==================== design 1
==> design_1/layers.png <==
Only two layers are drawn.
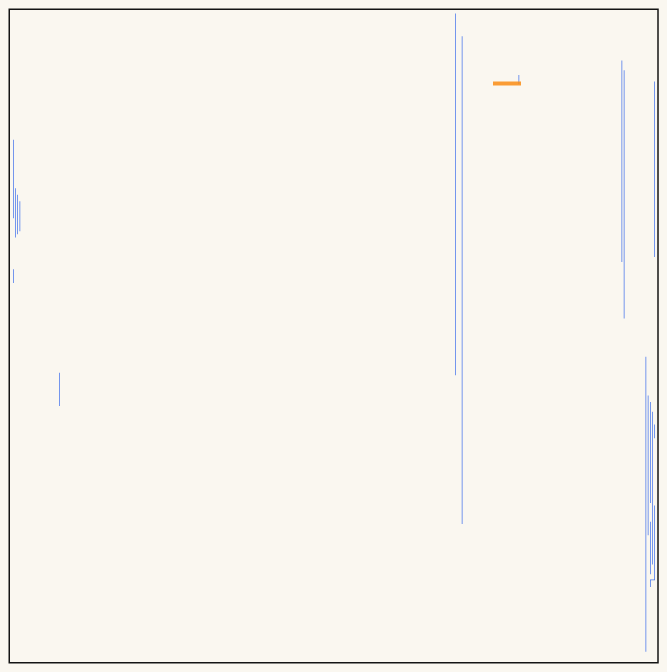

**src/rtl/salu_instr_pkg.sv**
```systemverilog
// Scalar-ALU instruction types shared by the issue stage, the dispatcher
// and the compute units, plus the unit-map type used to bind ops to units.
package salu_instr_pkg;

  localparam int SALU_DATA_W    = 32;
  localparam int SALU_SGPR_W    = 5;
  localparam int SALU_TAG_W     = 8;
  // Upper bound on attached compute units; the unit map is sized to this
  localparam int SALU_MAX_UNITS = 4;

  typedef enum logic [3:0] {
    nop_op = 4'd0,
    add_op = 4'd1,
    sub_op = 4'd2,
    and_op = 4'd3,
    or_op  = 4'd4,
    xor_op = 4'd5
  } salu_op_t;

  typedef struct packed {
    salu_op_t salu_op;
  } salu_common_params_t;

  typedef struct packed {
    salu_common_params_t common_params;
  } salu_params_t;

  typedef struct packed {
    logic [SALU_SGPR_W-1:0] addr;
    logic [SALU_DATA_W-1:0] val;
  } salu_wr_req_t;

  // One issued scalar instruction: op, two source operands, the SGPR write
  // request that the compute unit fills in, and an issue tag
  typedef struct packed {
    salu_params_t                salu_params;
    logic [1:0][SALU_DATA_W-1:0] val;
    salu_wr_req_t                wr_req;
    logic [SALU_TAG_W-1:0]       tag;
  } salu_issued_instr_t;

  // Op served by each unit; only the first NUM_UNITS entries are decoded
  typedef salu_op_t salu_unit_map_t [SALU_MAX_UNITS];

  // Width of a unit index, never narrower than one bit
  function automatic int salu_unit_idx_w(input int n);
    return (n > 1) ? $clog2(n) : 1;
  endfunction

endpackage

```
**src/rtl/salu_order_fifo.sv**
```systemverilog
// Circular FIFO of compute-unit indices recording dispatch order so results
// can be retired in issue order. Depth must be a power of two, at least 2.
module salu_order_fifo #(
  parameter int DEPTH = 8,
  parameter int WIDTH = 1
) (
  input  logic                   clk,
  input  logic                   rst_n,
  input  logic                   push,
  input  logic [WIDTH-1:0]       push_idx,
  input  logic                   pop,
  output logic [WIDTH-1:0]       head,
  output logic                   full,
  output logic                   empty,
  output logic [$clog2(DEPTH):0] count
);

  localparam int PTR_W = $clog2(DEPTH);
  localparam int CNT_W = PTR_W + 1;

  logic [WIDTH-1:0] mem [DEPTH];
  logic [PTR_W-1:0] rd_ptr;
  logic [PTR_W-1:0] wr_ptr;
  logic             do_push;
  logic             do_pop;

  assign full    = (count == CNT_W'(DEPTH));
  assign empty   = (count == '0);
  assign do_push = push && !full;
  assign do_pop  = pop && !empty;
  assign head    = mem[rd_ptr];

  // Pointers wrap naturally at the power-of-two depth; count tracks occupancy
  always_ff @(posedge clk) begin
    if (!rst_n) begin
      rd_ptr <= '0;
      wr_ptr <= '0;
      count  <= '0;
    end else begin
      if (do_push) wr_ptr <= wr_ptr + PTR_W'(1);
      if (do_pop)  rd_ptr <= rd_ptr + PTR_W'(1);
      case ({do_push, do_pop})
        2'b10:   count <= count + CNT_W'(1);
        2'b01:   count <= count - CNT_W'(1);
        default: count <= count;
      endcase
    end
  end

  // Entry storage needs no reset: the pointers decide which slots are live
  always_ff @(posedge clk) begin
    if (do_push) mem[wr_ptr] <= push_idx;
  end

endmodule

```
**src/rtl/salu_dispatch.sv**
```systemverilog
// Scalar-ALU dispatcher: steers each issued instruction to the compute unit
// that serves its op and retires unit results to writeback in issue order.
module salu_dispatch
  import salu_instr_pkg::*;
#(
  parameter int             NUM_UNITS    = 2,
  // Entries beyond NUM_UNITS are ignored; mapped entries must be unique
  parameter salu_unit_map_t UNIT_OPS     = '{add_op, sub_op, nop_op, nop_op},
  parameter int             MAX_INFLIGHT = 8
) (
  input  logic                            clk,
  input  logic                            rst_n,
  input  logic                            issue_valid,
  output logic                            issue_ready,
  input  salu_issued_instr_t              issue_data,
  output logic [NUM_UNITS-1:0]            unit_req_valid,
  input  logic [NUM_UNITS-1:0]            unit_req_ready,
  output salu_issued_instr_t              unit_req_data [NUM_UNITS],
  input  logic [NUM_UNITS-1:0]            unit_resp_valid,
  output logic [NUM_UNITS-1:0]            unit_resp_ready,
  input  salu_issued_instr_t              unit_resp_data [NUM_UNITS],
  output logic                            wb_valid,
  input  logic                            wb_ready,
  output salu_issued_instr_t              wb_data,
  output logic                            illegal_op,
  output logic [$clog2(MAX_INFLIGHT):0]   inflight,
  output logic                            busy
);

  localparam int IDX_W = salu_unit_idx_w(NUM_UNITS);

  salu_op_t         op;
  logic             hit;
  logic [IDX_W-1:0] sel;
  logic             full;
  logic             empty;
  logic             push;
  logic             pop;
  logic [IDX_W-1:0] head;

  assign op = issue_data.salu_params.common_params.salu_op;

  // Decode the issued op into the index of the unit that serves it
  always_comb begin
    hit = 1'b0;
    sel = '0;
    for (int i = 0; i < NUM_UNITS; i++) begin
      if (UNIT_OPS[i] == op) begin
        hit = 1'b1;
        sel = IDX_W'(i);
      end
    end
  end

  // Unmapped ops are always accepted so they drain; mapped ops wait for the
  // target unit and a free order slot (full depends only on registered state)
  always_comb begin
    issue_ready = 1'b1;
    if (hit) issue_ready = unit_req_ready[sel] && !full;
  end

  assign push = issue_valid && hit && issue_ready;

  // Present the request only to the selected unit; data is broadcast
  always_comb begin
    unit_req_valid = '0;
    for (int i = 0; i < NUM_UNITS; i++) begin
      unit_req_valid[i] = issue_valid && hit && (sel == IDX_W'(i)) && !full;
      unit_req_data[i]  = issue_data;
    end
  end

  // Only the unit at the head of the order queue may hand over a result;
  // every other unit is held off so nothing is reordered or lost
  always_comb begin
    unit_resp_ready = '0;
    for (int i = 0; i < NUM_UNITS; i++) begin
      unit_resp_ready[i] = !empty && (head == IDX_W'(i)) && wb_ready;
    end
  end

  assign wb_valid = !empty && unit_resp_valid[head];
  assign wb_data  = unit_resp_data[head];
  assign pop      = wb_valid && wb_ready;
  assign busy     = !empty;

  salu_order_fifo #(
    .DEPTH (MAX_INFLIGHT),
    .WIDTH (IDX_W)
  ) u_order_fifo (
    .clk      (clk),
    .rst_n    (rst_n),
    .push     (push),
    .push_idx (sel),
    .pop      (pop),
    .head     (head),
    .full     (full),
    .empty    (empty),
    .count    (inflight)
  );

  // Flag for one cycle that an unmapped instruction was accepted and dropped
  always_ff @(posedge clk) begin
    if (!rst_n) illegal_op <= 1'b0;
    else        illegal_op <= issue_valid && !hit;
  end

endmodule

```
**config.mk**
```make
export PLATFORM = sky130hd
export DESIGN_NAME = salu_dispatch
export DESIGN_NICKNAME = d
export VERILOG_FILES = /design/src/rtl/salu_instr_pkg.sv /design/src/rtl/salu_order_fifo.sv /design/src/rtl/salu_dispatch.sv
export SDC_FILE = /design/constraint.sdc
export NUM_CORES = 1
export LEC_CHECK = 0
export ABC_AREA = 1
export CAP_MARGIN = 40
export CORE_AREA = 2 2 270 272
export DETAILED_ROUTE_END_ITERATION = 8
export DIE_AREA = 0 0 272 274
export SLEW_MARGIN = 20
export SYNTH_ARGS = -nofsm -noshare
export SYNTH_HDL_FRONTEND = slang
export SYNTH_HIERARCHICAL = 1
export SYNTH_SLANG_ARGS = --single-unit
```
**constraint.sdc**
```tcl
create_clock -name clk -period 4.6 [get_ports clk]
set_clock_uncertainty 0.1 [all_clocks]
set_input_delay 0.69 -clock clk [delete_from_list [all_inputs] [get_ports clk]]
set_output_delay 0.69 -clock clk [all_outputs]
set_load 0.005 [all_outputs]
```
==================== design 2
**config.mk**
```make
export PLATFORM = sky130hd
export DESIGN_NAME = byte_serial_wide_adder
export DESIGN_NICKNAME = d
export VERILOG_FILES = /design/src/rtl/byte_serial_wide_adder.sv
export SDC_FILE = /design/constraint.sdc
export NUM_CORES = 1
export LEC_CHECK = 0
export ABC_AREA = 1
export CORE_AREA = 2 2 109 111
export CTS_BUF_LIST = sky130_fd_sc_hd__clkbuf_4
export CTS_CLUSTER_DIAMETER = 120
export DETAILED_ROUTE_END_ITERATION = 8
export DIE_AREA = 0 0 111 113
export GPL_ROUTABILITY_DRIVEN = 0
export PLACE_DENSITY = 0.71
export REMOVE_ABC_BUFFERS = 1
export SLEW_MARGIN = 20
export SYNTH_ARGS = -nofsm -noshare
export SYNTH_HDL_FRONTEND = slang
export SYNTH_SLANG_ARGS = --single-unit
```
**constraint.sdc**
```tcl
create_clock -name clk -period 1.8 [get_ports clk]
set_clock_uncertainty 0.1 [all_clocks]
set_input_delay 0.27 -clock clk [delete_from_list [all_inputs] [get_ports clk]]
set_output_delay 0.27 -clock clk [all_outputs]
set_load 0.02 [all_outputs]
```
**src/rtl/byte_serial_wide_adder.sv**
```systemverilog
// Byte-serial NBYTES-wide adder that time-multiplexes one external 8-bit adder, LSB byte first.
// Define OVERFLOW_DETECT_EN to register signed overflow on Ovf; otherwise Ovf is tied low.
module byte_serial_wide_adder #(
    parameter int NBYTES = 4
) (
    input  logic                  clk,
    input  logic                  rst,
    input  logic                  start,
    input  logic [8*NBYTES-1:0]   OpA,
    input  logic [8*NBYTES-1:0]   OpB,
    input  logic                  CinIn,
    output logic [7:0]            A,
    output logic [7:0]            B,
    output logic                  Cin,
    input  logic [7:0]            Sum,
    input  logic                  Cout,
    output logic [8*NBYTES-1:0]   Result,
    output logic                  CoutOut,
    output logic                  Ovf,
    output logic                  busy,
    output logic                  done
);
    localparam int W  = 8 * NBYTES;
    localparam int IW = $clog2(NBYTES);
    localparam logic [IW-1:0] LAST_IDX = IW'(NBYTES - 1);

    typedef enum logic [1:0] {
        IDLE = 2'd0,
        ADD  = 2'd1,
        DONE = 2'd2
    } state_t;

    state_t          state_q, state_d;
    logic [IW-1:0]   idx_q, idx_d;
    logic            carry_q, carry_d;
    logic [W-1:0]    opa_q, opa_d;
    logic [W-1:0]    opb_q, opb_d;
    logic [W-1:0]    result_q, result_d;
    logic            cout_q, cout_d;
    logic            busy_q, busy_d;
    logic            done_q, done_d;
    logic            last_s;

    assign last_s = (idx_q == LAST_IDX);

    // State register
    always_ff @(posedge clk) begin
        if (rst) begin
            state_q <= IDLE;
        end else begin
            state_q <= state_d;
        end
    end

    // Next-state logic
    always_comb begin
        state_d = state_q;
        case (state_q)
            IDLE:    state_d = start ? ADD : IDLE;
            ADD:     state_d = last_s ? DONE : ADD;
            DONE:    state_d = IDLE;
            default: state_d = IDLE;
        endcase
    end

    // Adder-side outputs: driven only from latched operands while adding
    always_comb begin
        A   = 8'h00;
        B   = 8'h00;
        Cin = 1'b0;
        if (state_q == ADD) begin
            A   = opa_q[{idx_q, 3'b000} +: 8];
            B   = opb_q[{idx_q, 3'b000} +: 8];
            Cin = carry_q;
        end else begin
            A   = 8'h00;
            B   = 8'h00;
            Cin = 1'b0;
        end
    end

    // Datapath next-state: operand capture, byte write-back, carry chaining
    always_comb begin
        idx_d    = idx_q;
        carry_d  = carry_q;
        opa_d    = opa_q;
        opb_d    = opb_q;
        result_d = result_q;
        cout_d   = cout_q;
        busy_d   = busy_q;
        done_d   = 1'b0;
        case (state_q)
            IDLE: begin
                if (start) begin
                    opa_d   = OpA;
                    opb_d   = OpB;
                    carry_d = CinIn;
                    idx_d   = '0;
                    busy_d  = 1'b1;
                end else begin
                    busy_d  = 1'b0;
                end
            end
            ADD: begin
                result_d[{idx_q, 3'b000} +: 8] = Sum;
                carry_d = Cout;
                if (last_s) begin
                    idx_d  = '0;
                    cout_d = Cout;
                    done_d = 1'b1;
                end else begin
                    idx_d  = idx_q + IW'(1);
                end
            end
            DONE:    busy_d = 1'b0;
            default: busy_d = 1'b0;
        endcase
    end

    // Datapath registers with synchronous reset
    always_ff @(posedge clk) begin
        if (rst) begin
            idx_q    <= '0;
            carry_q  <= 1'b0;
            opa_q    <= '0;
            opb_q    <= '0;
            result_q <= '0;
            cout_q   <= 1'b0;
            busy_q   <= 1'b0;
            done_q   <= 1'b0;
        end else begin
            idx_q    <= idx_d;
            carry_q  <= carry_d;
            opa_q    <= opa_d;
            opb_q    <= opb_d;
            result_q <= result_d;
            cout_q   <= cout_d;
            busy_q   <= busy_d;
            done_q   <= done_d;
        end
    end

`ifdef OVERFLOW_DETECT_EN
    logic ovf_q, ovf_d;

    // Signed overflow captured alongside the final carry
    always_comb begin
        ovf_d = ovf_q;
        if ((state_q == ADD) && last_s) begin
            ovf_d = (opa_q[W-1] == opb_q[W-1]) && (Sum[7] != opa_q[W-1]);
        end else begin
            ovf_d = ovf_q;
        end
    end

    // Overflow register
    always_ff @(posedge clk) begin
        if (rst) begin
            ovf_q <= 1'b0;
        end else begin
            ovf_q <= ovf_d;
        end
    end

    assign Ovf = ovf_q;
`else
    assign Ovf = 1'b0;
`endif

    assign Result  = result_q;
    assign CoutOut = cout_q;
    assign busy    = busy_q;
    assign done    = done_q;

endmodule

```
==> design_2/m3.png <==
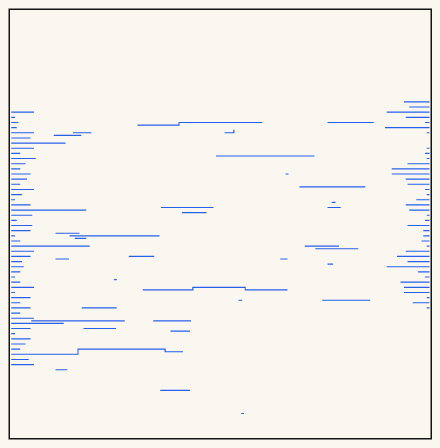
The layer holds 6.2% of the routed length. The longest straight run is 25.8 um. The layer carries 747 um of wire.

==> out/results.txt, design 2 <==
Failing checks - negative setup slack
Hold_ws - 0.303 ns
Tap Count - 143
Logic area - 0.00220 sq mm
Crit start category - register
Synth top cell by count - nor2_1
Top cell excl fill/tap - nor2_1
Fin worst setup slack - -0.167 ns
Synthesis-to-layout area growth - 41.4%
Met1 wire length - 5.31 mm
Switch Pwr - 0.00129 W
Flop Count - 104
Status - finished, violations left
Worst-skew pair later-pin latency - 0.44 ns
Final setup fails - 16
Yosys xor share - 0%
Sum of buffers and inverters on the critical path - 2
Synth Cell Area - 0.00445 sq mm
Longest Clk Path Bufs - 2
Sequential cell power - 0.00252 W
==> design_1/m3.png <==
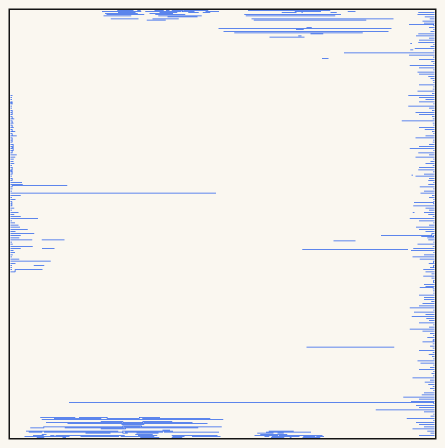
The layer holds 16% of the routed length. The longest straight run is 233 um. The wires run mostly horizontal. The layer carries 4570 um of wire. 313 nets have wire on it.

## Picture notes: design_1/layers.png
Key: M4 = blue [wire length 1070 um]; M5 = orange [wire length 10.1 um]

==> out/results.txt, design 1 <==
Status - finished, final reports clean
Nets - 1223
Most instantiated logic cells after routing - clkdlybuf4s50_1 (367), nand2_1 (359), inv_1 (26), nor2_1 (26), dfxtp_1 (14)
Adders+Majority by Area - 1.45%
F_max - 271 MHz
YS chip area - 0.00430 sq mm
Total power - 0.000941 W
Core area - 0.0720 sq mm
Number of non-clock inverters - 29
Yosys xor share - 0.611%
Tool warnings - 29
Dpl cell area - 0.00741 sq mm
Average size of a mapped cell - 5.81 sq um
Longest Clk Path Bufs - 2
# port buffers - 370
Worst EP required - 3.81 ns

==================== design 3
==> design_3/ff_map.png <==
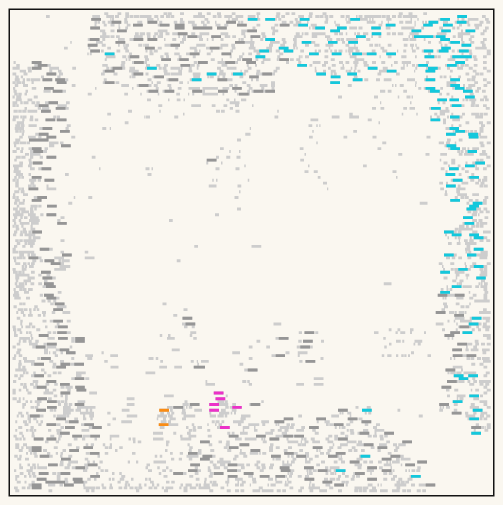

===== config.mk =====
export PLATFORM = sky130hd
export DESIGN_NAME = aes_core_arbiter
export DESIGN_NICKNAME = d
export VERILOG_FILES = /design/src/rtl/aes_ctrl_pkg.sv /design/src/rtl/rr_arbiter2.sv /design/src/rtl/aes_core_arbiter.sv
export SDC_FILE = /design/constraint.sdc
export NUM_CORES = 1
export LEC_CHECK = 0
export CAP_MARGIN = 25
export CORE_AREA = 2 2 455 457
export CTS_CLUSTER_SIZE = 12
export DETAILED_ROUTE_END_ITERATION = 8
export DIE_AREA = 0 0 457 459
export PLACE_DENSITY = 0.34
export SYNTH_ARGS = -nofsm -noshare
export SYNTH_HDL_FRONTEND = slang
export SYNTH_SLANG_ARGS = --single-unit

===== constraint.sdc =====
create_clock -name AES_clk -period 2.8 [get_ports AES_clk]
set_input_delay 0.28 -clock AES_clk [delete_from_list [all_inputs] [get_ports AES_clk]]
set_output_delay 0.28 -clock AES_clk [all_outputs]
set_load 0.005 [all_outputs]

===== src/rtl/aes_ctrl_pkg.sv =====
// Shared types and defaults for the AES core arbiter.
// Imported by the arbiter top and its round-robin helper.
package aes_ctrl_pkg;

  localparam int AES_DATA_W  = 128;
  localparam int DEF_TIMEOUT = 64;
  localparam int DEF_GAP     = 2;

  typedef logic chan_t;

  typedef enum logic [1:0] {
    IDLE,
    RUN,
    RESP,
    GAP
  } state_e;

endpackage


===== src/rtl/rr_arbiter2.sv =====
// Two-input round-robin pick; the pointer lives in the caller.
// ptr_i names the channel that wins when both are valid.
module rr_arbiter2
  import aes_ctrl_pkg::*;
(
  input  logic       valid0_i,
  input  logic       valid1_i,
  input  chan_t      ptr_i,
  output logic [1:0] gnt_o,
  output chan_t      id_o
);

  // One-hot grant plus the winning channel id.
  always_comb begin
    gnt_o = 2'b00;
    id_o  = 1'b0;
    unique case (1'b1)
      (valid0_i && valid1_i): begin
        id_o  = ptr_i;
        gnt_o = ptr_i ? 2'b10 : 2'b01;
      end
      (valid0_i && !valid1_i): begin
        id_o  = 1'b0;
        gnt_o = 2'b01;
      end
      (valid1_i && !valid0_i): begin
        id_o  = 1'b1;
        gnt_o = 2'b10;
      end
      default: ;
    endcase
  end

endmodule


===== src/rtl/aes_core_arbiter.sv =====
// Shares one AES core between two request/response channels.
// Round-robin grant, timeout turns a silent core into an error.
module aes_core_arbiter
  import aes_ctrl_pkg::*;
#(
  parameter int DATA_W     = AES_DATA_W,
  parameter int TIMEOUT    = DEF_TIMEOUT,
  parameter int GAP_CYCLES = DEF_GAP
) (
  input  logic              AES_clk,
  input  logic              AES_rst_n,
  input  logic              req0_valid,
  output logic              req0_ready,
  input  logic [DATA_W-1:0] req0_data,
  input  logic [DATA_W-1:0] req0_key,
  input  logic              req1_valid,
  output logic              req1_ready,
  input  logic [DATA_W-1:0] req1_data,
  input  logic [DATA_W-1:0] req1_key,
  output logic              rsp0_valid,
  input  logic              rsp0_ready,
  output logic [DATA_W-1:0] rsp0_data,
  output logic              rsp0_err,
  output logic              rsp1_valid,
  input  logic              rsp1_ready,
  output logic [DATA_W-1:0] rsp1_data,
  output logic              rsp1_err,
  output logic              core_en,
  output logic [DATA_W-1:0] core_data_in,
  output logic [DATA_W-1:0] core_key_in,
  input  logic [DATA_W-1:0] core_data_out,
  input  logic              core_data_out_valid,
  output logic              busy,
  output logic              grant_id
);

  localparam int CW = (TIMEOUT > 1) ? $clog2(TIMEOUT) : 1;
  localparam int GW = $clog2(GAP_CYCLES + 1);
  localparam logic [CW-1:0] CLAST = CW'(TIMEOUT - 1);
  localparam logic [GW-1:0] GLAST = GW'(GAP_CYCLES - 1);

  state_e            state_q, state_d;
  chan_t             rr_q, rr_d;
  chan_t             gid_q, gid_d;
  logic [CW-1:0]     cnt_q, cnt_d;
  logic [GW-1:0]     gcnt_q, gcnt_d;
  logic [DATA_W-1:0] din_q, din_d;
  logic [DATA_W-1:0] key_q, key_d;
  logic [DATA_W-1:0] res_q, res_d;
  logic              err_q, err_d;

  logic [1:0] gnt;
  chan_t      win_id;
  logic       rsp_hs;

  rr_arbiter2 u_arb (
    .valid0_i (req0_valid),
    .valid1_i (req1_valid),
    .ptr_i    (rr_q),
    .gnt_o    (gnt),
    .id_o     (win_id)
  );

  assign rsp_hs = gid_q ? rsp1_ready : rsp0_ready;

  // Next-state, capture and request-ready decode.
  always_comb begin
    state_d    = state_q;
    rr_d       = rr_q;
    gid_d      = gid_q;
    cnt_d      = cnt_q;
    gcnt_d     = gcnt_q;
    din_d      = din_q;
    key_d      = key_q;
    res_d      = res_q;
    err_d      = err_q;
    req0_ready = 1'b0;
    req1_ready = 1'b0;
    unique case (state_q)
      IDLE: begin
        req0_ready = gnt[0];
        req1_ready = gnt[1];
        if (|gnt) begin
          din_d   = win_id ? req1_data : req0_data;
          key_d   = win_id ? req1_key : req0_key;
          gid_d   = win_id;
          rr_d    = ~win_id;
          cnt_d   = '0;
          state_d = RUN;
        end
      end
      RUN: begin
        if (core_data_out_valid) begin
          res_d   = core_data_out;
          err_d   = 1'b0;
          state_d = RESP;
        end else if (cnt_q == CLAST) begin
          res_d   = '0;
          err_d   = 1'b1;
          state_d = RESP;
        end else begin
          cnt_d = cnt_q + 1'b1;
        end
      end
      RESP: begin
        if (rsp_hs) begin
          gcnt_d  = '0;
          state_d = GAP;
        end
      end
      GAP: begin
        if (gcnt_q == GLAST) begin
          state_d = IDLE;
        end else begin
          gcnt_d = gcnt_q + 1'b1;
        end
      end
      default: state_d = IDLE;
    endcase
  end

  // State and datapath registers.
  always_ff @(posedge AES_clk or negedge AES_rst_n) begin
    if (!AES_rst_n) begin
      state_q <= IDLE;
      rr_q    <= 1'b0;
      gid_q   <= 1'b0;
      cnt_q   <= '0;
      gcnt_q  <= '0;
      din_q   <= '0;
      key_q   <= '0;
      res_q   <= '0;
      err_q   <= 1'b0;
    end else begin
      state_q <= state_d;
      rr_q    <= rr_d;
      gid_q   <= gid_d;
      cnt_q   <= cnt_d;
      gcnt_q  <= gcnt_d;
      din_q   <= din_d;
      key_q   <= key_d;
      res_q   <= res_d;
      err_q   <= err_d;
    end
  end

  assign core_en      = (state_q == RUN);
  assign busy         = (state_q != IDLE);
  assign grant_id     = gid_q;
  assign core_data_in = din_q;
  assign core_key_in  = key_q;

  assign rsp0_valid = (state_q == RESP) && !gid_q;
  assign rsp1_valid = (state_q == RESP) && gid_q;
  assign rsp0_data  = rsp0_valid ? res_q : '0;
  assign rsp1_data  = rsp1_valid ? res_q : '0;
  assign rsp0_err   = rsp0_valid & err_q;
  assign rsp1_err   = rsp1_valid & err_q;

endmodule


==================== design 4
## src/rtl/psum_drain_ctrl_if.sv

```systemverilog
`default_nettype none
// ============================================================================
// psum_drain_ctrl_if : host start/stream and psum SRAM control bundle
// Rev 1.0
// ============================================================================
interface psum_drain_ctrl_if #(
  parameter int ADR_P  = 11,
  parameter int SRAM_P = 32
);
  logic              i_start;
  logic              i_abort;
  logic [ADR_P-1:0]  i_base_addr;
  logic [ADR_P:0]    i_num_rows;
  logic              o_busy;
  logic              o_done;
  logic              o_out;
  logic [ADR_P-1:0]  o_addr;
  logic [5:0]        o_bank_sel;
  logic [SRAM_P-1:0] i_rdata;
  logic [SRAM_P-1:0] o_data;
  logic              o_valid;
  logic              i_ready;
  logic              o_last;

  modport master (
    input  i_start, i_abort, i_base_addr, i_num_rows, i_rdata, i_ready,
    output o_busy, o_done, o_out, o_addr, o_bank_sel, o_data, o_valid, o_last
  );

  modport slave (
    output i_start, i_abort, i_base_addr, i_num_rows, i_rdata, i_ready,
    input  o_busy, o_done, o_out, o_addr, o_bank_sel, o_data, o_valid, o_last
  );
endinterface
`default_nettype wire

```

## src/rtl/psum_drain_ctrl.sv

```systemverilog
`default_nettype none
// ============================================================================
// psum_drain_ctrl : walks psum SRAM rows/banks and streams words to the host
// Rev 1.0
// ============================================================================
module psum_drain_ctrl #(
  parameter int ADR_P   = 11,
  parameter int SRAM_P  = 32,
  parameter int N_BANKS = 32,
  parameter int RD_LAT  = 1
) (
  input  wire logic           i_clk,
  input  wire logic           i_rst,
  psum_drain_ctrl_if.master   bus
);
  localparam int         c_ROW_W     = ADR_P + 1;
  localparam logic [1:0] c_IDLE      = 2'd0;
  localparam logic [1:0] c_WAIT      = 2'd1;
  localparam logic [1:0] c_STREAM    = 2'd2;
  localparam logic [1:0] c_DONE      = 2'd3;
  localparam logic [5:0] c_LAST_BANK = 6'(N_BANKS - 1);
  localparam logic [1:0] c_WAIT_END  = 2'(RD_LAT - 1);

  logic [1:0]         r_state;
  logic [1:0]         r_wait;
  logic [c_ROW_W-1:0] r_rows;
  logic [ADR_P-1:0]   r_addr;
  logic [5:0]         r_bank;
  logic               r_out;
  logic               r_valid;
  logic [SRAM_P-1:0]  w_data;
  logic               w_hs;
  logic               w_last_bank;

  assign w_data      = bus.i_rdata;
  assign w_hs        = r_valid && bus.i_ready;
  assign w_last_bank = (r_bank == c_LAST_BANK);

  always_ff @(posedge i_clk) begin
    if (i_rst) begin
      r_state <= c_IDLE;
      r_wait  <= '0;
      r_rows  <= '0;
      r_addr  <= '0;
      r_bank  <= '0;
      r_out   <= 1'b0;
      r_valid <= 1'b0;
    end else if (r_state != c_IDLE && bus.i_abort) begin
      // abort outranks any handshake in the same cycle
      r_state <= c_IDLE;
      r_wait  <= '0;
      r_bank  <= '0;
      r_out   <= 1'b0;
      r_valid <= 1'b0;
    end else begin
      case (r_state)
        c_IDLE: begin
          if (bus.i_start) begin
            if (bus.i_num_rows != '0) begin
              r_rows  <= bus.i_num_rows;
              r_addr  <= bus.i_base_addr;
              r_bank  <= '0;
              r_wait  <= '0;
              r_out   <= 1'b1;
              r_state <= c_WAIT;
            end else begin
              r_state <= c_DONE;
            end
          end
        end
        c_WAIT: begin
          if (r_wait == c_WAIT_END) begin
            r_valid <= 1'b1;
            r_state <= c_STREAM;
          end else begin
            r_wait <= r_wait + 2'd1;
          end
        end
        c_STREAM: begin
          if (w_hs) begin
            if (!w_last_bank) begin
              r_bank <= r_bank + 6'd1;
            end else if (r_rows != c_ROW_W'(1)) begin
              // next row needs a fresh SRAM read, hence the WAIT bubble
              r_addr  <= r_addr + 1'b1;
              r_bank  <= '0;
              r_rows  <= r_rows - 1'b1;
              r_wait  <= '0;
              r_valid <= 1'b0;
              r_state <= c_WAIT;
            end else begin
              r_valid <= 1'b0;
              r_out   <= 1'b0;
              r_state <= c_DONE;
            end
          end
        end
        default: begin
          r_out   <= 1'b0;
          r_valid <= 1'b0;
          r_state <= c_IDLE;
        end
      endcase
    end
  end

  assign bus.o_busy     = (r_state != c_IDLE);
  assign bus.o_done     = (r_state == c_DONE);
  assign bus.o_out      = r_out;
  assign bus.o_addr     = r_addr;
  assign bus.o_bank_sel = r_bank;
  assign bus.o_data     = w_data;
  assign bus.o_valid    = r_valid;
  assign bus.o_last     = r_valid && w_last_bank && (r_rows == c_ROW_W'(1));
endmodule
`default_nettype wire

```

## src/flat_wrapper.sv

```systemverilog
// flat-port wrapper written by rule: the top's interface ports become plain ports
module psum_drain_ctrl_flat 
#(
  parameter int ADR_P   = 11,
  parameter int SRAM_P  = 32,
  parameter int N_BANKS = 32,
  parameter int RD_LAT  = 1
)
  (i_clk, i_rst, bus_i_start, bus_i_abort, bus_i_base_addr, bus_i_num_rows, bus_i_rdata, bus_i_ready, bus_o_busy, bus_o_done, bus_o_out, bus_o_addr, bus_o_bank_sel, bus_o_data, bus_o_valid, bus_o_last);
  psum_drain_ctrl_if #(.ADR_P(ADR_P), .SRAM_P(SRAM_P)) bus_i ();
  input  wire logic i_clk;
  input  wire logic i_rst;
  input wire logic [$bits(bus_i.i_start)-1:0] bus_i_start;
  input wire logic [$bits(bus_i.i_abort)-1:0] bus_i_abort;
  input wire logic [$bits(bus_i.i_base_addr)-1:0] bus_i_base_addr;
  input wire logic [$bits(bus_i.i_num_rows)-1:0] bus_i_num_rows;
  input wire logic [$bits(bus_i.i_rdata)-1:0] bus_i_rdata;
  input wire logic [$bits(bus_i.i_ready)-1:0] bus_i_ready;
  output wire logic [$bits(bus_i.o_busy)-1:0] bus_o_busy;
  output wire logic [$bits(bus_i.o_done)-1:0] bus_o_done;
  output wire logic [$bits(bus_i.o_out)-1:0] bus_o_out;
  output wire logic [$bits(bus_i.o_addr)-1:0] bus_o_addr;
  output wire logic [$bits(bus_i.o_bank_sel)-1:0] bus_o_bank_sel;
  output wire logic [$bits(bus_i.o_data)-1:0] bus_o_data;
  output wire logic [$bits(bus_i.o_valid)-1:0] bus_o_valid;
  output wire logic [$bits(bus_i.o_last)-1:0] bus_o_last;
  assign bus_i.i_start = bus_i_start;
  assign bus_i.i_abort = bus_i_abort;
  assign bus_i.i_base_addr = bus_i_base_addr;
  assign bus_i.i_num_rows = bus_i_num_rows;
  assign bus_i.i_rdata = bus_i_rdata;
  assign bus_i.i_ready = bus_i_ready;
  assign bus_o_busy = bus_i.o_busy;
  assign bus_o_done = bus_i.o_done;
  assign bus_o_out = bus_i.o_out;
  assign bus_o_addr = bus_i.o_addr;
  assign bus_o_bank_sel = bus_i.o_bank_sel;
  assign bus_o_data = bus_i.o_data;
  assign bus_o_valid = bus_i.o_valid;
  assign bus_o_last = bus_i.o_last;
  psum_drain_ctrl #(.ADR_P(ADR_P), .SRAM_P(SRAM_P), .N_BANKS(N_BANKS), .RD_LAT(RD_LAT)) u_core (.i_clk(i_clk), .i_rst(i_rst), .bus(bus_i));
endmodule
```

## config.mk

```make
export PLATFORM = sky130hd
export DESIGN_NAME = psum_drain_ctrl_flat
export DESIGN_NICKNAME = d
export VERILOG_FILES = /design/src/rtl/psum_drain_ctrl_if.sv /design/src/rtl/psum_drain_ctrl.sv /design/src/flat_wrapper.sv
export SDC_FILE = /design/constraint.sdc
export NUM_CORES = 1
export LEC_CHECK = 0
export CAP_MARGIN = 20
export CORE_MARGIN = 8
export CORE_UTILIZATION = 28
export DETAILED_ROUTE_END_ITERATION = 10
export GPL_TIMING_DRIVEN = 0
export MAX_ROUTING_LAYER = met4
export SYNTH_ARGS = -nofsm -noshare
export SYNTH_HDL_FRONTEND = slang
export SYNTH_SLANG_ARGS = --single-unit
```

## constraint.sdc

```tcl
create_clock -name i_clk -period 2.2 [get_ports i_clk]
set_input_delay 0.22 -clock i_clk [delete_from_list [all_inputs] [get_ports i_clk]]
set_output_delay 0.22 -clock i_clk [all_outputs]
set_load 0.01 [all_outputs]
```

==================== design 5
### config.mk
export PLATFORM = sky130hd
export DESIGN_NAME = shift_pipe_flat
export DESIGN_NICKNAME = d
export VERILOG_FILES = /design/src/rtl/shift_pipe_if.sv /design/src/rtl/shift_pipe.sv /design/src/flat_wrapper.sv
export SDC_FILE = /design/constraint.sdc
export NUM_CORES = 1
export LEC_CHECK = 0
export CAP_MARGIN = 10
export CORE_UTILIZATION = 49
export DETAILED_ROUTE_END_ITERATION = 12
export PLACE_DENSITY = 0.68
export RECOVER_POWER = 100
export SLEW_MARGIN = 20
export SYNTH_ARGS = -nofsm -noshare
export SYNTH_HDL_FRONTEND = slang
export SYNTH_SLANG_ARGS = --single-unit
### constraint.sdc
create_clock -name clk -period 2.3 [get_ports clk]
set_input_delay 0.46 -clock clk [delete_from_list [all_inputs] [get_ports clk]]
set_output_delay 0.46 -clock clk [all_outputs]
set_load 0.005 [all_outputs]
### src/rtl/shift_pipe_if.sv
// Handshake bundle for shift_pipe: operand beat in, result beat out.
// The master modport is the producer/consumer side; the slave modport is the shifter.
interface shift_pipe_if #(
    parameter int WIDTH = 16,
    parameter int LOG2W = 4
);
    logic             in_valid;
    logic             in_ready;
    logic [WIDTH-1:0] in_data;
    logic [LOG2W-1:0] in_shamt;
    logic [2:0]       in_op;
    logic             out_valid;
    logic             out_ready;
    logic [WIDTH-1:0] out_data;
    logic             out_cout;
    logic             out_zero;
    logic             out_err;

    modport master (
        output in_valid, in_data, in_shamt, in_op, out_ready,
        input  in_ready, out_valid, out_data, out_cout, out_zero, out_err
    );

    modport slave (
        input  in_valid, in_data, in_shamt, in_op, out_ready,
        output in_ready, out_valid, out_data, out_cout, out_zero, out_err
    );
endinterface

### src/rtl/shift_pipe.sv
// Barrel shifter/rotator built from LOG2W power-of-two stages, either registered after
// every stage or collapsed into a single output register, with valid/ready on both sides.
module shift_pipe #(
    parameter int WIDTH     = 16,
    parameter int LOG2W     = 4,
    parameter bit PIPELINED = 1
) (
    input  logic         clk,
    input  logic         rst,
    shift_pipe_if.slave  bus
);
    localparam int LAST = LOG2W - 1;

    localparam logic [2:0] OP_ROL = 3'b000;
    localparam logic [2:0] OP_SLL = 3'b001;
    localparam logic [2:0] OP_SRA = 3'b010;
    localparam logic [2:0] OP_SRL = 3'b011;
    localparam logic [2:0] OP_ROR = 3'b100;

    function automatic logic [WIDTH-1:0] stage_shift(
        input logic [WIDTH-1:0] d,
        input logic [2:0]       op,
        input logic [LOG2W-1:0] sh,
        input int               k
    );
        logic [WIDTH-1:0] r;
        logic [LOG2W-1:0] s;
        int               amt;
        r   = d;
        s   = sh >> k;
        amt = 1 << k;
        if (s[0]) begin
            case (op)
                OP_ROL:  r = (d << amt) | (d >> (WIDTH - amt));
                OP_SLL:  r = d << amt;
                OP_SRA:  r = $signed(d) >>> amt;
                OP_SRL:  r = d >> amt;
                OP_ROR:  r = (d >> amt) | (d << (WIDTH - amt));
                default: r = d;
            endcase
        end
        return r;
    endfunction

    // Carry-out depends only on the original operand, so it is resolved once at the input.
    function automatic logic calc_cout(
        input logic [WIDTH-1:0] d,
        input logic [2:0]       op,
        input logic [LOG2W-1:0] sh
    );
        logic [WIDTH-1:0] t;
        logic             c;
        int               n;
        n = int'(sh);
        c = 1'b0;
        t = '0;
        if (n != 0) begin
            case (op)
                OP_SLL: begin
                    t = d >> (WIDTH - n);
                    c = t[0];
                end
                OP_SRA, OP_SRL: begin
                    t = d >> (n - 1);
                    c = t[0];
                end
                default: c = 1'b0;
            endcase
        end
        return c;
    endfunction

    genvar gi;
    generate
        for (gi = 0; gi < LOG2W; gi++) begin : g_stage
            localparam bit REG = (PIPELINED != 0) || (gi == LAST);

            logic             v_in;
            logic             c_in;
            logic [WIDTH-1:0] d_in;
            logic [WIDTH-1:0] d_sh;
            logic [2:0]       op_in;
            logic [LOG2W-1:0] sh_in;
            logic             v_o;
            logic             c_o;
            logic [WIDTH-1:0] d_o;
            logic [2:0]       op_o;
            logic             rdy_i;
            logic             rdy_o;

            if (gi == 0) begin : g_src
                assign v_in  = bus.in_valid;
                assign d_in  = bus.in_data;
                assign op_in = bus.in_op;
                assign sh_in = bus.in_shamt;
                assign c_in  = calc_cout(bus.in_data, bus.in_op, bus.in_shamt);
            end else begin : g_src
                assign v_in  = g_stage[gi-1].v_o;
                assign d_in  = g_stage[gi-1].d_o;
                assign op_in = g_stage[gi-1].op_o;
                assign sh_in = g_stage[gi-1].g_fwd.sh_o;
                assign c_in  = g_stage[gi-1].c_o;
            end

            if (gi == LAST) begin : g_rdy
                assign rdy_i = bus.out_ready;
            end else begin : g_rdy
                assign rdy_i = g_stage[gi+1].rdy_o;
            end

            assign d_sh = stage_shift(d_in, op_in, sh_in, gi);

            if (REG) begin : g_reg
                logic             v_q, v_d;
                logic             c_q, c_d;
                logic [WIDTH-1:0] d_q, d_d;
                logic [2:0]       op_q, op_d;

                // An empty stage always loads, which is what lets bubbles collapse.
                assign rdy_o = !v_q || rdy_i;

                always_comb begin
                    v_d  = v_q;
                    c_d  = c_q;
                    d_d  = d_q;
                    op_d = op_q;
                    if (rdy_o) begin
                        v_d = v_in;
                        if (v_in) begin
                            c_d  = c_in;
                            d_d  = d_sh;
                            op_d = op_in;
                        end
                    end
                end

                always_ff @(posedge clk) begin
                    if (rst) begin
                        v_q  <= 1'b0;
                        c_q  <= 1'b0;
                        d_q  <= '0;
                        op_q <= '0;
                    end else begin
                        v_q  <= v_d;
                        c_q  <= c_d;
                        d_q  <= d_d;
                        op_q <= op_d;
                    end
                end

                assign v_o  = v_q;
                assign c_o  = c_q;
                assign d_o  = d_q;
                assign op_o = op_q;
            end else begin : g_thru
                assign rdy_o = rdy_i;
                assign v_o   = v_in;
                assign c_o   = c_in;
                assign d_o   = d_sh;
                assign op_o  = op_in;
            end

            // The final stage has no successor, so it never needs the shift amount again.
            if (gi < LAST) begin : g_fwd
                logic [LOG2W-1:0] sh_o;
                if (REG) begin : g_sh_reg
                    logic [LOG2W-1:0] sh_q, sh_d;
                    always_comb begin
                        sh_d = sh_q;
                        if (rdy_o && v_in) begin
                            sh_d = sh_in;
                        end
                    end
                    always_ff @(posedge clk) begin
                        if (rst) begin
                            sh_q <= '0;
                        end else begin
                            sh_q <= sh_d;
                        end
                    end
                    assign sh_o = sh_q;
                end else begin : g_sh_thru
                    assign sh_o = sh_in;
                end
            end
        end
    endgenerate

    logic zero_q, zero_d;

    always_comb begin
        zero_d = zero_q;
        if (g_stage[LAST].rdy_o && g_stage[LAST].v_in) begin
            zero_d = (g_stage[LAST].d_sh == '0);
        end
    end

    always_ff @(posedge clk) begin
        if (rst) begin
            zero_q <= 1'b0;
        end else begin
            zero_q <= zero_d;
        end
    end

    assign bus.in_ready  = g_stage[0].rdy_o;
    assign bus.out_valid = g_stage[LAST].v_o;
    assign bus.out_data  = g_stage[LAST].d_o;
    assign bus.out_cout  = g_stage[LAST].c_o;
    assign bus.out_zero  = zero_q;
    assign bus.out_err   = (g_stage[LAST].op_o > OP_ROR);
endmodule

### src/flat_wrapper.sv
// flat-port wrapper written by rule: the top's interface ports become plain ports
module shift_pipe_flat 
#(
    parameter int WIDTH     = 16,
    parameter int LOG2W     = 4,
    parameter bit PIPELINED = 1
)
  (clk, rst, bus_in_valid, bus_in_data, bus_in_shamt, bus_in_op, bus_out_ready, bus_in_ready, bus_out_valid, bus_out_data, bus_out_cout, bus_out_zero, bus_out_err);
  shift_pipe_if #(.WIDTH(WIDTH), .LOG2W(LOG2W)) bus_i ();
  input  logic clk;
  input  logic rst;
  input wire logic [$bits(bus_i.in_valid)-1:0] bus_in_valid;
  input wire logic [$bits(bus_i.in_data)-1:0] bus_in_data;
  input wire logic [$bits(bus_i.in_shamt)-1:0] bus_in_shamt;
  input wire logic [$bits(bus_i.in_op)-1:0] bus_in_op;
  input wire logic [$bits(bus_i.out_ready)-1:0] bus_out_ready;
  output wire logic [$bits(bus_i.in_ready)-1:0] bus_in_ready;
  output wire logic [$bits(bus_i.out_valid)-1:0] bus_out_valid;
  output wire logic [$bits(bus_i.out_data)-1:0] bus_out_data;
  output wire logic [$bits(bus_i.out_cout)-1:0] bus_out_cout;
  output wire logic [$bits(bus_i.out_zero)-1:0] bus_out_zero;
  output wire logic [$bits(bus_i.out_err)-1:0] bus_out_err;
  assign bus_i.in_valid = bus_in_valid;
  assign bus_i.in_data = bus_in_data;
  assign bus_i.in_shamt = bus_in_shamt;
  assign bus_i.in_op = bus_in_op;
  assign bus_i.out_ready = bus_out_ready;
  assign bus_in_ready = bus_i.in_ready;
  assign bus_out_valid = bus_i.out_valid;
  assign bus_out_data = bus_i.out_data;
  assign bus_out_cout = bus_i.out_cout;
  assign bus_out_zero = bus_i.out_zero;
  assign bus_out_err = bus_i.out_err;
  shift_pipe #(.WIDTH(WIDTH), .LOG2W(LOG2W), .PIPELINED(PIPELINED)) u_core (.clk(clk), .rst(rst), .bus(bus_i));
endmodule

## Gallery

Routed metal, one colour a layer.
Only two layers are drawn.
Plate I
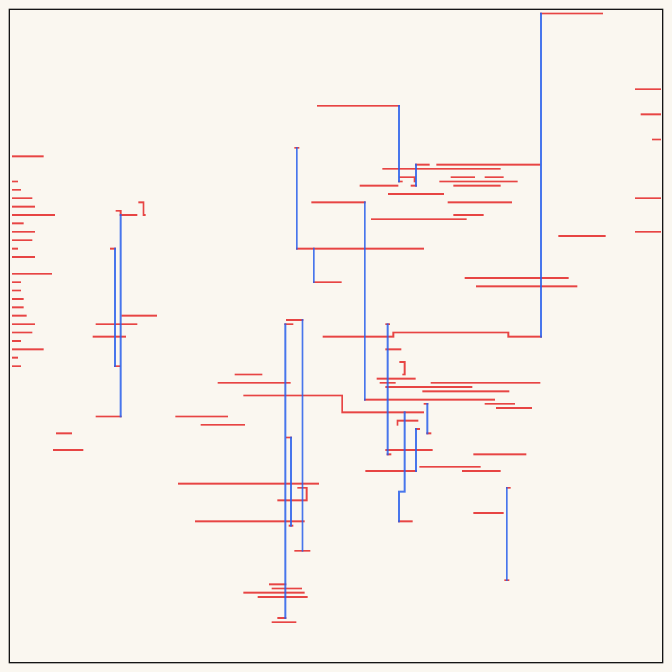
Plate II
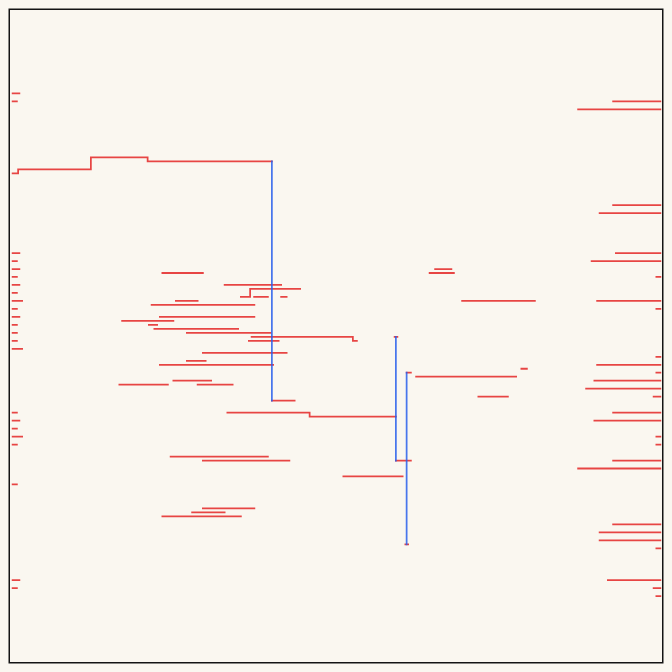
Plate III
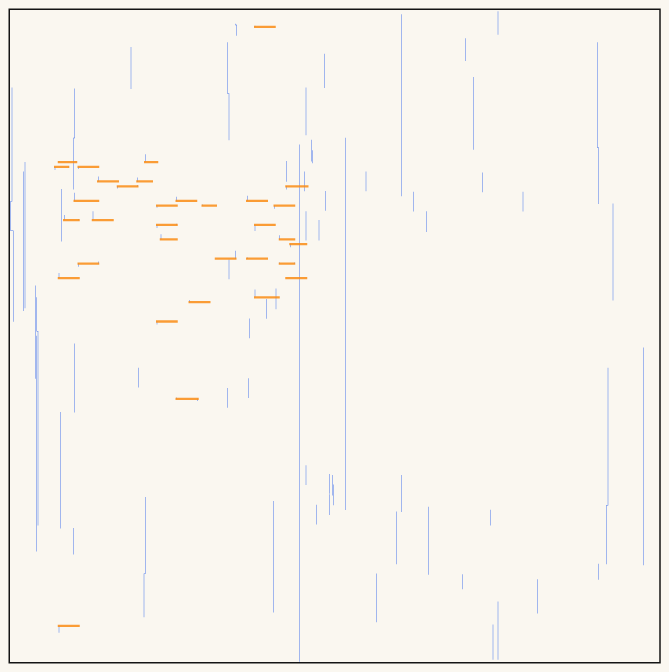
- least wire: Plate II
For design 4, see Plate II.
For design 3, see Plate III.
For design 5, see Plate I.

Key to Plate II:
Key: M3 = red [wire length 598 um]; M4 = blue [wire length 91.1 um]

==> design_4/ff_map.png <==
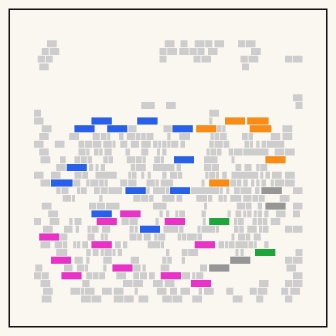
Key: `u_core.bus.o_bank_sel` = orange [flops 6]; `u_core.bus.o_addr` = magenta [flops 11]; `u_core.r_rows` = blue [flops 12]; `u_core.r_state` = green [flops 2]
Another 4 sequential cells are not coloured.
Reg area: 704 sq um
final core utilization: 41.5%

==> design_4/pinout.png <==
Pins as bars across the die edge, other pins in grey.
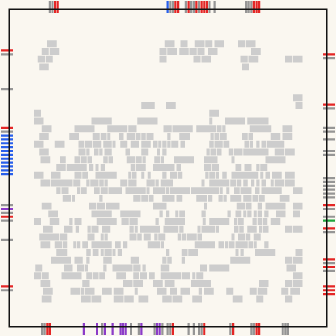
Key: `bus_o_data` = red [pins 32, direction output, edge 12 top, 9 right, 7 bottom, 4 left]; `bus_o_done` = green [pins 1, direction output, edge right]; `bus_o_addr` = purple [pins 11, direction output, edge 10 bottom, 1 left]; `bus_i_num_rows` = blue [pins 12, direction input, edge 11 left, 1 top]
# port buffers: 80
Die Ht: 111 um
DIE WIDTH: 111 um

==> out/results.txt, design 4 <==
Status - finished, final reports clean
Critical Path Start - u_core.r_rows[2]
Design Area, Final - 0.00364 sq mm
Largest net degree at the start of global routing - 11
Worst hold path class - primary input to register
# rows - 34
Comb pwr share - 46.1%
Relative slew margins - 48.3%
Synth Seq Share - 27.7%
Worst-margin pin slew - 0.771 ns
RR Endpoint - u_core.bus.o_addr[0]
Unique masters post-synth - 56
Area leader share - 27.7%
Max FFs per register - 12
Die Area - 0.0123 sq mm
Worst Hold Path Cells - 2
Post-CTS Hold Fix Bufs - 0
Async SR Flop Fraction - 0%
Clk sinks - 35
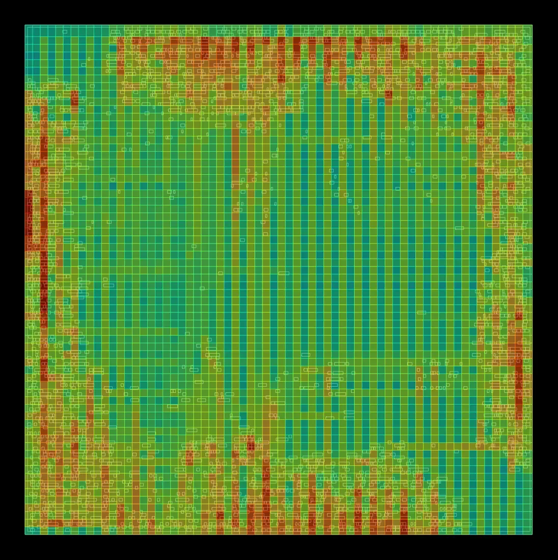
(design_3/congestion_map.png)
met1 Usage GRT: 15.2%
GRT Util Overall: 12.9%
met3 Use GR: 5.43%
GRT Max-Usage Layer: met2
grt met2 use: 21.8%

## Picture notes: design_3/ff_map.png
Key: `cnt_q` = magenta [flops 6, where bottom middle]; `state_q` = orange [flops 2]; `core_key_in` = cyan [flops 128]
Another 261 sequential cells are not coloured.
Reg area: 0.00994 sq mm
final core utilization: 17.6%

==> out/results.txt, design 3 <==
Yosys xor share - 0%
Worst-skew pair later-pin latency - 0.67 ns
Crit Reg-Reg Startpoint - state_q[0]
Average size of a mapped cell - 10.3 sq um
Clock-cell share - 5.11%
Global-route wire length before repair - 187 mm
Clock Skew - 0.0293 ns
Post-route antenna net violation count - 0
Top cell excl fill/tap - clkdlybuf4s50_1
Wire per inst - 24.7 um
Place WS - 0.262 ns
CP max FO - 28
Met1 wire length - 56.9 mm
Logic power comb - 0.0165 W
Final Cycle Share - 99.4%
Total power - 0.0351 W
Biggest consumer - combinational logic
VDD IR-drop max - 0.438 mV
Logic area - 0.00686 sq mm
Status - finished, final reports clean
Core area - 0.206 sq mm
Adders+Majority by Area - 0.478%
Worst-margin pin slew - 0.881 ns
Die Ht - 459 um
==> design_5/pinout.png <==
Pins as bars across the die edge, other pins in grey.
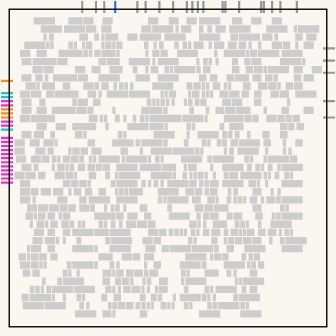
Key: `bus_in_shamt` = orange [pins 4, direction input, edge left]; `bus_in_data` = magenta [pins 16, direction input, edge left]; `bus_in_ready` = blue [pins 1, direction output, edge top]; `bus_in_op` = cyan [pins 3, direction input, edge left]
All pins by edge: 23 left, 20 top, 5 right.
DIE WIDTH: 106 um
# port buffers: 47
Die Ht: 106 um

==> out/results.txt, design 5 <==
Hold_sp - u_core.bus.out_data[9]
Status - finished, final reports clean
Most instantiated logic cells after routing - nand2_1 (139), dfxtp_1 (91), a21oi_1 (88)
Post-synth EDFFs - 0
Synth Cell Area - 0.00526 sq mm
Number of global-route vias before repair - 4751
Critical Path Sink - bus_in_ready
Final Cycle Share - 95.9%
Met1 Usage GRT - 33.5%
Min cycle time layout - 2.21 ns
H-Tree Depth - 3
YS chip area - 0.00526 sq mm
Average size of a mapped cell - 7.80 sq um
Ant. Diodes - 0
Critical Path Start - bus_out_ready
MUX area fraction - 7.89%

==================== design 6
$ cat src/rtl/stopwatch_ctrl.sv
// stopwatch_ctrl: run/pause/clear sequencer for a four-digit BCD stopwatch (SS.hh).
// Optional lap display freeze is built when STOPWATCH_LAP_EN is defined.
module stopwatch_ctrl #(
  parameter int TICK_DIV = 500000
) (
  input  logic       CLOCK_50,
  input  logic       RST_N,
  input  logic       START,
  input  logic       STOP,
  input  logic       CLEAR,
  input  logic       LAP,
  output logic [3:0] DIGIT0,
  output logic [3:0] DIGIT1,
  output logic [3:0] DIGIT2,
  output logic [3:0] DIGIT3,
  output logic       RUNNING,
  output logic       TICK,
  output logic       WRAP,
  output logic       HOLD
);
  typedef enum logic [1:0] {S_IDLE, S_RUN, S_PAUSE} state_t;
  state_t      r_state;
  logic [25:0] r_pre;
  logic [15:0] r_cnt;
  logic [15:0] w_inc;
  logic [15:0] w_disp;
  logic        r_running;
  logic        r_tick;
  logic        r_wrap;
  logic        w_pre_wrap;
  logic        w_step;
  logic        w_max;
  assign w_pre_wrap = r_pre == 26'(TICK_DIV - 1);
  assign w_step     = (r_state == S_RUN) && w_pre_wrap && !CLEAR;
  assign w_max      = r_cnt == 16'h9999;
  // cascaded decimal increment: a digit advances only when every lower digit is 9
  always_comb begin
    logic c;
    c = 1'b1;
    w_inc = r_cnt;
    for (int i = 0; i < 4; i++) begin
      w_inc[4*i +: 4] = c ? ((r_cnt[4*i +: 4] == 4'd9) ? 4'd0 : r_cnt[4*i +: 4] + 4'd1) : r_cnt[4*i +: 4];
      c = c && (r_cnt[4*i +: 4] == 4'd9);
    end
  end
  // control FSM with prescaler, count and registered status flags; CLEAR beats everything
  always_ff @(posedge CLOCK_50 or negedge RST_N) begin
    if (!RST_N) begin
      r_state   <= S_IDLE;
      r_pre     <= '0;
      r_cnt     <= '0;
      r_running <= 1'b0;
      r_tick    <= 1'b0;
      r_wrap    <= 1'b0;
    end else begin
      r_tick <= w_step;
      r_wrap <= w_step && w_max;
      if (CLEAR) begin
        r_state   <= S_IDLE;
        r_pre     <= '0;
        r_cnt     <= '0;
        r_running <= 1'b0;
      end else if (r_state == S_RUN) begin
        r_pre <= w_pre_wrap ? '0 : r_pre + 26'd1;
        if (w_pre_wrap) r_cnt <= w_inc;
        if (STOP) begin
          r_state   <= S_PAUSE;
          r_running <= 1'b0;
        end
      end else if (START) begin
        r_state   <= S_RUN;
        r_running <= 1'b1;
      end
    end
  end
`ifdef STOPWATCH_LAP_EN
  logic        r_hold;
  logic [15:0] r_snap;
  // lap freeze: snapshot the pre-update count when HOLD is set, live count once released
  always_ff @(posedge CLOCK_50 or negedge RST_N) begin
    if (!RST_N) begin
      r_hold <= 1'b0;
      r_snap <= '0;
    end else if (CLEAR) begin
      r_hold <= 1'b0;
    end else if (LAP && r_state != S_IDLE) begin
      r_hold <= !r_hold;
      if (!r_hold) r_snap <= r_cnt;
    end
  end
  assign w_disp = r_hold ? r_snap : r_cnt;
  assign HOLD   = r_hold;
`else
  logic w_unused_lap;
  assign w_unused_lap = LAP;
  assign w_disp       = r_cnt;
  assign HOLD         = 1'b0;
`endif
  assign DIGIT0  = w_disp[3:0];
  assign DIGIT1  = w_disp[7:4];
  assign DIGIT2  = w_disp[11:8];
  assign DIGIT3  = w_disp[15:12];
  assign RUNNING = r_running;
  assign TICK    = r_tick;
  assign WRAP    = r_wrap;
endmodule
$ cat config.mk
export PLATFORM = sky130hd
export DESIGN_NAME = stopwatch_ctrl
export DESIGN_NICKNAME = d
export VERILOG_FILES = /design/src/rtl/stopwatch_ctrl.sv
export SDC_FILE = /design/constraint.sdc
export NUM_CORES = 1
export LEC_CHECK = 0
export ABC_AREA = 1
export CORE_ASPECT_RATIO = 1.1
export CORE_UTILIZATION = 35
export CTS_BUF_LIST = sky130_fd_sc_hd__clkbuf_4 sky130_fd_sc_hd__clkbuf_8
export DETAILED_ROUTE_END_ITERATION = 12
export GPL_TIMING_DRIVEN = 0
export SYNTH_ARGS = -nofsm -noshare
export SYNTH_HDL_FRONTEND = slang
export SYNTH_SLANG_ARGS = --single-unit
export TNS_END_PERCENT = 1
$ cat constraint.sdc
create_clock -name CLOCK_50 -period 2 [get_ports CLOCK_50]
set_clock_uncertainty 0.15 [all_clocks]
set_input_delay 0.2 -clock CLOCK_50 [delete_from_list [all_inputs] [get_ports CLOCK_50]]
set_output_delay 0.2 -clock CLOCK_50 [all_outputs]
set_load 0.005 [all_outputs]
==================== design 7
--- src/rtl/register_writeback_queue.sv ---
// register_writeback_queue: in-order queue of in-flight destination tags; retiring the oldest tag
// drives a one-cycle registered clear strobe into the register stall table.
module register_writeback_queue #(
  parameter int DEPTH = 4,
  parameter int PTR_W = 2,
  parameter int REG_W = 3
) (
  input  logic                  clk,
  input  logic                  reset,
  input  logic [REG_W-1:0]      alloc_reg,
  input  logic                  alloc_valid,
  output logic                  alloc_ready,
  input  logic                  retire_valid,
  input  logic                  flush,
  output logic [REG_W-1:0]      wb_reg,
  output logic                  wb_is_valid,
  output logic [2**REG_W-1:0]   pending_mask,
  output logic [PTR_W:0]        count,
  output logic                  underflow_err
);
  logic [REG_W-1:0] tag_q [DEPTH];
  logic [DEPTH-1:0] vld_q, vld_d;
  logic [PTR_W-1:0] wr_ptr_q, wr_ptr_d, rd_ptr_q, rd_ptr_d;
  logic [PTR_W:0]   count_q, count_d;
  logic [REG_W-1:0] wb_reg_q, wb_reg_d;
  logic             wb_vld_q, wb_vld_d, uf_q, uf_d;
  logic             push, pop;
  assign alloc_ready   = count_q != (PTR_W+1)'(DEPTH);
  assign push          = alloc_valid & alloc_ready & ~flush;
  assign pop           = retire_valid & (count_q != '0) & ~flush;
  assign wb_reg        = wb_reg_q;
  assign wb_is_valid   = wb_vld_q;
  assign count         = count_q;
  assign underflow_err = uf_q;
  always_comb begin
    pending_mask = '0;
    for (int i = 0; i < DEPTH; i++)
      if (vld_q[i]) pending_mask[tag_q[i]] = 1'b1;
  end
  always_comb begin
    vld_d    = vld_q;
    if (pop) vld_d[rd_ptr_q] = 1'b0;
    if (push) vld_d[wr_ptr_q] = 1'b1;
    wr_ptr_d = push ? wr_ptr_q + 1'b1 : wr_ptr_q;
    rd_ptr_d = pop ? rd_ptr_q + 1'b1 : rd_ptr_q;
    count_d  = (push && !pop) ? count_q + 1'b1 : (pop && !push) ? count_q - 1'b1 : count_q;
    wb_reg_d = pop ? tag_q[rd_ptr_q] : wb_reg_q;
    wb_vld_d = pop;
    uf_d     = uf_q | (retire_valid & (count_q == '0));
    // Flush discards everything in flight but keeps the sticky underflow record.
    if (flush) begin
      vld_d    = '0;
      wr_ptr_d = '0;
      rd_ptr_d = '0;
      count_d  = '0;
    end
  end
  always_ff @(posedge clk or negedge reset) begin
    if (!reset) begin
      vld_q    <= '0;
      wr_ptr_q <= '0;
      rd_ptr_q <= '0;
      count_q  <= '0;
      wb_reg_q <= '0;
      wb_vld_q <= 1'b0;
      uf_q     <= 1'b0;
    end else begin
      vld_q    <= vld_d;
      wr_ptr_q <= wr_ptr_d;
      rd_ptr_q <= rd_ptr_d;
      count_q  <= count_d;
      wb_reg_q <= wb_reg_d;
      wb_vld_q <= wb_vld_d;
      uf_q     <= uf_d;
    end
  end
  always_ff @(posedge clk)
    if (push) tag_q[wr_ptr_q] <= alloc_reg;
endmodule

--- config.mk ---
export PLATFORM = sky130hd
export DESIGN_NAME = register_writeback_queue
export DESIGN_NICKNAME = d
export VERILOG_FILES = /design/src/rtl/register_writeback_queue.sv
export SDC_FILE = /design/constraint.sdc
export NUM_CORES = 1
export LEC_CHECK = 0
export CELL_PAD_IN_SITES_DETAIL_PLACEMENT = 0
export CELL_PAD_IN_SITES_GLOBAL_PLACEMENT = 1
export CORE_MARGIN = 2
export CORE_UTILIZATION = 25
export DETAILED_ROUTE_END_ITERATION = 7
export PLACE_DENSITY = 0.56
export SLEW_MARGIN = 0
export SYNTH_ARGS = -nofsm -noshare
export SYNTH_HDL_FRONTEND = slang
export SYNTH_SLANG_ARGS = --single-unit
--- constraint.sdc ---
create_clock -name clk -period 5.6 [get_ports clk]
set_clock_uncertainty 0.05 [all_clocks]
set_input_delay 0.84 -clock clk [delete_from_list [all_inputs] [get_ports clk]]
set_output_delay 0.84 -clock clk [all_outputs]
set_load 0.02 [all_outputs]
==================== design 8
[config.mk]
export PLATFORM = sky130hd
export DESIGN_NAME = frame_writer
export DESIGN_NICKNAME = d
export VERILOG_FILES = /design/src/rtl/dic_frame_pkg.sv /design/src/rtl/frame_word_counter.sv /design/src/rtl/frame_writer.sv
export SDC_FILE = /design/constraint.sdc
export NUM_CORES = 1
export LEC_CHECK = 0
export ABC_AREA = 1
export CORE_MARGIN = 5
export CORE_UTILIZATION = 30
export DETAILED_ROUTE_END_ITERATION = 8
export GPL_ROUTABILITY_DRIVEN = 1
export PLACE_DENSITY = 0.57
export SLEW_MARGIN = 20
export SYNTH_ARGS = -nofsm -noshare
export SYNTH_HDL_FRONTEND = slang
export SYNTH_SLANG_ARGS = --single-unit
[constraint.sdc]
create_clock -name clock -period 11.9 [get_ports clock]
set_input_delay 1.785 -clock clock [delete_from_list [all_inputs] [get_ports clock]]
set_output_delay 1.785 -clock clock [all_outputs]
set_load 0.05 [all_outputs]
[src/rtl/dic_frame_pkg.sv]
// Shared types and constants for the ping-pong frame writer.
package dic_frame_pkg;
  localparam int          WORD_BYTES    = 4;
  localparam int          WIDX_W        = 17;
  localparam logic [31:0] NEW_FRAME_SET = 32'd1;

  typedef enum logic [1:0] {IDLE, WRITE, FLUSH, WAIT_DONE} state_t;

  typedef struct packed {
    logic [31:0] addr;
    logic [3:0]  we;
    logic [31:0] din;
  } bram_wr_t;

  // Wrap to 2 rather than 0 so parity is kept and a pair always exists after wrap.
  function automatic logic [31:0] count_next(input logic [31:0] c);
    return (c == 32'hFFFF_FFFF) ? 32'd2 : c + 32'd1;
  endfunction
endpackage

[src/rtl/frame_word_counter.sv]
// Word index within the current frame, with terminal-count flag.
module frame_word_counter
  import dic_frame_pkg::*;
#(
  parameter int FRAME_WORDS = 65536
) (
  input  logic              clock,
  input  logic              reset,
  input  logic              clear,
  input  logic              inc,
  output logic [WIDX_W-1:0] widx,
  output logic              tc
);
  assign tc = (widx == WIDX_W'(FRAME_WORDS - 1));

  always_ff @(posedge clock or posedge reset) begin
    if (reset)      widx <= '0;
    else if (clear) widx <= '0;
    else if (inc)   widx <= widx + 1'b1;
  end
endmodule

[src/rtl/frame_writer.sv]
// Ping-pong BRAM frame writer: odd frames to BRAM_0, even frames to BRAM_1.
// Optional macro FRAME_WRITER_LEN_CHECK_EN enables s_last length checking.
module frame_writer
  import dic_frame_pkg::*;
#(
  parameter int FRAME_WORDS = 65536
) (
  input  logic        clock,
  input  logic        reset,
  input  logic        s_valid,
  output logic        s_ready,
  input  logic [31:0] s_data,
  input  logic        s_last,
  input  logic        proc_done,
  output logic [31:0] bram0_addr,
  output logic [3:0]  bram0_we,
  output logic [31:0] bram0_din,
  output logic [31:0] bram1_addr,
  output logic [3:0]  bram1_we,
  output logic [31:0] bram1_din,
  output logic [31:0] frame_counter,
  output logic [31:0] new_frame,
  output logic        len_err
);
  state_t            state, state_nx;
  logic [WIDX_W-1:0] widx;
  logic              tc;
  logic              accept;
  logic [31:0]       count_nx;
  logic [31:0]       waddr;
  bram_wr_t          wr0, wr1;

  assign s_ready  = (state == WRITE);
  assign accept   = s_ready && s_valid;
  assign count_nx = count_next(frame_counter);
  assign waddr    = 32'(widx) << $clog2(WORD_BYTES);

  frame_word_counter #(.FRAME_WORDS(FRAME_WORDS)) u_cnt (
    .clock (clock),
    .reset (reset),
    .clear (accept && tc),
    .inc   (accept),
    .widx  (widx),
    .tc    (tc)
  );

  always_comb begin
    state_nx = state;
    case (state)
      IDLE:      state_nx = WRITE;
      WRITE:     if (accept && tc) state_nx = FLUSH;
      FLUSH:     state_nx = (count_nx == 32'd1) ? WRITE : WAIT_DONE;
      WAIT_DONE: if (proc_done) state_nx = WRITE;
      default:   state_nx = IDLE;
    endcase
  end

  always_ff @(posedge clock or posedge reset) begin
    if (reset) state <= IDLE;
    else       state <= state_nx;
  end

  // Target is parity of the frame being written (frame_counter + 1).
  always_ff @(posedge clock or posedge reset) begin
    if (reset) begin
      wr0 <= '0;
      wr1 <= '0;
    end else begin
      wr0.we <= 4'h0;
      wr1.we <= 4'h0;
      if (accept) begin
        if (!frame_counter[0]) wr0 <= '{addr: waddr, we: 4'hF, din: s_data};
        else                   wr1 <= '{addr: waddr, we: 4'hF, din: s_data};
      end
    end
  end

  always_ff @(posedge clock or posedge reset) begin
    if (reset) begin
      frame_counter <= '0;
      new_frame     <= '0;
    end else if (state == FLUSH) begin
      frame_counter <= count_nx;
      if (count_nx != 32'd1) new_frame <= NEW_FRAME_SET;
    end else if (state == WAIT_DONE && proc_done) begin
      new_frame <= '0;
    end
  end

  assign bram0_addr = wr0.addr;
  assign bram0_we   = wr0.we;
  assign bram0_din  = wr0.din;
  assign bram1_addr = wr1.addr;
  assign bram1_we   = wr1.we;
  assign bram1_din  = wr1.din;

`ifdef FRAME_WRITER_LEN_CHECK_EN
  always_ff @(posedge clock or posedge reset) begin
    if (reset)                       len_err <= 1'b0;
    else if (accept && (s_last != tc)) len_err <= 1'b1;
  end
`else
  logic s_last_unused;
  assign s_last_unused = s_last;
  assign len_err       = 1'b0;
`endif
endmodule

==================== design 9
[src/rtl/alu_pkg.sv]
// Shared definitions for the Z-stage ALU: opcodes, flag bit positions, FSM encoding.
// No logic; constants, types and a flag-packing helper only.
// Imported by alu_z and alu_mul_seq.
package alu_pkg;

  // Opcodes sampled with Z_in. Codes 11-15 are reserved and fall back to PASS_A.
  localparam logic [3:0] OP_PASS_A = 4'd0;
  localparam logic [3:0] OP_PASS_B = 4'd1;
  localparam logic [3:0] OP_ADD    = 4'd2;
  localparam logic [3:0] OP_SUB    = 4'd3;
  localparam logic [3:0] OP_AND    = 4'd4;
  localparam logic [3:0] OP_OR     = 4'd5;
  localparam logic [3:0] OP_XOR    = 4'd6;
  localparam logic [3:0] OP_NOT_A  = 4'd7;
  localparam logic [3:0] OP_INC_A  = 4'd8;
  localparam logic [3:0] OP_DEC_A  = 4'd9;
  localparam logic [3:0] OP_MUL    = 4'd10;

  // Bit positions inside the 4-bit flags vector {N, Zf, C, V}.
  localparam int FLAG_V = 0;
  localparam int FLAG_C = 1;
  localparam int FLAG_Z = 2;
  localparam int FLAG_N = 3;

  // Top-level sequencing: idle (single-cycle ops complete here) or multiplying.
  typedef enum logic {
    S_IDLE = 1'b0,
    S_MUL  = 1'b1
  } state_t;

  // Pack individual condition bits into the flags vector at their fixed positions.
  function automatic logic [3:0] make_flags(input logic n, input logic zf,
                                            input logic c, input logic v);
    logic [3:0] f;
    f         = 4'b0000;
    f[FLAG_N] = n;
    f[FLAG_Z] = zf;
    f[FLAG_C] = c;
    f[FLAG_V] = v;
    return f;
  endfunction

endpackage

[src/rtl/alu_mul_seq.sv]
// Unsigned WxW shift-add multiplier, one multiplier bit retired per clock.
// Latency: CYCLES clocks after start; product is presented combinationally on the last step.
// No backpressure: start is only honoured when the owner is idle; busy gates each step.
module alu_mul_seq
  import alu_pkg::*;
#(
  parameter int W      = 16,
  parameter int CYCLES = 16
) (
  input  logic           clk,
  input  logic           reset,
  input  logic           start,
  input  logic           busy,
  input  logic [W-1:0]   a,
  input  logic [W-1:0]   b,
  output logic           last,
  output logic [2*W-1:0] product
);

  localparam int CW = (CYCLES > 1) ? $clog2(CYCLES) : 1;

  logic [2*W-1:0] mcand;
  logic [W-1:0]   mplier;
  logic [2*W-1:0] acc;
  logic [CW-1:0]  cnt;
  logic [2*W-1:0] addend;

  // Partial product for this step: the shifted multiplicand when the current multiplier bit is set.
  always_comb begin
    addend = '0;
    if (mplier[0]) begin
      addend = mcand;
    end
  end

  // Accumulator value after the current step; on the final step this is the full product.
  always_comb begin
    product = acc + addend;
  end

  assign last = busy && (cnt == CW'(CYCLES - 1));

  // Operand capture on start, then one shift-add step per clock while busy.
  always_ff @(posedge clk) begin
    if (reset) begin
      mcand  <= '0;
      mplier <= '0;
      acc    <= '0;
      cnt    <= '0;
    end else if (start) begin
      mcand  <= {{W{1'b0}}, a};
      mplier <= b;
      acc    <= '0;
      cnt    <= '0;
    end else if (busy) begin
      acc    <= product;
      mcand  <= mcand << 1;
      mplier <= mplier >> 1;
      cnt    <= cnt + CW'(1);
    end
  end

endmodule

[src/rtl/alu_z.sv]
// Z-stage ALU: combinational op on (shifter, W-bus) latched into Z/flags; MUL via shift-add sequencer.
// Latency: 1 clock for single-cycle ops, MUL_CYCLES clocks for MUL; done pulses the cycle after the write.
// Backpressure: Z_in is dropped silently while busy; a new Z_in is accepted on the cycle done is high.
module alu_z
  import alu_pkg::*;
#(
  parameter int WIDTH      = 16,
  parameter int MUL_CYCLES = 16
) (
  input  logic             clk,
  input  logic             reset,
  input  logic [WIDTH-1:0] from_shifter,
  input  logic [WIDTH-1:0] DATA,
  input  logic [3:0]       alu_op,
  input  logic             Z_in,
  input  logic             Z_out,
  output logic [WIDTH-1:0] REG_OUT_Z,
  output logic [WIDTH-1:0] REG_OUT_ZH,
  output logic [WIDTH-1:0] BUS_OUT_Z,
  output logic [3:0]       flags,
  output logic             busy,
  output logic             done
);

  localparam int MSB = WIDTH - 1;

  state_t             state;
  state_t             next_state;
  logic               wr_alu;
  logic               mul_start;
  logic               mul_last;
  logic [2*WIDTH-1:0] mul_product;

  logic [WIDTH-1:0]   alu_res;
  logic [WIDTH:0]     alu_ext;
  logic               alu_c;
  logic               alu_v;
  logic [3:0]         alu_flags;
  logic [3:0]         mul_flags;

  assign busy      = (state == S_MUL);
  assign BUS_OUT_Z = Z_out ? REG_OUT_Z : '0;

  alu_mul_seq #(
    .W      (WIDTH),
    .CYCLES (MUL_CYCLES)
  ) u_mul (
    .clk     (clk),
    .reset   (reset),
    .start   (mul_start),
    .busy    (busy),
    .a       (from_shifter),
    .b       (DATA),
    .last    (mul_last),
    .product (mul_product)
  );

  // Single-cycle datapath: 17-bit arithmetic so the carry/borrow falls out of the top bit.
  always_comb begin
    alu_res = from_shifter;
    alu_ext = '0;
    alu_c   = 1'b0;
    alu_v   = 1'b0;
    case (alu_op)
      OP_PASS_A: alu_res = from_shifter;
      OP_PASS_B: alu_res = DATA;
      OP_ADD: begin
        alu_ext = {1'b0, from_shifter} + {1'b0, DATA};
        alu_res = alu_ext[MSB:0];
        alu_c   = alu_ext[WIDTH];
        alu_v   = (from_shifter[MSB] == DATA[MSB]) && (alu_res[MSB] != from_shifter[MSB]);
      end
      OP_SUB: begin
        alu_ext = {1'b0, from_shifter} - {1'b0, DATA};
        alu_res = alu_ext[MSB:0];
        alu_c   = ~alu_ext[WIDTH];
        alu_v   = (from_shifter[MSB] != DATA[MSB]) && (alu_res[MSB] != from_shifter[MSB]);
      end
      OP_AND:   alu_res = from_shifter & DATA;
      OP_OR:    alu_res = from_shifter | DATA;
      OP_XOR:   alu_res = from_shifter ^ DATA;
      OP_NOT_A: alu_res = ~from_shifter;
      OP_INC_A: begin
        alu_ext = {1'b0, from_shifter} + (WIDTH + 1)'(1);
        alu_res = alu_ext[MSB:0];
        alu_c   = alu_ext[WIDTH];
        alu_v   = ~from_shifter[MSB] && alu_res[MSB];
      end
      OP_DEC_A: begin
        alu_ext = {1'b0, from_shifter} - (WIDTH + 1)'(1);
        alu_res = alu_ext[MSB:0];
        alu_c   = ~alu_ext[WIDTH];
        alu_v   = from_shifter[MSB] && ~alu_res[MSB];
      end
      default:  alu_res = from_shifter;
    endcase
  end

  // Flag vectors for both write sources; MUL reports a nonzero high word as carry.
  always_comb begin
    alu_flags = make_flags(alu_res[MSB], (alu_res == '0), alu_c, alu_v);
    mul_flags = make_flags(mul_product[MSB], (mul_product[MSB:0] == '0),
                           (mul_product[2*WIDTH-1:WIDTH] != '0), 1'b0);
  end

  // Next-state and strobe decode: Z_in only matters in IDLE, which is how starts during MUL are dropped.
  always_comb begin
    next_state = state;
    wr_alu     = 1'b0;
    mul_start  = 1'b0;
    case (state)
      S_IDLE: begin
        if (Z_in) begin
          if (alu_op == OP_MUL) begin
            mul_start  = 1'b1;
            next_state = S_MUL;
          end else begin
            wr_alu = 1'b1;
          end
        end
      end
      S_MUL: begin
        if (mul_last) begin
          next_state = S_IDLE;
        end
      end
      default: next_state = S_IDLE;
    endcase
  end

  // State register; reset aborts any multiply in flight.
  always_ff @(posedge clk) begin
    if (reset) begin
      state <= S_IDLE;
    end else begin
      state <= next_state;
    end
  end

  // Result registers: ZH only moves on a multiply, done marks the cycle after any write.
  always_ff @(posedge clk) begin
    if (reset) begin
      REG_OUT_Z  <= '0;
      REG_OUT_ZH <= '0;
      flags      <= 4'b0000;
      done       <= 1'b0;
    end else begin
      done <= wr_alu | mul_last;
      if (wr_alu) begin
        REG_OUT_Z <= alu_res;
        flags     <= alu_flags;
      end else if (mul_last) begin
        REG_OUT_Z  <= mul_product[MSB:0];
        REG_OUT_ZH <= mul_product[2*WIDTH-1:WIDTH];
        flags      <= mul_flags;
      end
    end
  end

endmodule

[config.mk]
export PLATFORM = sky130hd
export DESIGN_NAME = alu_z
export DESIGN_NICKNAME = d
export VERILOG_FILES = /design/src/rtl/alu_pkg.sv /design/src/rtl/alu_mul_seq.sv /design/src/rtl/alu_z.sv
export SDC_FILE = /design/constraint.sdc
export NUM_CORES = 1
export LEC_CHECK = 0
export CAP_MARGIN = 20
export CORE_MARGIN = 2
export CORE_UTILIZATION = 40
export DETAILED_ROUTE_END_ITERATION = 16
export HOLD_SLACK_MARGIN = 0.03
export PLACE_DENSITY_LB_ADDON = 0.25
export SYNTH_ARGS = -nofsm -noshare
export SYNTH_HDL_FRONTEND = slang
export SYNTH_SLANG_ARGS = --single-unit
[constraint.sdc]
create_clock -name clk -period 6 [get_ports clk]
set_clock_uncertainty 0.05 [all_clocks]
set_input_delay 1.8 -clock clk [delete_from_list [all_inputs] [get_ports clk]]
set_output_delay 1.8 -clock clk [all_outputs]
set_load 0.005 [all_outputs]
==================== design 10
File: src/rtl/next_line_prefetcher_pkg.sv
// Shared types and helpers for the next-line prefetch engine: FSM state
// encoding, line geometry, and the next-line address computation.
package pf_types;

    typedef enum logic [1:0] {
        IDLE  = 2'd0,
        FETCH = 2'd1,
        HOLD  = 2'd2
    } pf_state_t;

    localparam int LINE_BYTES  = 32;
    localparam int OFFSET_BITS = 5;

    // Returns {valid, next_line_address}. The line after the topmost line
    // would wrap to address zero, which is never a useful prefetch, so that
    // case comes back with valid cleared.
    function automatic logic [32:0] next_line(input logic [31:0] addr);
        logic [31-OFFSET_BITS:0] base;
        base      = addr[31:OFFSET_BITS];
        next_line = {~&base, base + 27'd1, {OFFSET_BITS{1'b0}}};
    endfunction

endpackage

File: src/rtl/next_line_prefetcher.sv
// Next-line prefetcher: on a demand-miss trigger it fetches the following
// 32-byte line through the arbiter's prefetch port, then offers that line to
// the prefetch cache until it is acknowledged. One pending trigger is queued
// while busy, and lines already in flight, queued or just fetched are not
// requested again.
module next_line_prefetcher
    import pf_types::*;
#(
    parameter int s_offset = 5,
    parameter int s_line   = 256
) (
    input  logic              clk,
    input  logic              rst,
    input  logic              pf_enable,
    input  logic              trigger_valid,
    input  logic [31:0]       trigger_address,
    input  logic              pf_flush,
    output logic              pf_pmem_read,
    output logic [31:0]       pf_pmem_address,
    input  logic [s_line-1:0] pf_pmem_rdata,
    input  logic              pf_pmem_resp,
    output logic              prefetch_ready,
    output logic [31:0]       pf_cline_address,
    output logic [s_line-1:0] prefetch_rdata,
    input  logic              pf_ack
);

    pf_state_t         state;
    logic [31:0]       target;
    logic [s_line-1:0] buffer;
    logic              pend_valid;
    logic [31:0]       pend_addr;
    logic              last_valid;
    logic [31:0]       last_addr;
    logic              discard;

    logic [32:0]       nl;
    logic              next_ok;
    logic [31:0]       next_addr;
    logic              dup;
    logic              accept;

    // Decide whether this cycle's trigger produces a new, non-duplicate line.
    always_comb begin
        nl        = next_line(trigger_address);
        next_ok   = nl[32];
        next_addr = nl[31:0];
        dup       = ((state != IDLE) && (next_addr == target)) ||
                    (pend_valid && (next_addr == pend_addr)) ||
                    (last_valid && (next_addr == last_addr));
        accept    = pf_enable && trigger_valid && !pf_flush && next_ok && !dup;
    end

    // Fetch/hold state machine plus the pending slot and recent-line filter.
    always_ff @(posedge clk) begin
        if (rst) begin
            state      <= IDLE;
            target     <= '0;
            buffer     <= '0;
            pend_valid <= 1'b0;
            pend_addr  <= '0;
            last_valid <= 1'b0;
            last_addr  <= '0;
            discard    <= 1'b0;
        end else begin
            case (state)
                IDLE: begin
                    if (pend_valid && !pf_flush) begin
                        target <= pend_addr;
                        state  <= FETCH;
                    end else if (accept) begin
                        target <= next_addr;
                        state  <= FETCH;
                    end
                end
                FETCH: begin
                    if (pf_pmem_resp) begin
                        buffer     <= pf_pmem_rdata;
                        last_addr  <= target;
                        last_valid <= 1'b1;
                        discard    <= 1'b0;
                        state      <= (discard || pf_flush) ? IDLE : HOLD;
                    end else if (pf_flush) begin
                        discard <= 1'b1;
                    end
                end
                HOLD: begin
                    if (pf_flush || pf_ack) begin
                        state <= IDLE;
                    end
                end
                default: state <= IDLE;
            endcase

            // A trigger that cannot start right away lands in the pending
            // slot; the newest one wins. The slot empties when IDLE drains it.
            if (pf_flush) begin
                pend_valid <= 1'b0;
            end else if (accept && ((state != IDLE) || pend_valid)) begin
                pend_addr  <= next_addr;
                pend_valid <= 1'b1;
            end else if ((state == IDLE) && pend_valid) begin
                pend_valid <= 1'b0;
            end

            // Flush forgets the recent line even if a response lands now.
            if (pf_flush) begin
                last_valid <= 1'b0;
            end
        end
    end

    assign pf_pmem_read     = (state == FETCH);
    assign pf_pmem_address  = {target[31:s_offset], {s_offset{1'b0}}};
    assign prefetch_ready   = (state == HOLD);
    assign pf_cline_address = {target[31:s_offset], {s_offset{1'b0}}};
    assign prefetch_rdata   = buffer;

endmodule

File: config.mk
export PLATFORM = sky130hd
export DESIGN_NAME = next_line_prefetcher
export DESIGN_NICKNAME = d
export VERILOG_FILES = /design/src/rtl/next_line_prefetcher_pkg.sv /design/src/rtl/next_line_prefetcher.sv
export SDC_FILE = /design/constraint.sdc
export NUM_CORES = 1
export LEC_CHECK = 0
export CAP_MARGIN = 0
export CORE_AREA = 2 2 239 241
export DETAILED_ROUTE_END_ITERATION = 8
export DIE_AREA = 0 0 241 243
export PLACE_DENSITY = 0.62
export SYNTH_ARGS = -nofsm -noshare
export SYNTH_HDL_FRONTEND = slang
export SYNTH_SLANG_ARGS = --single-unit
File: constraint.sdc
create_clock -name clk -period 3.4 [get_ports clk]
set_input_delay 0.34 -clock clk [delete_from_list [all_inputs] [get_ports clk]]
set_output_delay 0.34 -clock clk [all_outputs]
set_load 0.01 [all_outputs]

## Gallery

I/O pins on the die edge.
Pins as bars across the die edge, other pins in grey.
panel A
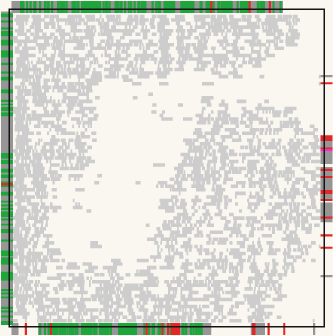
panel B
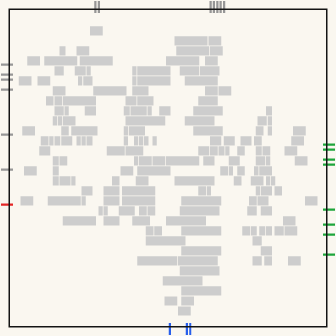
panel C
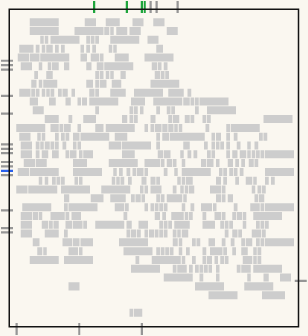
panel D
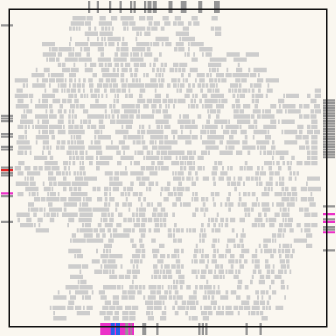
panel E
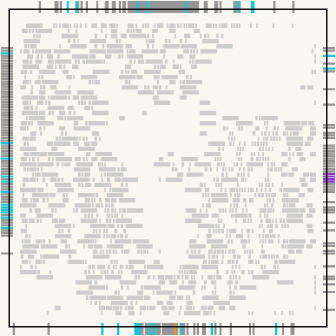
- panel A = design 10
- panel D = design 9
- panel B = design 7
- panel C = design 6
- panel E = design 8

==> design_7/layers.png <==
Only two layers are drawn.
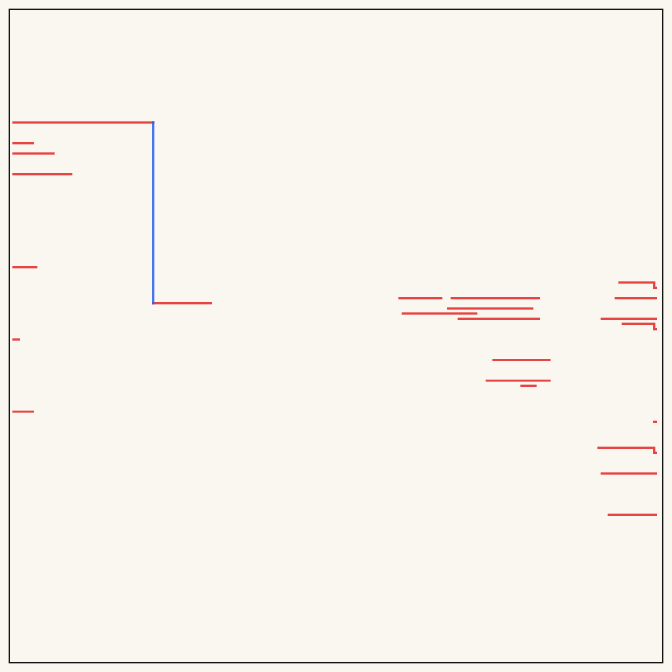
Key: M3 = red [wire length 158 um]; M4 = blue [wire length 23.8 um]
post-detailed-routing wire length: 3.91 mm
GRT Util Overall: 11.2%
DR vias: 1273
wire per inst: 15.6 um

==> out/results.txt, design 7 <==
H-Tree Depth - 1
CP cell instances - nand2b_1, or3b_2, o311ai_0, clkdlybuf4s50_1
Post-synth EDFFs - 12
Met1 Usage GRT - 14.7%
Pins over their slew limit - 0
Largest area contributor in the netlist - dfrtp_1
Failing checks - design-rule violations
Reg area - 761 sq um
Final core utilization - 31.7%
Worst hold endpoint - underflow_err
Status - finished, violations left
Relative slew margins - 51.0%
Via/cell ratio - 5.07
Unique masters post-synth - 43
Clock root cell - clkbuf_8
# port buffers - 24
DRC Markers - 3
GRT Max-Usage Layer - met2
RSZ-0062 raised after global routing - no
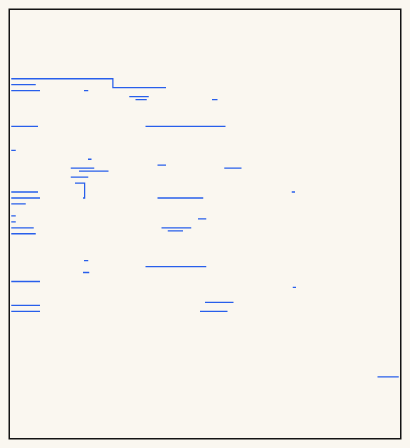
(design_6/m3.png)
31 nets have wire on it. The layer carries 206 um of wire. The layer holds 3.1% of the routed length.

==> out/results.txt, design 6 <==
Met2 wire length - 3.12 mm
AO/OA Area Share - 4.13%
Top Metal Used - met4
Switch Pwr - 0.000742 W
Post-CTS Hold Fix Bufs - 1
Main logic family - simple AND/OR/NAND/NOR gates
MaxCap Viol Count - 0
Biggest consumer - sequential cells
R2R depth - 7
Crit start category - register
Clock network power share - 29.6%
CP cell instances - ha_1, nand2_1, nor2_1, nor2_1, inv_1, or2_2, o21ai_0
Clock slew at reported path FFs - 0.09 ns
Placed cell count - 542
F_max - 548 MHz
YS warnings - 0
Status - finished, final reports clean
Worst-skew pair later-pin latency - 0.30 ns
RR Endpoint - r_cnt[1]
Met3 Use GR - 3.06%
DR vias - 2667
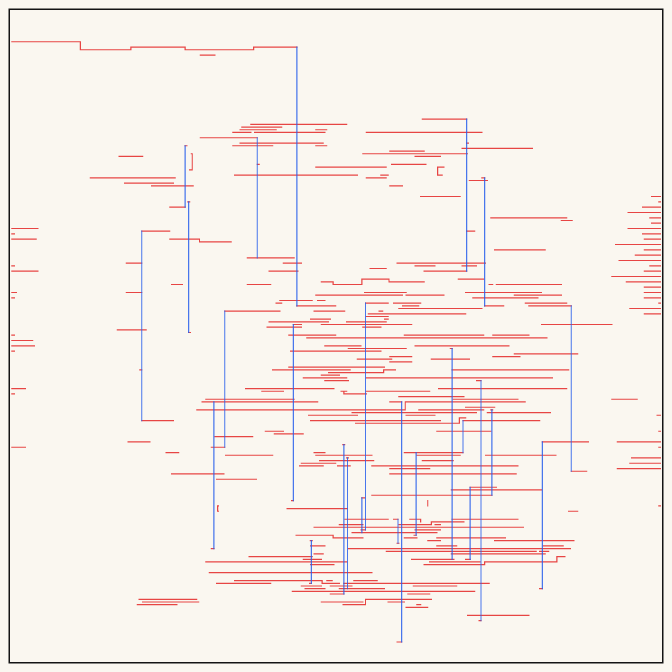
(design_9/layers.png)
Only two layers are drawn.
Key: M4 = blue [wire length 862 um]; M3 = red [wire length 3160 um]
wire per inst: 21.1 um
DR vias: 11100
GRT Util Overall: 27.1%
post-detailed-routing wire length: 38.0 mm

==> out/results.txt, design 9 <==
Biggest consumer - the clock network
Top cells by count, synth - nor2_1 (170), dfxtp_1 (121), nand2_1 (104)
Ys flops - 121
Placed cell count - 1768
Seq/total area - 19.5%
Main logic family - AND-OR/OR-AND gates
CP arrival - 5.45 ns
Pwr dens - 188 mW/mm^2
Floorplan Utilization - 40.6%
Cts repair resizes - 0
DRC Markers - 0
Worst hold endpoint - REG_OUT_ZH[10]
CP top delay family - simple AND/OR/NAND/NOR gates
Final core utilization - 48.0%
Overflow after GRT - 0
Hold_ws - 0.403 ns
Clock slew at reported path FFs - 0.06 ns
Clock network power share - 42.9%
Cell count after synthesis - 1391
Critical Path Start - from_shifter[0]
Crit-path max cell delay - 0.57 ns
Dpl cell area - 0.0119 sq mm
Final setup fails - 0
Status - finished, final reports clean
# port buffers - 93
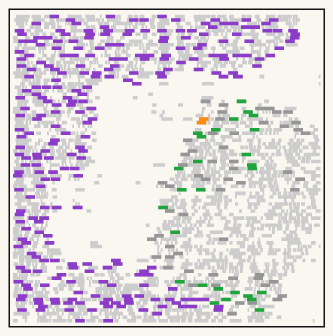
(design_10/ff_map.png)
Key: `state` = orange [flops 2]; `target` = green [flops 27]; `prefetch_rdata` = purple [flops 256, where widely spread]
Another 57 sequential cells are not coloured.

==> design_10/m3.png <==
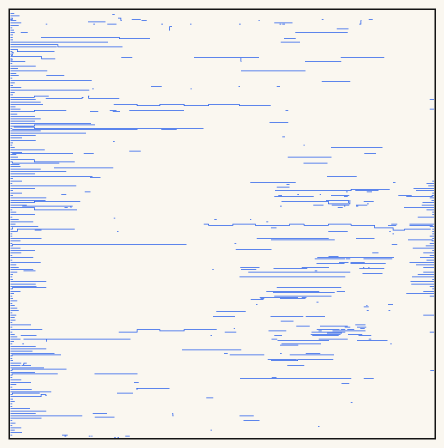
The layer carries 5090 um of wire. The layer holds 7.4% of the routed length.

==> out/results.txt, design 10 <==
Flop Count - 342
Met2 wire length - 33.7 mm
Synthesis-to-layout area growth - 64.2%
Worst hold path class - primary input to register
Sw Ratio - 24.6%
Tool warnings - 35
Sum of buffers and inverters on the critical path - 6
Post-synth EDFFs - 0
Die Area - 0.0586 sq mm
DIE WIDTH - 241 um
Met1 wire length - 26.5 mm
Hold_sp - rst
Final std cells w/o fill - 3422
Final Cycle Share - 99.9%
MaxCap Viol Count - 0
CP arrival - 3.88 ns
Final core utilization - 44.4%
Status - finished, final reports clean
Via/cell ratio - 4.75
==> design_8/ff_map.png <==
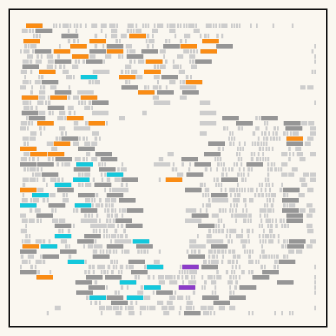
Key: `state` = purple [flops 2]; `bram0_addr` = cyan [flops 17]; `bram0_din` = orange [flops 32]
Another 101 sequential cells are not coloured.
Reg area: 0.00380 sq mm
final core utilization: 40.3%
Seq/total area: 38.7%

==> out/results.txt, design 8 <==
Clock-cell share - 5.98%
TritonCTS Buffers - 17
Hold Vio Cnt, Final - 0
GRT Max-Usage Layer - met2
Status - finished, final reports clean
1st-iter DRT viols - 309
RR Endpoint - state[1]
Crit start category - register
DRC Markers - 0
Pwr dens - 141 mW/mm^2
DR vias - 6081
Global-route wire length before repair - 32.4 mm
Largest class - registers
Fillcell total - 2517
Wire per inst - 14.1 um
Met2 wire length - 9.01 mm
Ys flop type - dfrtp_1
Logic power comb - 0.000263 W
Core area - 0.0244 sq mm
Post-route antenna net violation count - 0

==================== design 11
$ cat src/rtl/gb_pkg.sv
// Shared Game Boy core package: OAM DMA constants and state type.
package gb_pkg;

    // Number of bytes copied into OAM by one DMA transfer.
    localparam int GB_OAM_DMA_LEN = 160;

    // Low byte of the FF46 DMA register address in the io map.
    localparam logic [7:0] GB_IO_DMA_ADR = 8'h46;

    // Index of the last OAM byte of a transfer.
    localparam logic [7:0] GB_OAM_DMA_LAST = 8'(GB_OAM_DMA_LEN - 1);

    // OAM DMA controller state.
    typedef enum logic [1:0] {
        IDLE  = 2'd0,
        START = 2'd1,
        XFER  = 2'd2
    } dma_state_t;

endpackage

$ cat src/rtl/gb_oam_dma.sv
// OAM DMA controller (FF46). A CPU write to FF46 starts a copy of 160 bytes
// from {page, 8'h00} into OAM, one byte per M-cycle (4 gbclk clocks).
// Optional feature macro: GB_OAM_DMA_ECHO_FOLD_EN folds source pages E0..FF
// onto the work RAM echo C0..DF; the register read-back is never folded.
//
// Bus ownership handshake: active is high from the clock after the FF46 write
// until the last OAM write completes; while active the top level hands the
// external and video buses to dma_adr/dma_rd and oam_adr/oam_dout/oam_wr.
// dma_rd is a level request held for phases 0-2 of each byte, and the bus must
// return the byte on dma_din by the posedge that ends phase 2.
module gb_oam_dma
    import gb_pkg::*;
(
    input  logic        clk,
    input  logic        reset,
    input  logic        sel,
    input  logic        write,
    input  logic        read,
    input  logic [7:0]  din,
    output logic [7:0]  dout,
    input  logic [7:0]  dma_din,
    output logic [15:0] dma_adr,
    output logic        dma_rd,
    output logic [7:0]  oam_adr,
    output logic [7:0]  oam_dout,
    output logic        oam_wr,
    output logic        active
);

    // Internal state, kept under plain names so checkers can bind to them.
    dma_state_t state;
    logic [1:0] phase;
    logic [7:0] idx;
    logic [7:0] page;
    logic [7:0] src_page;

    // Reads of FF46 have no side effect; the strobe is deliberately unused.
    logic unused_read;
    assign unused_read = read;

`ifdef GB_OAM_DMA_ECHO_FOLD_EN
    // Echo RAM pages E0..FF read the work RAM they mirror.
    assign src_page = (page >= 8'hE0) ? (page - 8'h20) : page;
`else
    assign src_page = page;
`endif

    // Outputs are pure decodes of registered state; no input reaches them.
    assign active   = (state != IDLE);
    assign dma_rd   = (state == XFER) && (phase != 2'd3);
    assign oam_wr   = (state == XFER) && (phase == 2'd3);
    assign oam_adr  = (state == XFER) ? idx : 8'h00;
    assign dma_adr  = (state == IDLE) ? 16'h0000 : {src_page, idx};
    assign dout     = page;

    // Transfer sequencer: a FF46 write restarts from any state, otherwise
    // step phase/idx through START and XFER and capture each bus byte.
    always_ff @(posedge clk or posedge reset) begin
        if (reset) begin
            state    <= IDLE;
            page     <= 8'h00;
            phase    <= 2'd0;
            idx      <= 8'h00;
            oam_dout <= 8'h00;
        end else if (sel && write) begin
            page  <= din;
            phase <= 2'd0;
            idx   <= 8'h00;
            state <= START;
        end else begin
            case (state)
                IDLE: begin
                    phase <= 2'd0;
                end
                START: begin
                    phase <= phase + 2'd1;
                    if (phase == 2'd3) begin
                        state <= XFER;
                    end
                end
                XFER: begin
                    phase <= phase + 2'd1;
                    // Bus data is valid at the end of the third read clock.
                    if (phase == 2'd2) begin
                        oam_dout <= dma_din;
                    end
                    if (phase == 2'd3) begin
                        if (idx == GB_OAM_DMA_LAST) begin
                            state <= IDLE;
                            idx   <= 8'h00;
                        end else begin
                            idx <= idx + 8'd1;
                        end
                    end
                end
                default: begin
                    state <= IDLE;
                    phase <= 2'd0;
                end
            endcase
        end
    end

endmodule
$ cat config.mk
export PLATFORM = sky130hd
export DESIGN_NAME = gb_oam_dma
export DESIGN_NICKNAME = d
export VERILOG_FILES = /design/src/rtl/gb_pkg.sv /design/src/rtl/gb_oam_dma.sv
export SDC_FILE = /design/constraint.sdc
export NUM_CORES = 1
export LEC_CHECK = 0
export CAP_MARGIN = 20
export CORE_MARGIN = 1.5
export CORE_UTILIZATION = 30
export CTS_BUF_LIST = sky130_fd_sc_hd__clkbuf_8
export CTS_CLUSTER_DIAMETER = 60
export DETAILED_ROUTE_END_ITERATION = 7
export PLACE_DENSITY_LB_ADDON = 0.25
export SYNTH_ARGS = -nofsm -noshare
export SYNTH_HDL_FRONTEND = slang
export SYNTH_SLANG_ARGS = --single-unit
$ cat constraint.sdc
create_clock -name clk -period 1.6 [get_ports clk]
set_input_delay 0.48 -clock clk [delete_from_list [all_inputs] [get_ports clk]]
set_output_delay 0.48 -clock clk [all_outputs]
set_load 0.02 [all_outputs]
==================== design 12
`src/rtl/rv_lsu_pkg.sv`:
```
// Shared constants and types for the RV32I load/store unit.
// No logic: funct3 encodings, FSM state enum and the byte-strobe width.
// Imported by the interface, the load aligner and the LSU top.
package rv_pkg;

    localparam int STRB_W = 4;

    localparam logic [2:0] F3_B  = 3'b000;
    localparam logic [2:0] F3_H  = 3'b001;
    localparam logic [2:0] F3_W  = 3'b010;
    localparam logic [2:0] F3_BU = 3'b100;
    localparam logic [2:0] F3_HU = 3'b101;

    typedef enum logic [1:0] {
        IDLE = 2'd0,
        REQ  = 2'd1,
        WAIT = 2'd2,
        DONE = 2'd3
    } lsu_state_t;

endpackage

```
`src/rtl/rv_lsu_if.sv`:
```
// Data-bus bundle between the LSU (master) and memory (slave).
// Request channel is valid/ready; the read response is a single-cycle valid.
// The slave holds off a request by keeping BusReady low.
interface rv_lsu_if;
    import rv_pkg::*;

    logic              BusValid;
    logic              BusReady;
    logic              BusWrite;
    logic [31:0]       BusAddr;
    logic [STRB_W-1:0] BusWStrb;
    logic [31:0]       BusWData;
    logic              BusRValid;
    logic [31:0]       BusRData;

    modport master (
        output BusValid, BusWrite, BusAddr, BusWStrb, BusWData,
        input  BusReady, BusRValid, BusRData
    );

    modport slave (
        input  BusValid, BusWrite, BusAddr, BusWStrb, BusWData,
        output BusReady, BusRValid, BusRData
    );

endinterface

```
`src/rtl/rv_lsu_load_align.sv`:
```
// Load formatter: picks the byte/half lane addressed by A[1:0] and extends it.
// Latency: purely combinational.
// Backpressure: none, no handshake.
module lsu_load_align
    import rv_pkg::*;
(
    input  logic [31:0] bus_rdata_i,
    input  logic [1:0]  addr_lo_i,
    input  logic [2:0]  funct3_i,
    output logic [31:0] data_o
);

    logic [31:0] byte_sh;
    logic [31:0] half_sh;

    // Shift the addressed lane down to bit 0, then sign- or zero-extend by funct3.
    always_comb begin
        byte_sh = bus_rdata_i >> {addr_lo_i, 3'b000};
        half_sh = bus_rdata_i >> {addr_lo_i[1], 4'b0000};
        data_o  = bus_rdata_i;
        case (funct3_i)
            F3_B:    data_o = {{24{byte_sh[7]}}, byte_sh[7:0]};
            F3_BU:   data_o = {24'd0, byte_sh[7:0]};
            F3_H:    data_o = {{16{half_sh[15]}}, half_sh[15:0]};
            F3_HU:   data_o = {16'd0, half_sh[15:0]};
            default: data_o = bus_rdata_i;
        endcase
    end

endmodule

```
`src/rtl/rv_lsu.sv`:
```
// Memory-stage LSU: one pipeline load/store -> one valid/ready bus transaction (macro RV_LSU_MISALIGN_TRAP_EN traps misaligned H/W).
// Latency: store >= 3 cycles (IDLE,REQ,DONE), load >= 4 (adds WAIT); illegal op 2 cycles; TIMEOUT bounds REQ+WAIT.
// Backpressure: BusReady low holds REQ with stable fields; StallM holds the pipeline until the DoneM pulse.
module rv_lsu
    import rv_pkg::*;
#(
    parameter int TIMEOUT = 255
)
(
    input  logic        CLK,
    input  logic        RST,
    input  logic        MemReqM,
    input  logic        MemWriteM,
    input  logic [2:0]  StrobeM,
    input  logic [31:0] AddrM,
    input  logic [31:0] WDataM,
    output logic        StallM,
    output logic        DoneM,
    output logic [31:0] ReadDataM,
    output logic        FaultM,
    rv_lsu_if.master    bus
);

    // A zero TIMEOUT disables the check, but the counter still needs one bit.
    localparam int CNT_W = (TIMEOUT > 0) ? $clog2(TIMEOUT + 1) : 1;

    lsu_state_t        state_q, state_d;
    logic [CNT_W-1:0]  cnt_q, cnt_d;
    logic              fault_q, fault_d;
    logic [31:0]       rdata_q, rdata_d;
    logic              write_q, write_d;
    logic [31:0]       addr_q, addr_d;
    logic [STRB_W-1:0] strb_q, strb_d;
    logic [31:0]       wdata_q, wdata_d;
    logic [1:0]        alo_q, alo_d;
    logic [2:0]        f3_q, f3_d;

    logic              legal;
    logic [STRB_W-1:0] strb_new;
    logic [31:0]       wdata_new;
    logic [31:0]       load_fmt;
    int                cnt_inc;
    logic              timeout_hit;

    // Decide whether the incoming op may reach the bus.
    always_comb begin
        legal = 1'b0;
        if (MemWriteM) begin
            legal = (StrobeM == F3_B) || (StrobeM == F3_H) || (StrobeM == F3_W);
        end else begin
            legal = (StrobeM == F3_B) || (StrobeM == F3_H) || (StrobeM == F3_W) ||
                    (StrobeM == F3_BU) || (StrobeM == F3_HU);
        end
`ifdef RV_LSU_MISALIGN_TRAP_EN
        if ((StrobeM[1:0] == 2'b01) && AddrM[0]) begin
            legal = 1'b0;
        end
        if ((StrobeM[1:0] == 2'b10) && (AddrM[1:0] != 2'b00)) begin
            legal = 1'b0;
        end
`endif
    end

    // Byte enables and lane-replicated write data from access size and address.
    always_comb begin
        strb_new  = 4'b1111;
        wdata_new = WDataM;
        case (StrobeM[1:0])
            2'b00: begin
                strb_new  = 4'b0001 << AddrM[1:0];
                wdata_new = {4{WDataM[7:0]}};
            end
            2'b01: begin
                strb_new  = 4'b0011 << {AddrM[1], 1'b0};
                wdata_new = {2{WDataM[15:0]}};
            end
            default: begin
                strb_new  = 4'b1111;
                wdata_new = WDataM;
            end
        endcase
    end

    lsu_load_align u_align (
        .bus_rdata_i (bus.BusRData),
        .addr_lo_i   (alo_q),
        .funct3_i    (f3_q),
        .data_o      (load_fmt)
    );

    // Next state; in REQ an accepted handshake beats the timeout so the slave never loses an accepted request.
    always_comb begin
        state_d     = state_q;
        cnt_d       = cnt_q;
        fault_d     = fault_q;
        rdata_d     = rdata_q;
        write_d     = write_q;
        addr_d      = addr_q;
        strb_d      = strb_q;
        wdata_d     = wdata_q;
        alo_d       = alo_q;
        f3_d        = f3_q;
        cnt_inc     = int'(cnt_q) + 1;
        timeout_hit = (TIMEOUT != 0) && (cnt_inc >= TIMEOUT);
        case (state_q)
            IDLE: begin
                if (MemReqM) begin
                    if (legal) begin
                        state_d = REQ;
                        cnt_d   = '0;
                        write_d = MemWriteM;
                        addr_d  = {AddrM[31:2], 2'b00};
                        strb_d  = strb_new;
                        wdata_d = wdata_new;
                        alo_d   = AddrM[1:0];
                        f3_d    = StrobeM;
                    end else begin
                        state_d = DONE;
                        fault_d = 1'b1;
                        rdata_d = '0;
                    end
                end
            end
            REQ: begin
                cnt_d = CNT_W'(cnt_inc);
                if (bus.BusReady) begin
                    state_d = write_q ? DONE : WAIT;
                end else if (timeout_hit) begin
                    state_d = DONE;
                    fault_d = 1'b1;
                    rdata_d = '0;
                end
            end
            WAIT: begin
                cnt_d = CNT_W'(cnt_inc);
                if (bus.BusRValid) begin
                    state_d = DONE;
                    rdata_d = load_fmt;
                end else if (timeout_hit) begin
                    state_d = DONE;
                    fault_d = 1'b1;
                    rdata_d = '0;
                end
            end
            DONE: begin
                state_d = IDLE;
                fault_d = 1'b0;
            end
            default: state_d = IDLE;
        endcase
    end

    // State and bus-field registers; reset returns everything to an idle, quiet bus.
    always_ff @(posedge CLK or posedge RST) begin
        if (RST) begin
            state_q <= IDLE;
            cnt_q   <= '0;
            fault_q <= 1'b0;
            rdata_q <= '0;
            write_q <= 1'b0;
            addr_q  <= '0;
            strb_q  <= '0;
            wdata_q <= '0;
            alo_q   <= '0;
            f3_q    <= '0;
        end else begin
            state_q <= state_d;
            cnt_q   <= cnt_d;
            fault_q <= fault_d;
            rdata_q <= rdata_d;
            write_q <= write_d;
            addr_q  <= addr_d;
            strb_q  <= strb_d;
            wdata_q <= wdata_d;
            alo_q   <= alo_d;
            f3_q    <= f3_d;
        end
    end

    // BusValid follows the REQ state directly, so an async reset drops it at once.
    assign bus.BusValid = (state_q == REQ);
    assign bus.BusWrite = write_q;
    assign bus.BusAddr  = addr_q;
    assign bus.BusWStrb = strb_q;
    assign bus.BusWData = wdata_q;

    assign DoneM     = (state_q == DONE);
    assign FaultM    = fault_q;
    assign ReadDataM = rdata_q;
    assign StallM    = MemReqM & ~DoneM;

endmodule
```
`src/flat_wrapper.sv`:
```
// flat-port wrapper written by rule: the top's interface ports become plain ports
module rv_lsu_flat import rv_pkg::*;
#(
    parameter int TIMEOUT = 255
)
  (CLK, RST, MemReqM, MemWriteM, StrobeM, AddrM, WDataM, StallM, DoneM, ReadDataM, FaultM, bus_BusValid, bus_BusWrite, bus_BusAddr, bus_BusWStrb, bus_BusWData, bus_BusReady, bus_BusRValid, bus_BusRData);
  rv_lsu_if bus_i ();
  input  logic CLK;
  input  logic RST;
  input  logic MemReqM;
  input  logic MemWriteM;
  input  logic [2:0] StrobeM;
  input  logic [31:0] AddrM;
  input  logic [31:0] WDataM;
  output logic StallM;
  output logic DoneM;
  output logic [31:0] ReadDataM;
  output logic FaultM;
  output wire logic [$bits(bus_i.BusValid)-1:0] bus_BusValid;
  output wire logic [$bits(bus_i.BusWrite)-1:0] bus_BusWrite;
  output wire logic [$bits(bus_i.BusAddr)-1:0] bus_BusAddr;
  output wire logic [$bits(bus_i.BusWStrb)-1:0] bus_BusWStrb;
  output wire logic [$bits(bus_i.BusWData)-1:0] bus_BusWData;
  input wire logic [$bits(bus_i.BusReady)-1:0] bus_BusReady;
  input wire logic [$bits(bus_i.BusRValid)-1:0] bus_BusRValid;
  input wire logic [$bits(bus_i.BusRData)-1:0] bus_BusRData;
  assign bus_BusValid = bus_i.BusValid;
  assign bus_BusWrite = bus_i.BusWrite;
  assign bus_BusAddr = bus_i.BusAddr;
  assign bus_BusWStrb = bus_i.BusWStrb;
  assign bus_BusWData = bus_i.BusWData;
  assign bus_i.BusReady = bus_BusReady;
  assign bus_i.BusRValid = bus_BusRValid;
  assign bus_i.BusRData = bus_BusRData;
  rv_lsu #(.TIMEOUT(TIMEOUT)) u_core (.CLK(CLK), .RST(RST), .MemReqM(MemReqM), .MemWriteM(MemWriteM), .StrobeM(StrobeM), .AddrM(AddrM), .WDataM(WDataM), .StallM(StallM), .DoneM(DoneM), .ReadDataM(ReadDataM), .FaultM(FaultM), .bus(bus_i));
endmodule
```
`config.mk`:
```
export PLATFORM = sky130hd
export DESIGN_NAME = rv_lsu_flat
export DESIGN_NICKNAME = d
export VERILOG_FILES = /design/src/rtl/rv_lsu_pkg.sv /design/src/rtl/rv_lsu_if.sv /design/src/rtl/rv_lsu_load_align.sv /design/src/rtl/rv_lsu.sv /design/src/flat_wrapper.sv
export SDC_FILE = /design/constraint.sdc
export NUM_CORES = 1
export LEC_CHECK = 0
export CAP_MARGIN = 20
export CORE_MARGIN = 8
export CORE_UTILIZATION = 45
export DETAILED_ROUTE_END_ITERATION = 8
export GPL_ROUTABILITY_DRIVEN = 0
export GPL_TIMING_DRIVEN = 0
export PLACE_DENSITY = 0.88
export SYNTH_ARGS = -nofsm -noshare
export SYNTH_HDL_FRONTEND = slang
export SYNTH_SLANG_ARGS = --single-unit
```
`constraint.sdc`:
```
create_clock -name CLK -period 4.8 [get_ports CLK]
set_input_delay 0.72 -clock CLK [delete_from_list [all_inputs] [get_ports CLK]]
set_output_delay 0.72 -clock CLK [all_outputs]
set_load 0.02 [all_outputs]
```
==================== design 13
**src/rtl/adder_seq_ctrl.sv**
```systemverilog
// Pops two little-endian operands from the RX FIFO, adds them and pushes the
// (OP_BYTES+1)-byte little-endian sum to the TX FIFO; counts completed operations.
module adder_seq_ctrl #(
  parameter int OP_BYTES = 2,
  parameter int CNT_W    = 16
) (
  input  logic             clk,
  input  logic             rst,
  input  logic             rx_empty,
  output logic             rx_rd_en,
  input  logic [7:0]       rx_data,
  input  logic             tx_full,
  output logic             tx_wr_en,
  output logic [7:0]       tx_data,
  output logic             busy,
  output logic             done,
  output logic [CNT_W-1:0] op_count
);

  localparam int SW    = 8 * OP_BYTES;
  localparam int IDX_W = 5;
  localparam logic [IDX_W-1:0] NB       = IDX_W'(OP_BYTES);
  localparam logic [IDX_W-1:0] LAST_IDX = IDX_W'(2 * OP_BYTES - 1);

  typedef enum logic [1:0] {RD_REQ, RD_CAP, ADD, WR} state_t;

  state_t            r_state;
  state_t            w_next;
  logic [IDX_W-1:0]  r_idx;
  logic [IDX_W-1:0]  r_widx;
  logic [IDX_W-1:0]  w_bidx;
  logic [SW-1:0]     r_a;
  logic [SW-1:0]     r_b;
  logic [SW:0]       r_sum;
  logic [SW+7:0]     w_sum_ext;
  logic [CNT_W-1:0]  r_cnt;

  assign w_bidx    = r_idx - NB;
  // Padding lets the top result byte read zeros above the carry bit.
  assign w_sum_ext = {7'd0, r_sum};

  always_ff @(posedge clk) begin
    if (rst) r_state <= RD_REQ;
    else     r_state <= w_next;
  end

  always_comb begin
    w_next   = r_state;
    rx_rd_en = 1'b0;
    tx_wr_en = 1'b0;
    tx_data  = 8'd0;
    done     = 1'b0;
    case (r_state)
      RD_REQ: begin
        if (!rx_empty) begin
          rx_rd_en = 1'b1;
          w_next   = RD_CAP;
        end
      end
      RD_CAP: w_next = (r_idx == LAST_IDX) ? ADD : RD_REQ;
      ADD:    w_next = WR;
      WR: begin
        tx_data = w_sum_ext[{r_widx, 3'b000} +: 8];
        if (!tx_full) begin
          tx_wr_en = 1'b1;
          if (r_widx == NB) begin
            done   = 1'b1;
            w_next = RD_REQ;
          end
        end
      end
      default: w_next = RD_REQ;
    endcase
    if (rst) begin
      rx_rd_en = 1'b0;
      tx_wr_en = 1'b0;
      tx_data  = 8'd0;
      done     = 1'b0;
    end
  end

  always_ff @(posedge clk) begin
    if (rst) begin
      r_idx  <= '0;
      r_widx <= '0;
      r_a    <= '0;
      r_b    <= '0;
      r_sum  <= '0;
      r_cnt  <= '0;
    end else begin
      case (r_state)
        RD_CAP: begin
          if (r_idx < NB) r_a[{r_idx, 3'b000} +: 8]  <= rx_data;
          else            r_b[{w_bidx, 3'b000} +: 8] <= rx_data;
          r_idx <= (r_idx == LAST_IDX) ? '0 : r_idx + IDX_W'(1);
        end
        ADD: begin
          r_sum  <= {1'b0, r_a} + {1'b0, r_b};
          r_widx <= '0;
        end
        WR: begin
          if (!tx_full) begin
            if (r_widx == NB) r_cnt  <= r_cnt + CNT_W'(1);
            else              r_widx <= r_widx + IDX_W'(1);
          end
        end
        default: ;
      endcase
    end
  end

  assign busy     = rst ? 1'b0 : ((r_state != RD_REQ) || (r_idx != '0));
  assign op_count = r_cnt;

endmodule

```
**config.mk**
```make
export PLATFORM = sky130hd
export DESIGN_NAME = adder_seq_ctrl
export DESIGN_NICKNAME = d
export VERILOG_FILES = /design/src/rtl/adder_seq_ctrl.sv
export SDC_FILE = /design/constraint.sdc
export NUM_CORES = 1
export LEC_CHECK = 0
export CORE_MARGIN = 4
export CORE_UTILIZATION = 30
export CTS_BUF_LIST = sky130_fd_sc_hd__clkbuf_16
export CTS_CLUSTER_SIZE = 20
export DETAILED_ROUTE_END_ITERATION = 10
export GPL_TIMING_DRIVEN = 0
export PLACE_DENSITY_LB_ADDON = 0.08
export SYNTH_ARGS = -nofsm -noshare
export SYNTH_HDL_FRONTEND = slang
export SYNTH_SLANG_ARGS = --single-unit
export TNS_END_PERCENT = 50
```
**constraint.sdc**
```tcl
create_clock -name clk -period 3.55 [get_ports clk]
set_clock_uncertainty 0.2 [all_clocks]
set_input_delay 0.355 -clock clk [delete_from_list [all_inputs] [get_ports clk]]
set_output_delay 0.355 -clock clk [all_outputs]
set_load 0.005 [all_outputs]
```
==> design_13/pinout.png <==
Pins as bars across the die edge, other pins in grey.
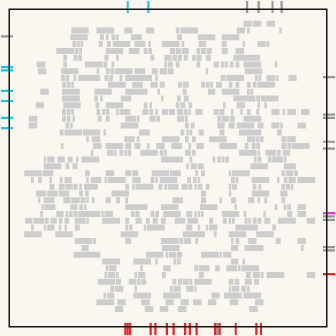
Key: `op_count` = red [pins 16, direction output, edge 15 bottom, 1 right]; `rx_data` = cyan [pins 8, direction input, edge 6 left, 2 top]; `tx_wr_en` = magenta [pins 1, direction output, edge right]
Die Ht: 127 um
DIE WIDTH: 127 um
# port buffers: 37

==> out/results.txt, design 13 <==
Setup bufs post-CTS - 0
GRT Util Overall - 15.1%
CP max FO - 10
MUX area fraction - 3.56%
Basic Gates by Area - 28.4%
VDD IR-drop max - 0.196 mV
Reg area - 0.00154 sq mm
Average size of a mapped cell - 8.09 sq um
Multi-input gates - 404
Ys flop type - dfxtp_1
Status - finished, final reports clean
Tool warnings - 32
MaxCap Viol Count - 0
Largest class - multi-input combinational cells
Wire per inst - 15.5 um
Most instantiated logic cells after routing - dfxtp_1 (77), nor2_1 (64), nand2_1 (48)
Comb/total area - 48.9%
RR Endpoint - r_a[1]
Critical Path Start - r_widx[0]
Unique masters post-synth - 49
Sum of buffers and inverters on the critical path - 3
Setup_tns - 0 ns
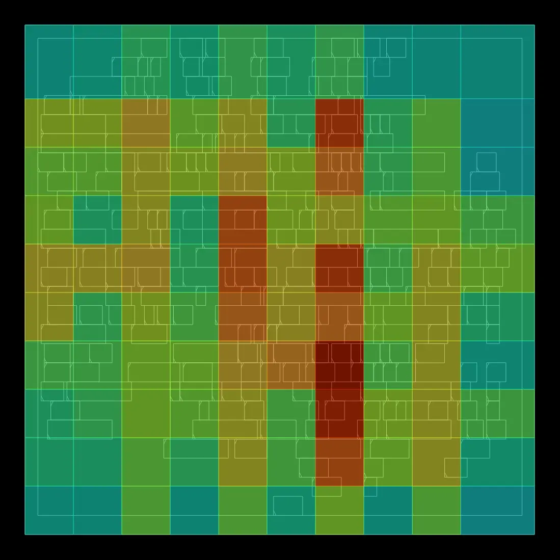
(design_11/congestion_map.png)
wire per inst: 12.7 um
met3 Use GR: 4.56%
GRT Util Overall: 15.0%
final core utilization: 54.2%

==> design_11/ff_map.png <==
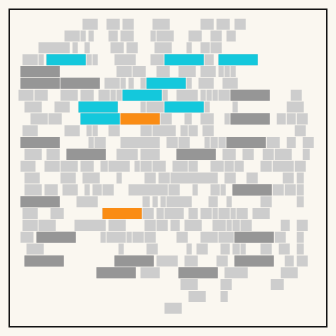
Key: `state` = orange [flops 2]; `dout` = cyan [flops 8, where top middle]
Another 18 sequential cells are not coloured.

==> out/results.txt, design 11 <==
Met1 wire length - 1.58 mm
Hold_ws - 0.509 ns
Comb/total area - 32.1%
Hold_sp - dout[0]
Clock buf count - 3
Failing checks - negative setup slack
CP Class - register to primary output
Cts repair resizes - 168
Status - finished, violations left
Ys flops - 28
Clk sinks - 28
Clock root cell - clkbuf_8
Clock network power share - 20.0%
Final setup fails - 37
Ys flop type - dfrtp_1
Top Metal Used - met4
Crit-path slowest cell - dfrtp_1
Setup bufs post-CTS - 2
Number of global-route vias before repair - 1401
Top cell excl fill/tap - buf_4
Fin worst setup slack - -0.238 ns
Seq/total area - 27.6%
==> design_12/m3.png <==
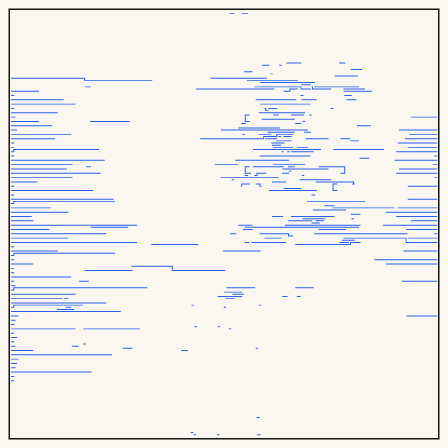
The wires run mostly horizontal. The longest straight run is 41.9 um.

==> out/results.txt, design 12 <==
Largest area contributor in the netlist - dfrtp_1
Status - finished, final reports clean
Setup bufs post-CTS - 0
Top cells, area - dfrtp_1 (45%), mux2_2 (8.7%), nand2_1 (4.7%)
Crit-path max cell delay - 0.61 ns
Worst-skew pair later-pin latency - 0.42 ns
Nets - 974
Fraction of layout instances using a drive strength above 1 - 13.3%
NonClk Buf Share - 25.2%
Clock-cell share - 6.05%
First drt pass iteration count - 6
Post-synth EDFFs - 0
Logic power comb - 0.00338 W
Reg-to-reg slack, setup - 2.26 ns
Basic Gates by Area - 13.8%
Post-CTS Hold Fix Bufs - 0
Critical Path Sink - StallM
Flop Count - 115
Largest net degree at the start of global routing - 63
Core area - 0.0138 sq mm
Die Area - 0.0181 sq mm
Dpl cell area - 0.00867 sq mm
# rows - 43
Cell count after synthesis - 634
CP Class - primary input to primary output
Grt met2 use - 38.4%
Sequential cell power - 0.00168 W
TritonCTS Buffers - 17
Pins over their slew limit - 0


==> screenshots <==
Congestion heat map.
picture 1
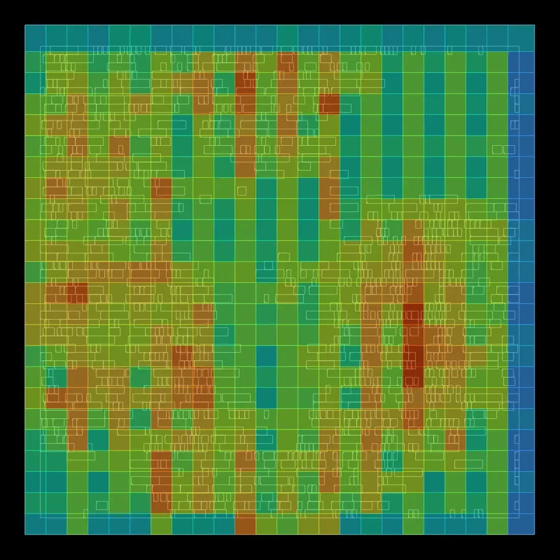
picture 2
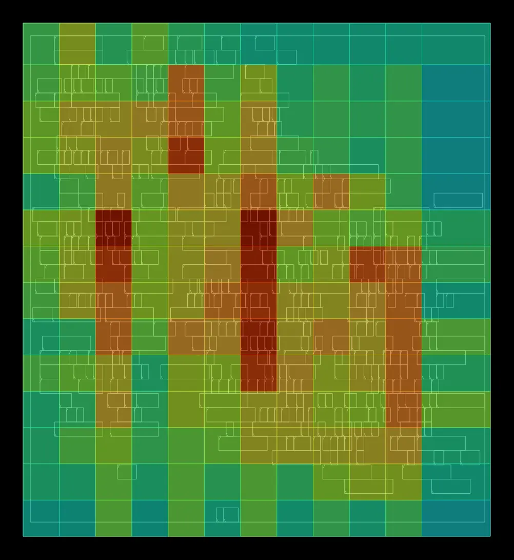
picture 3
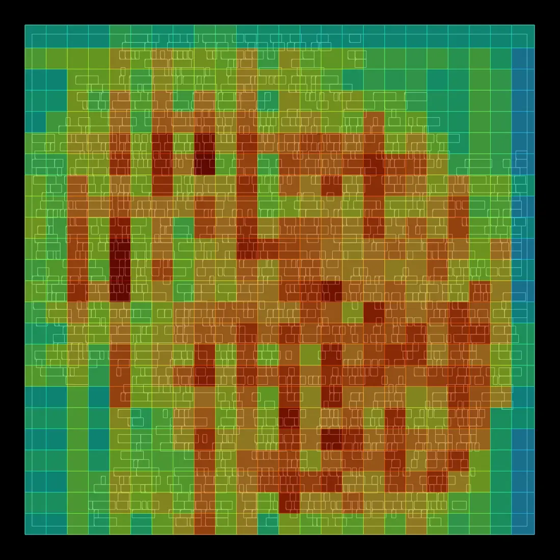
picture 4
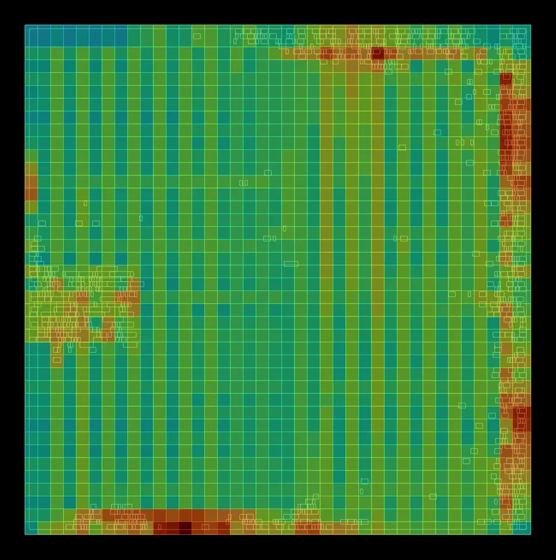
picture 5
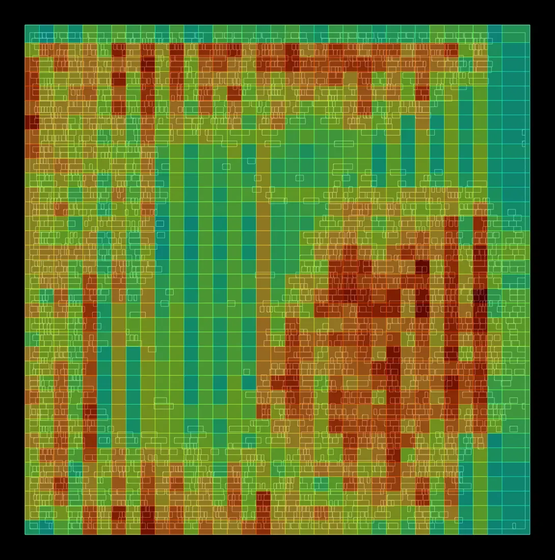
picture 6
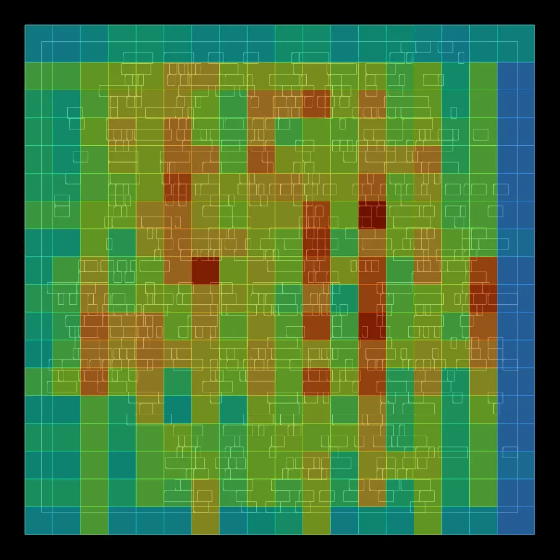
picture 4: design 1
picture 3: design 9
picture 2: design 6
picture 1: design 8
picture 6: design 13
picture 5: design 10
Of these, highest track usage: picture 3


==> screenshots <==
Routed metal, one colour a layer.
Only two layers are drawn.
image #1
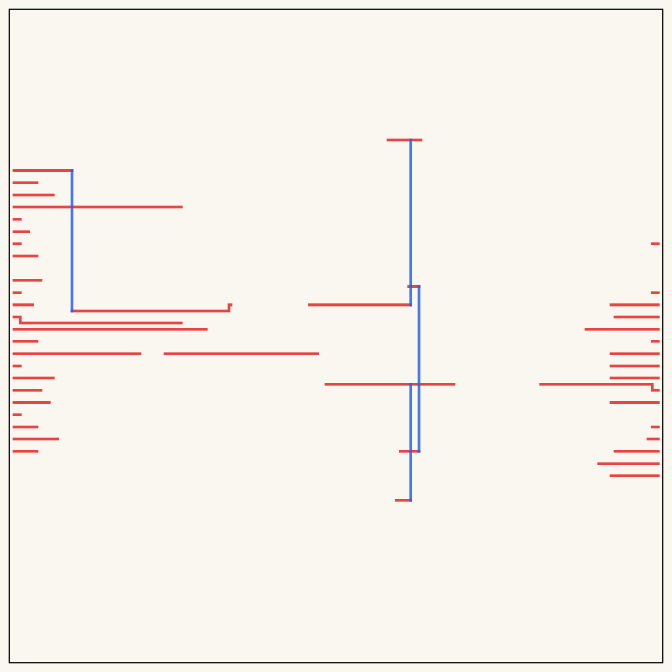
image #2
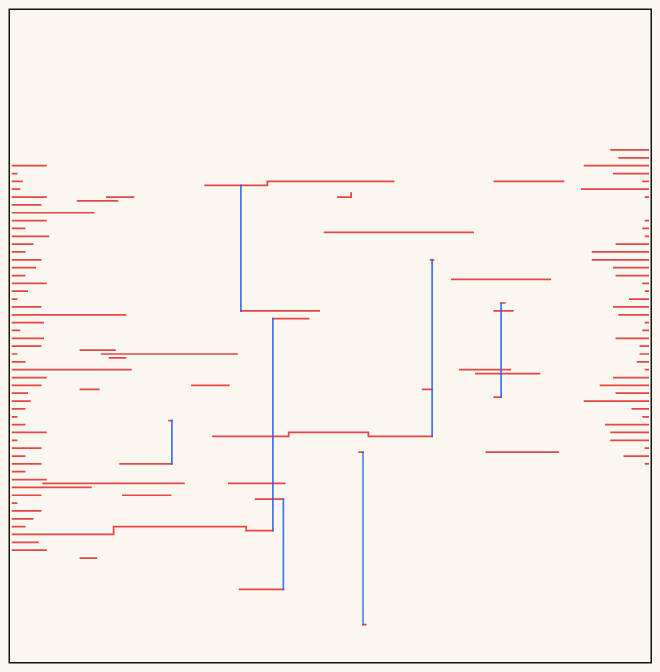
image #3
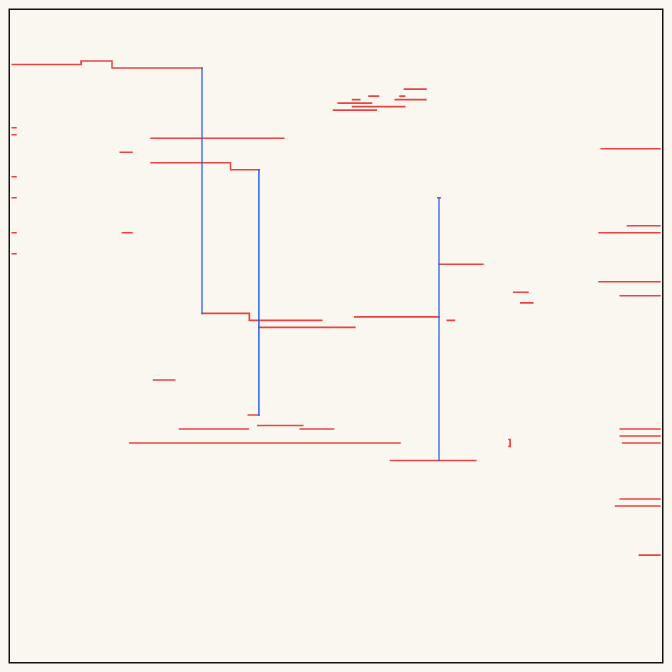
image #4
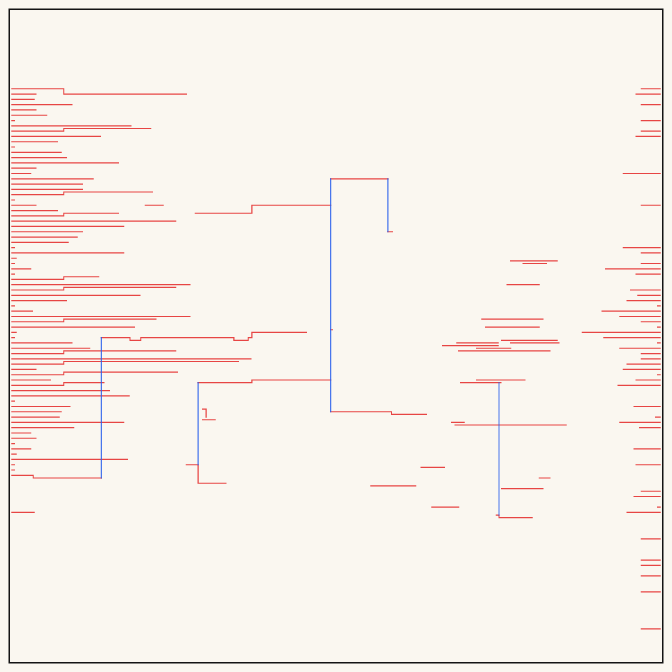
image #5
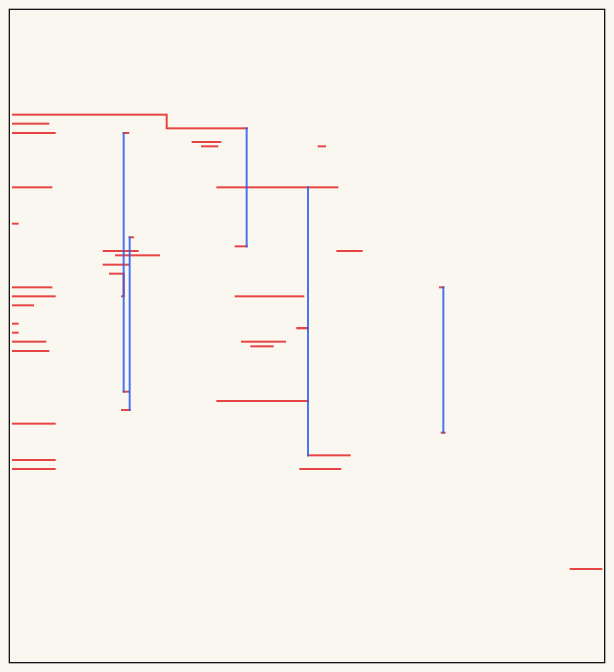
image #6
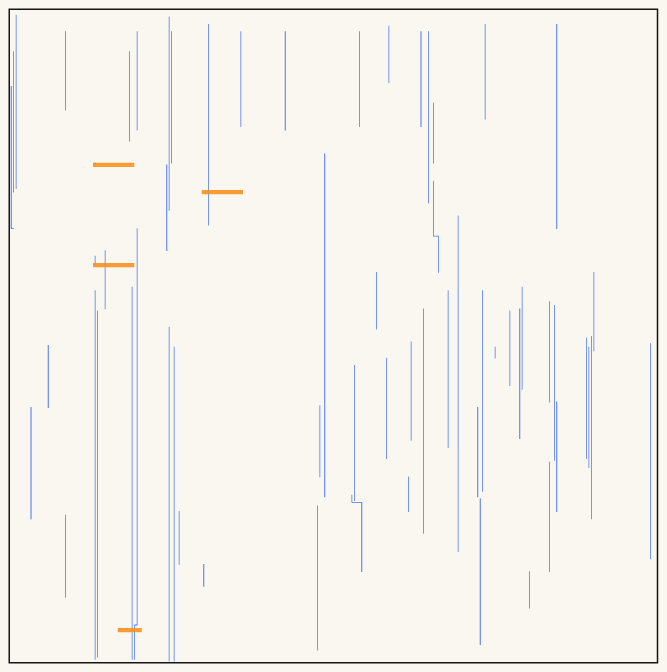
image #4 -> design 8
image #3 -> design 13
image #2 -> design 2
image #5 -> design 6
image #6 -> design 10
image #1 -> design 11

Key to image #1:
Key: M3 = red [wire length 266 um]; M4 = blue [wire length 65.3 um]

Power is estimated from default activity; no workload was simulated.
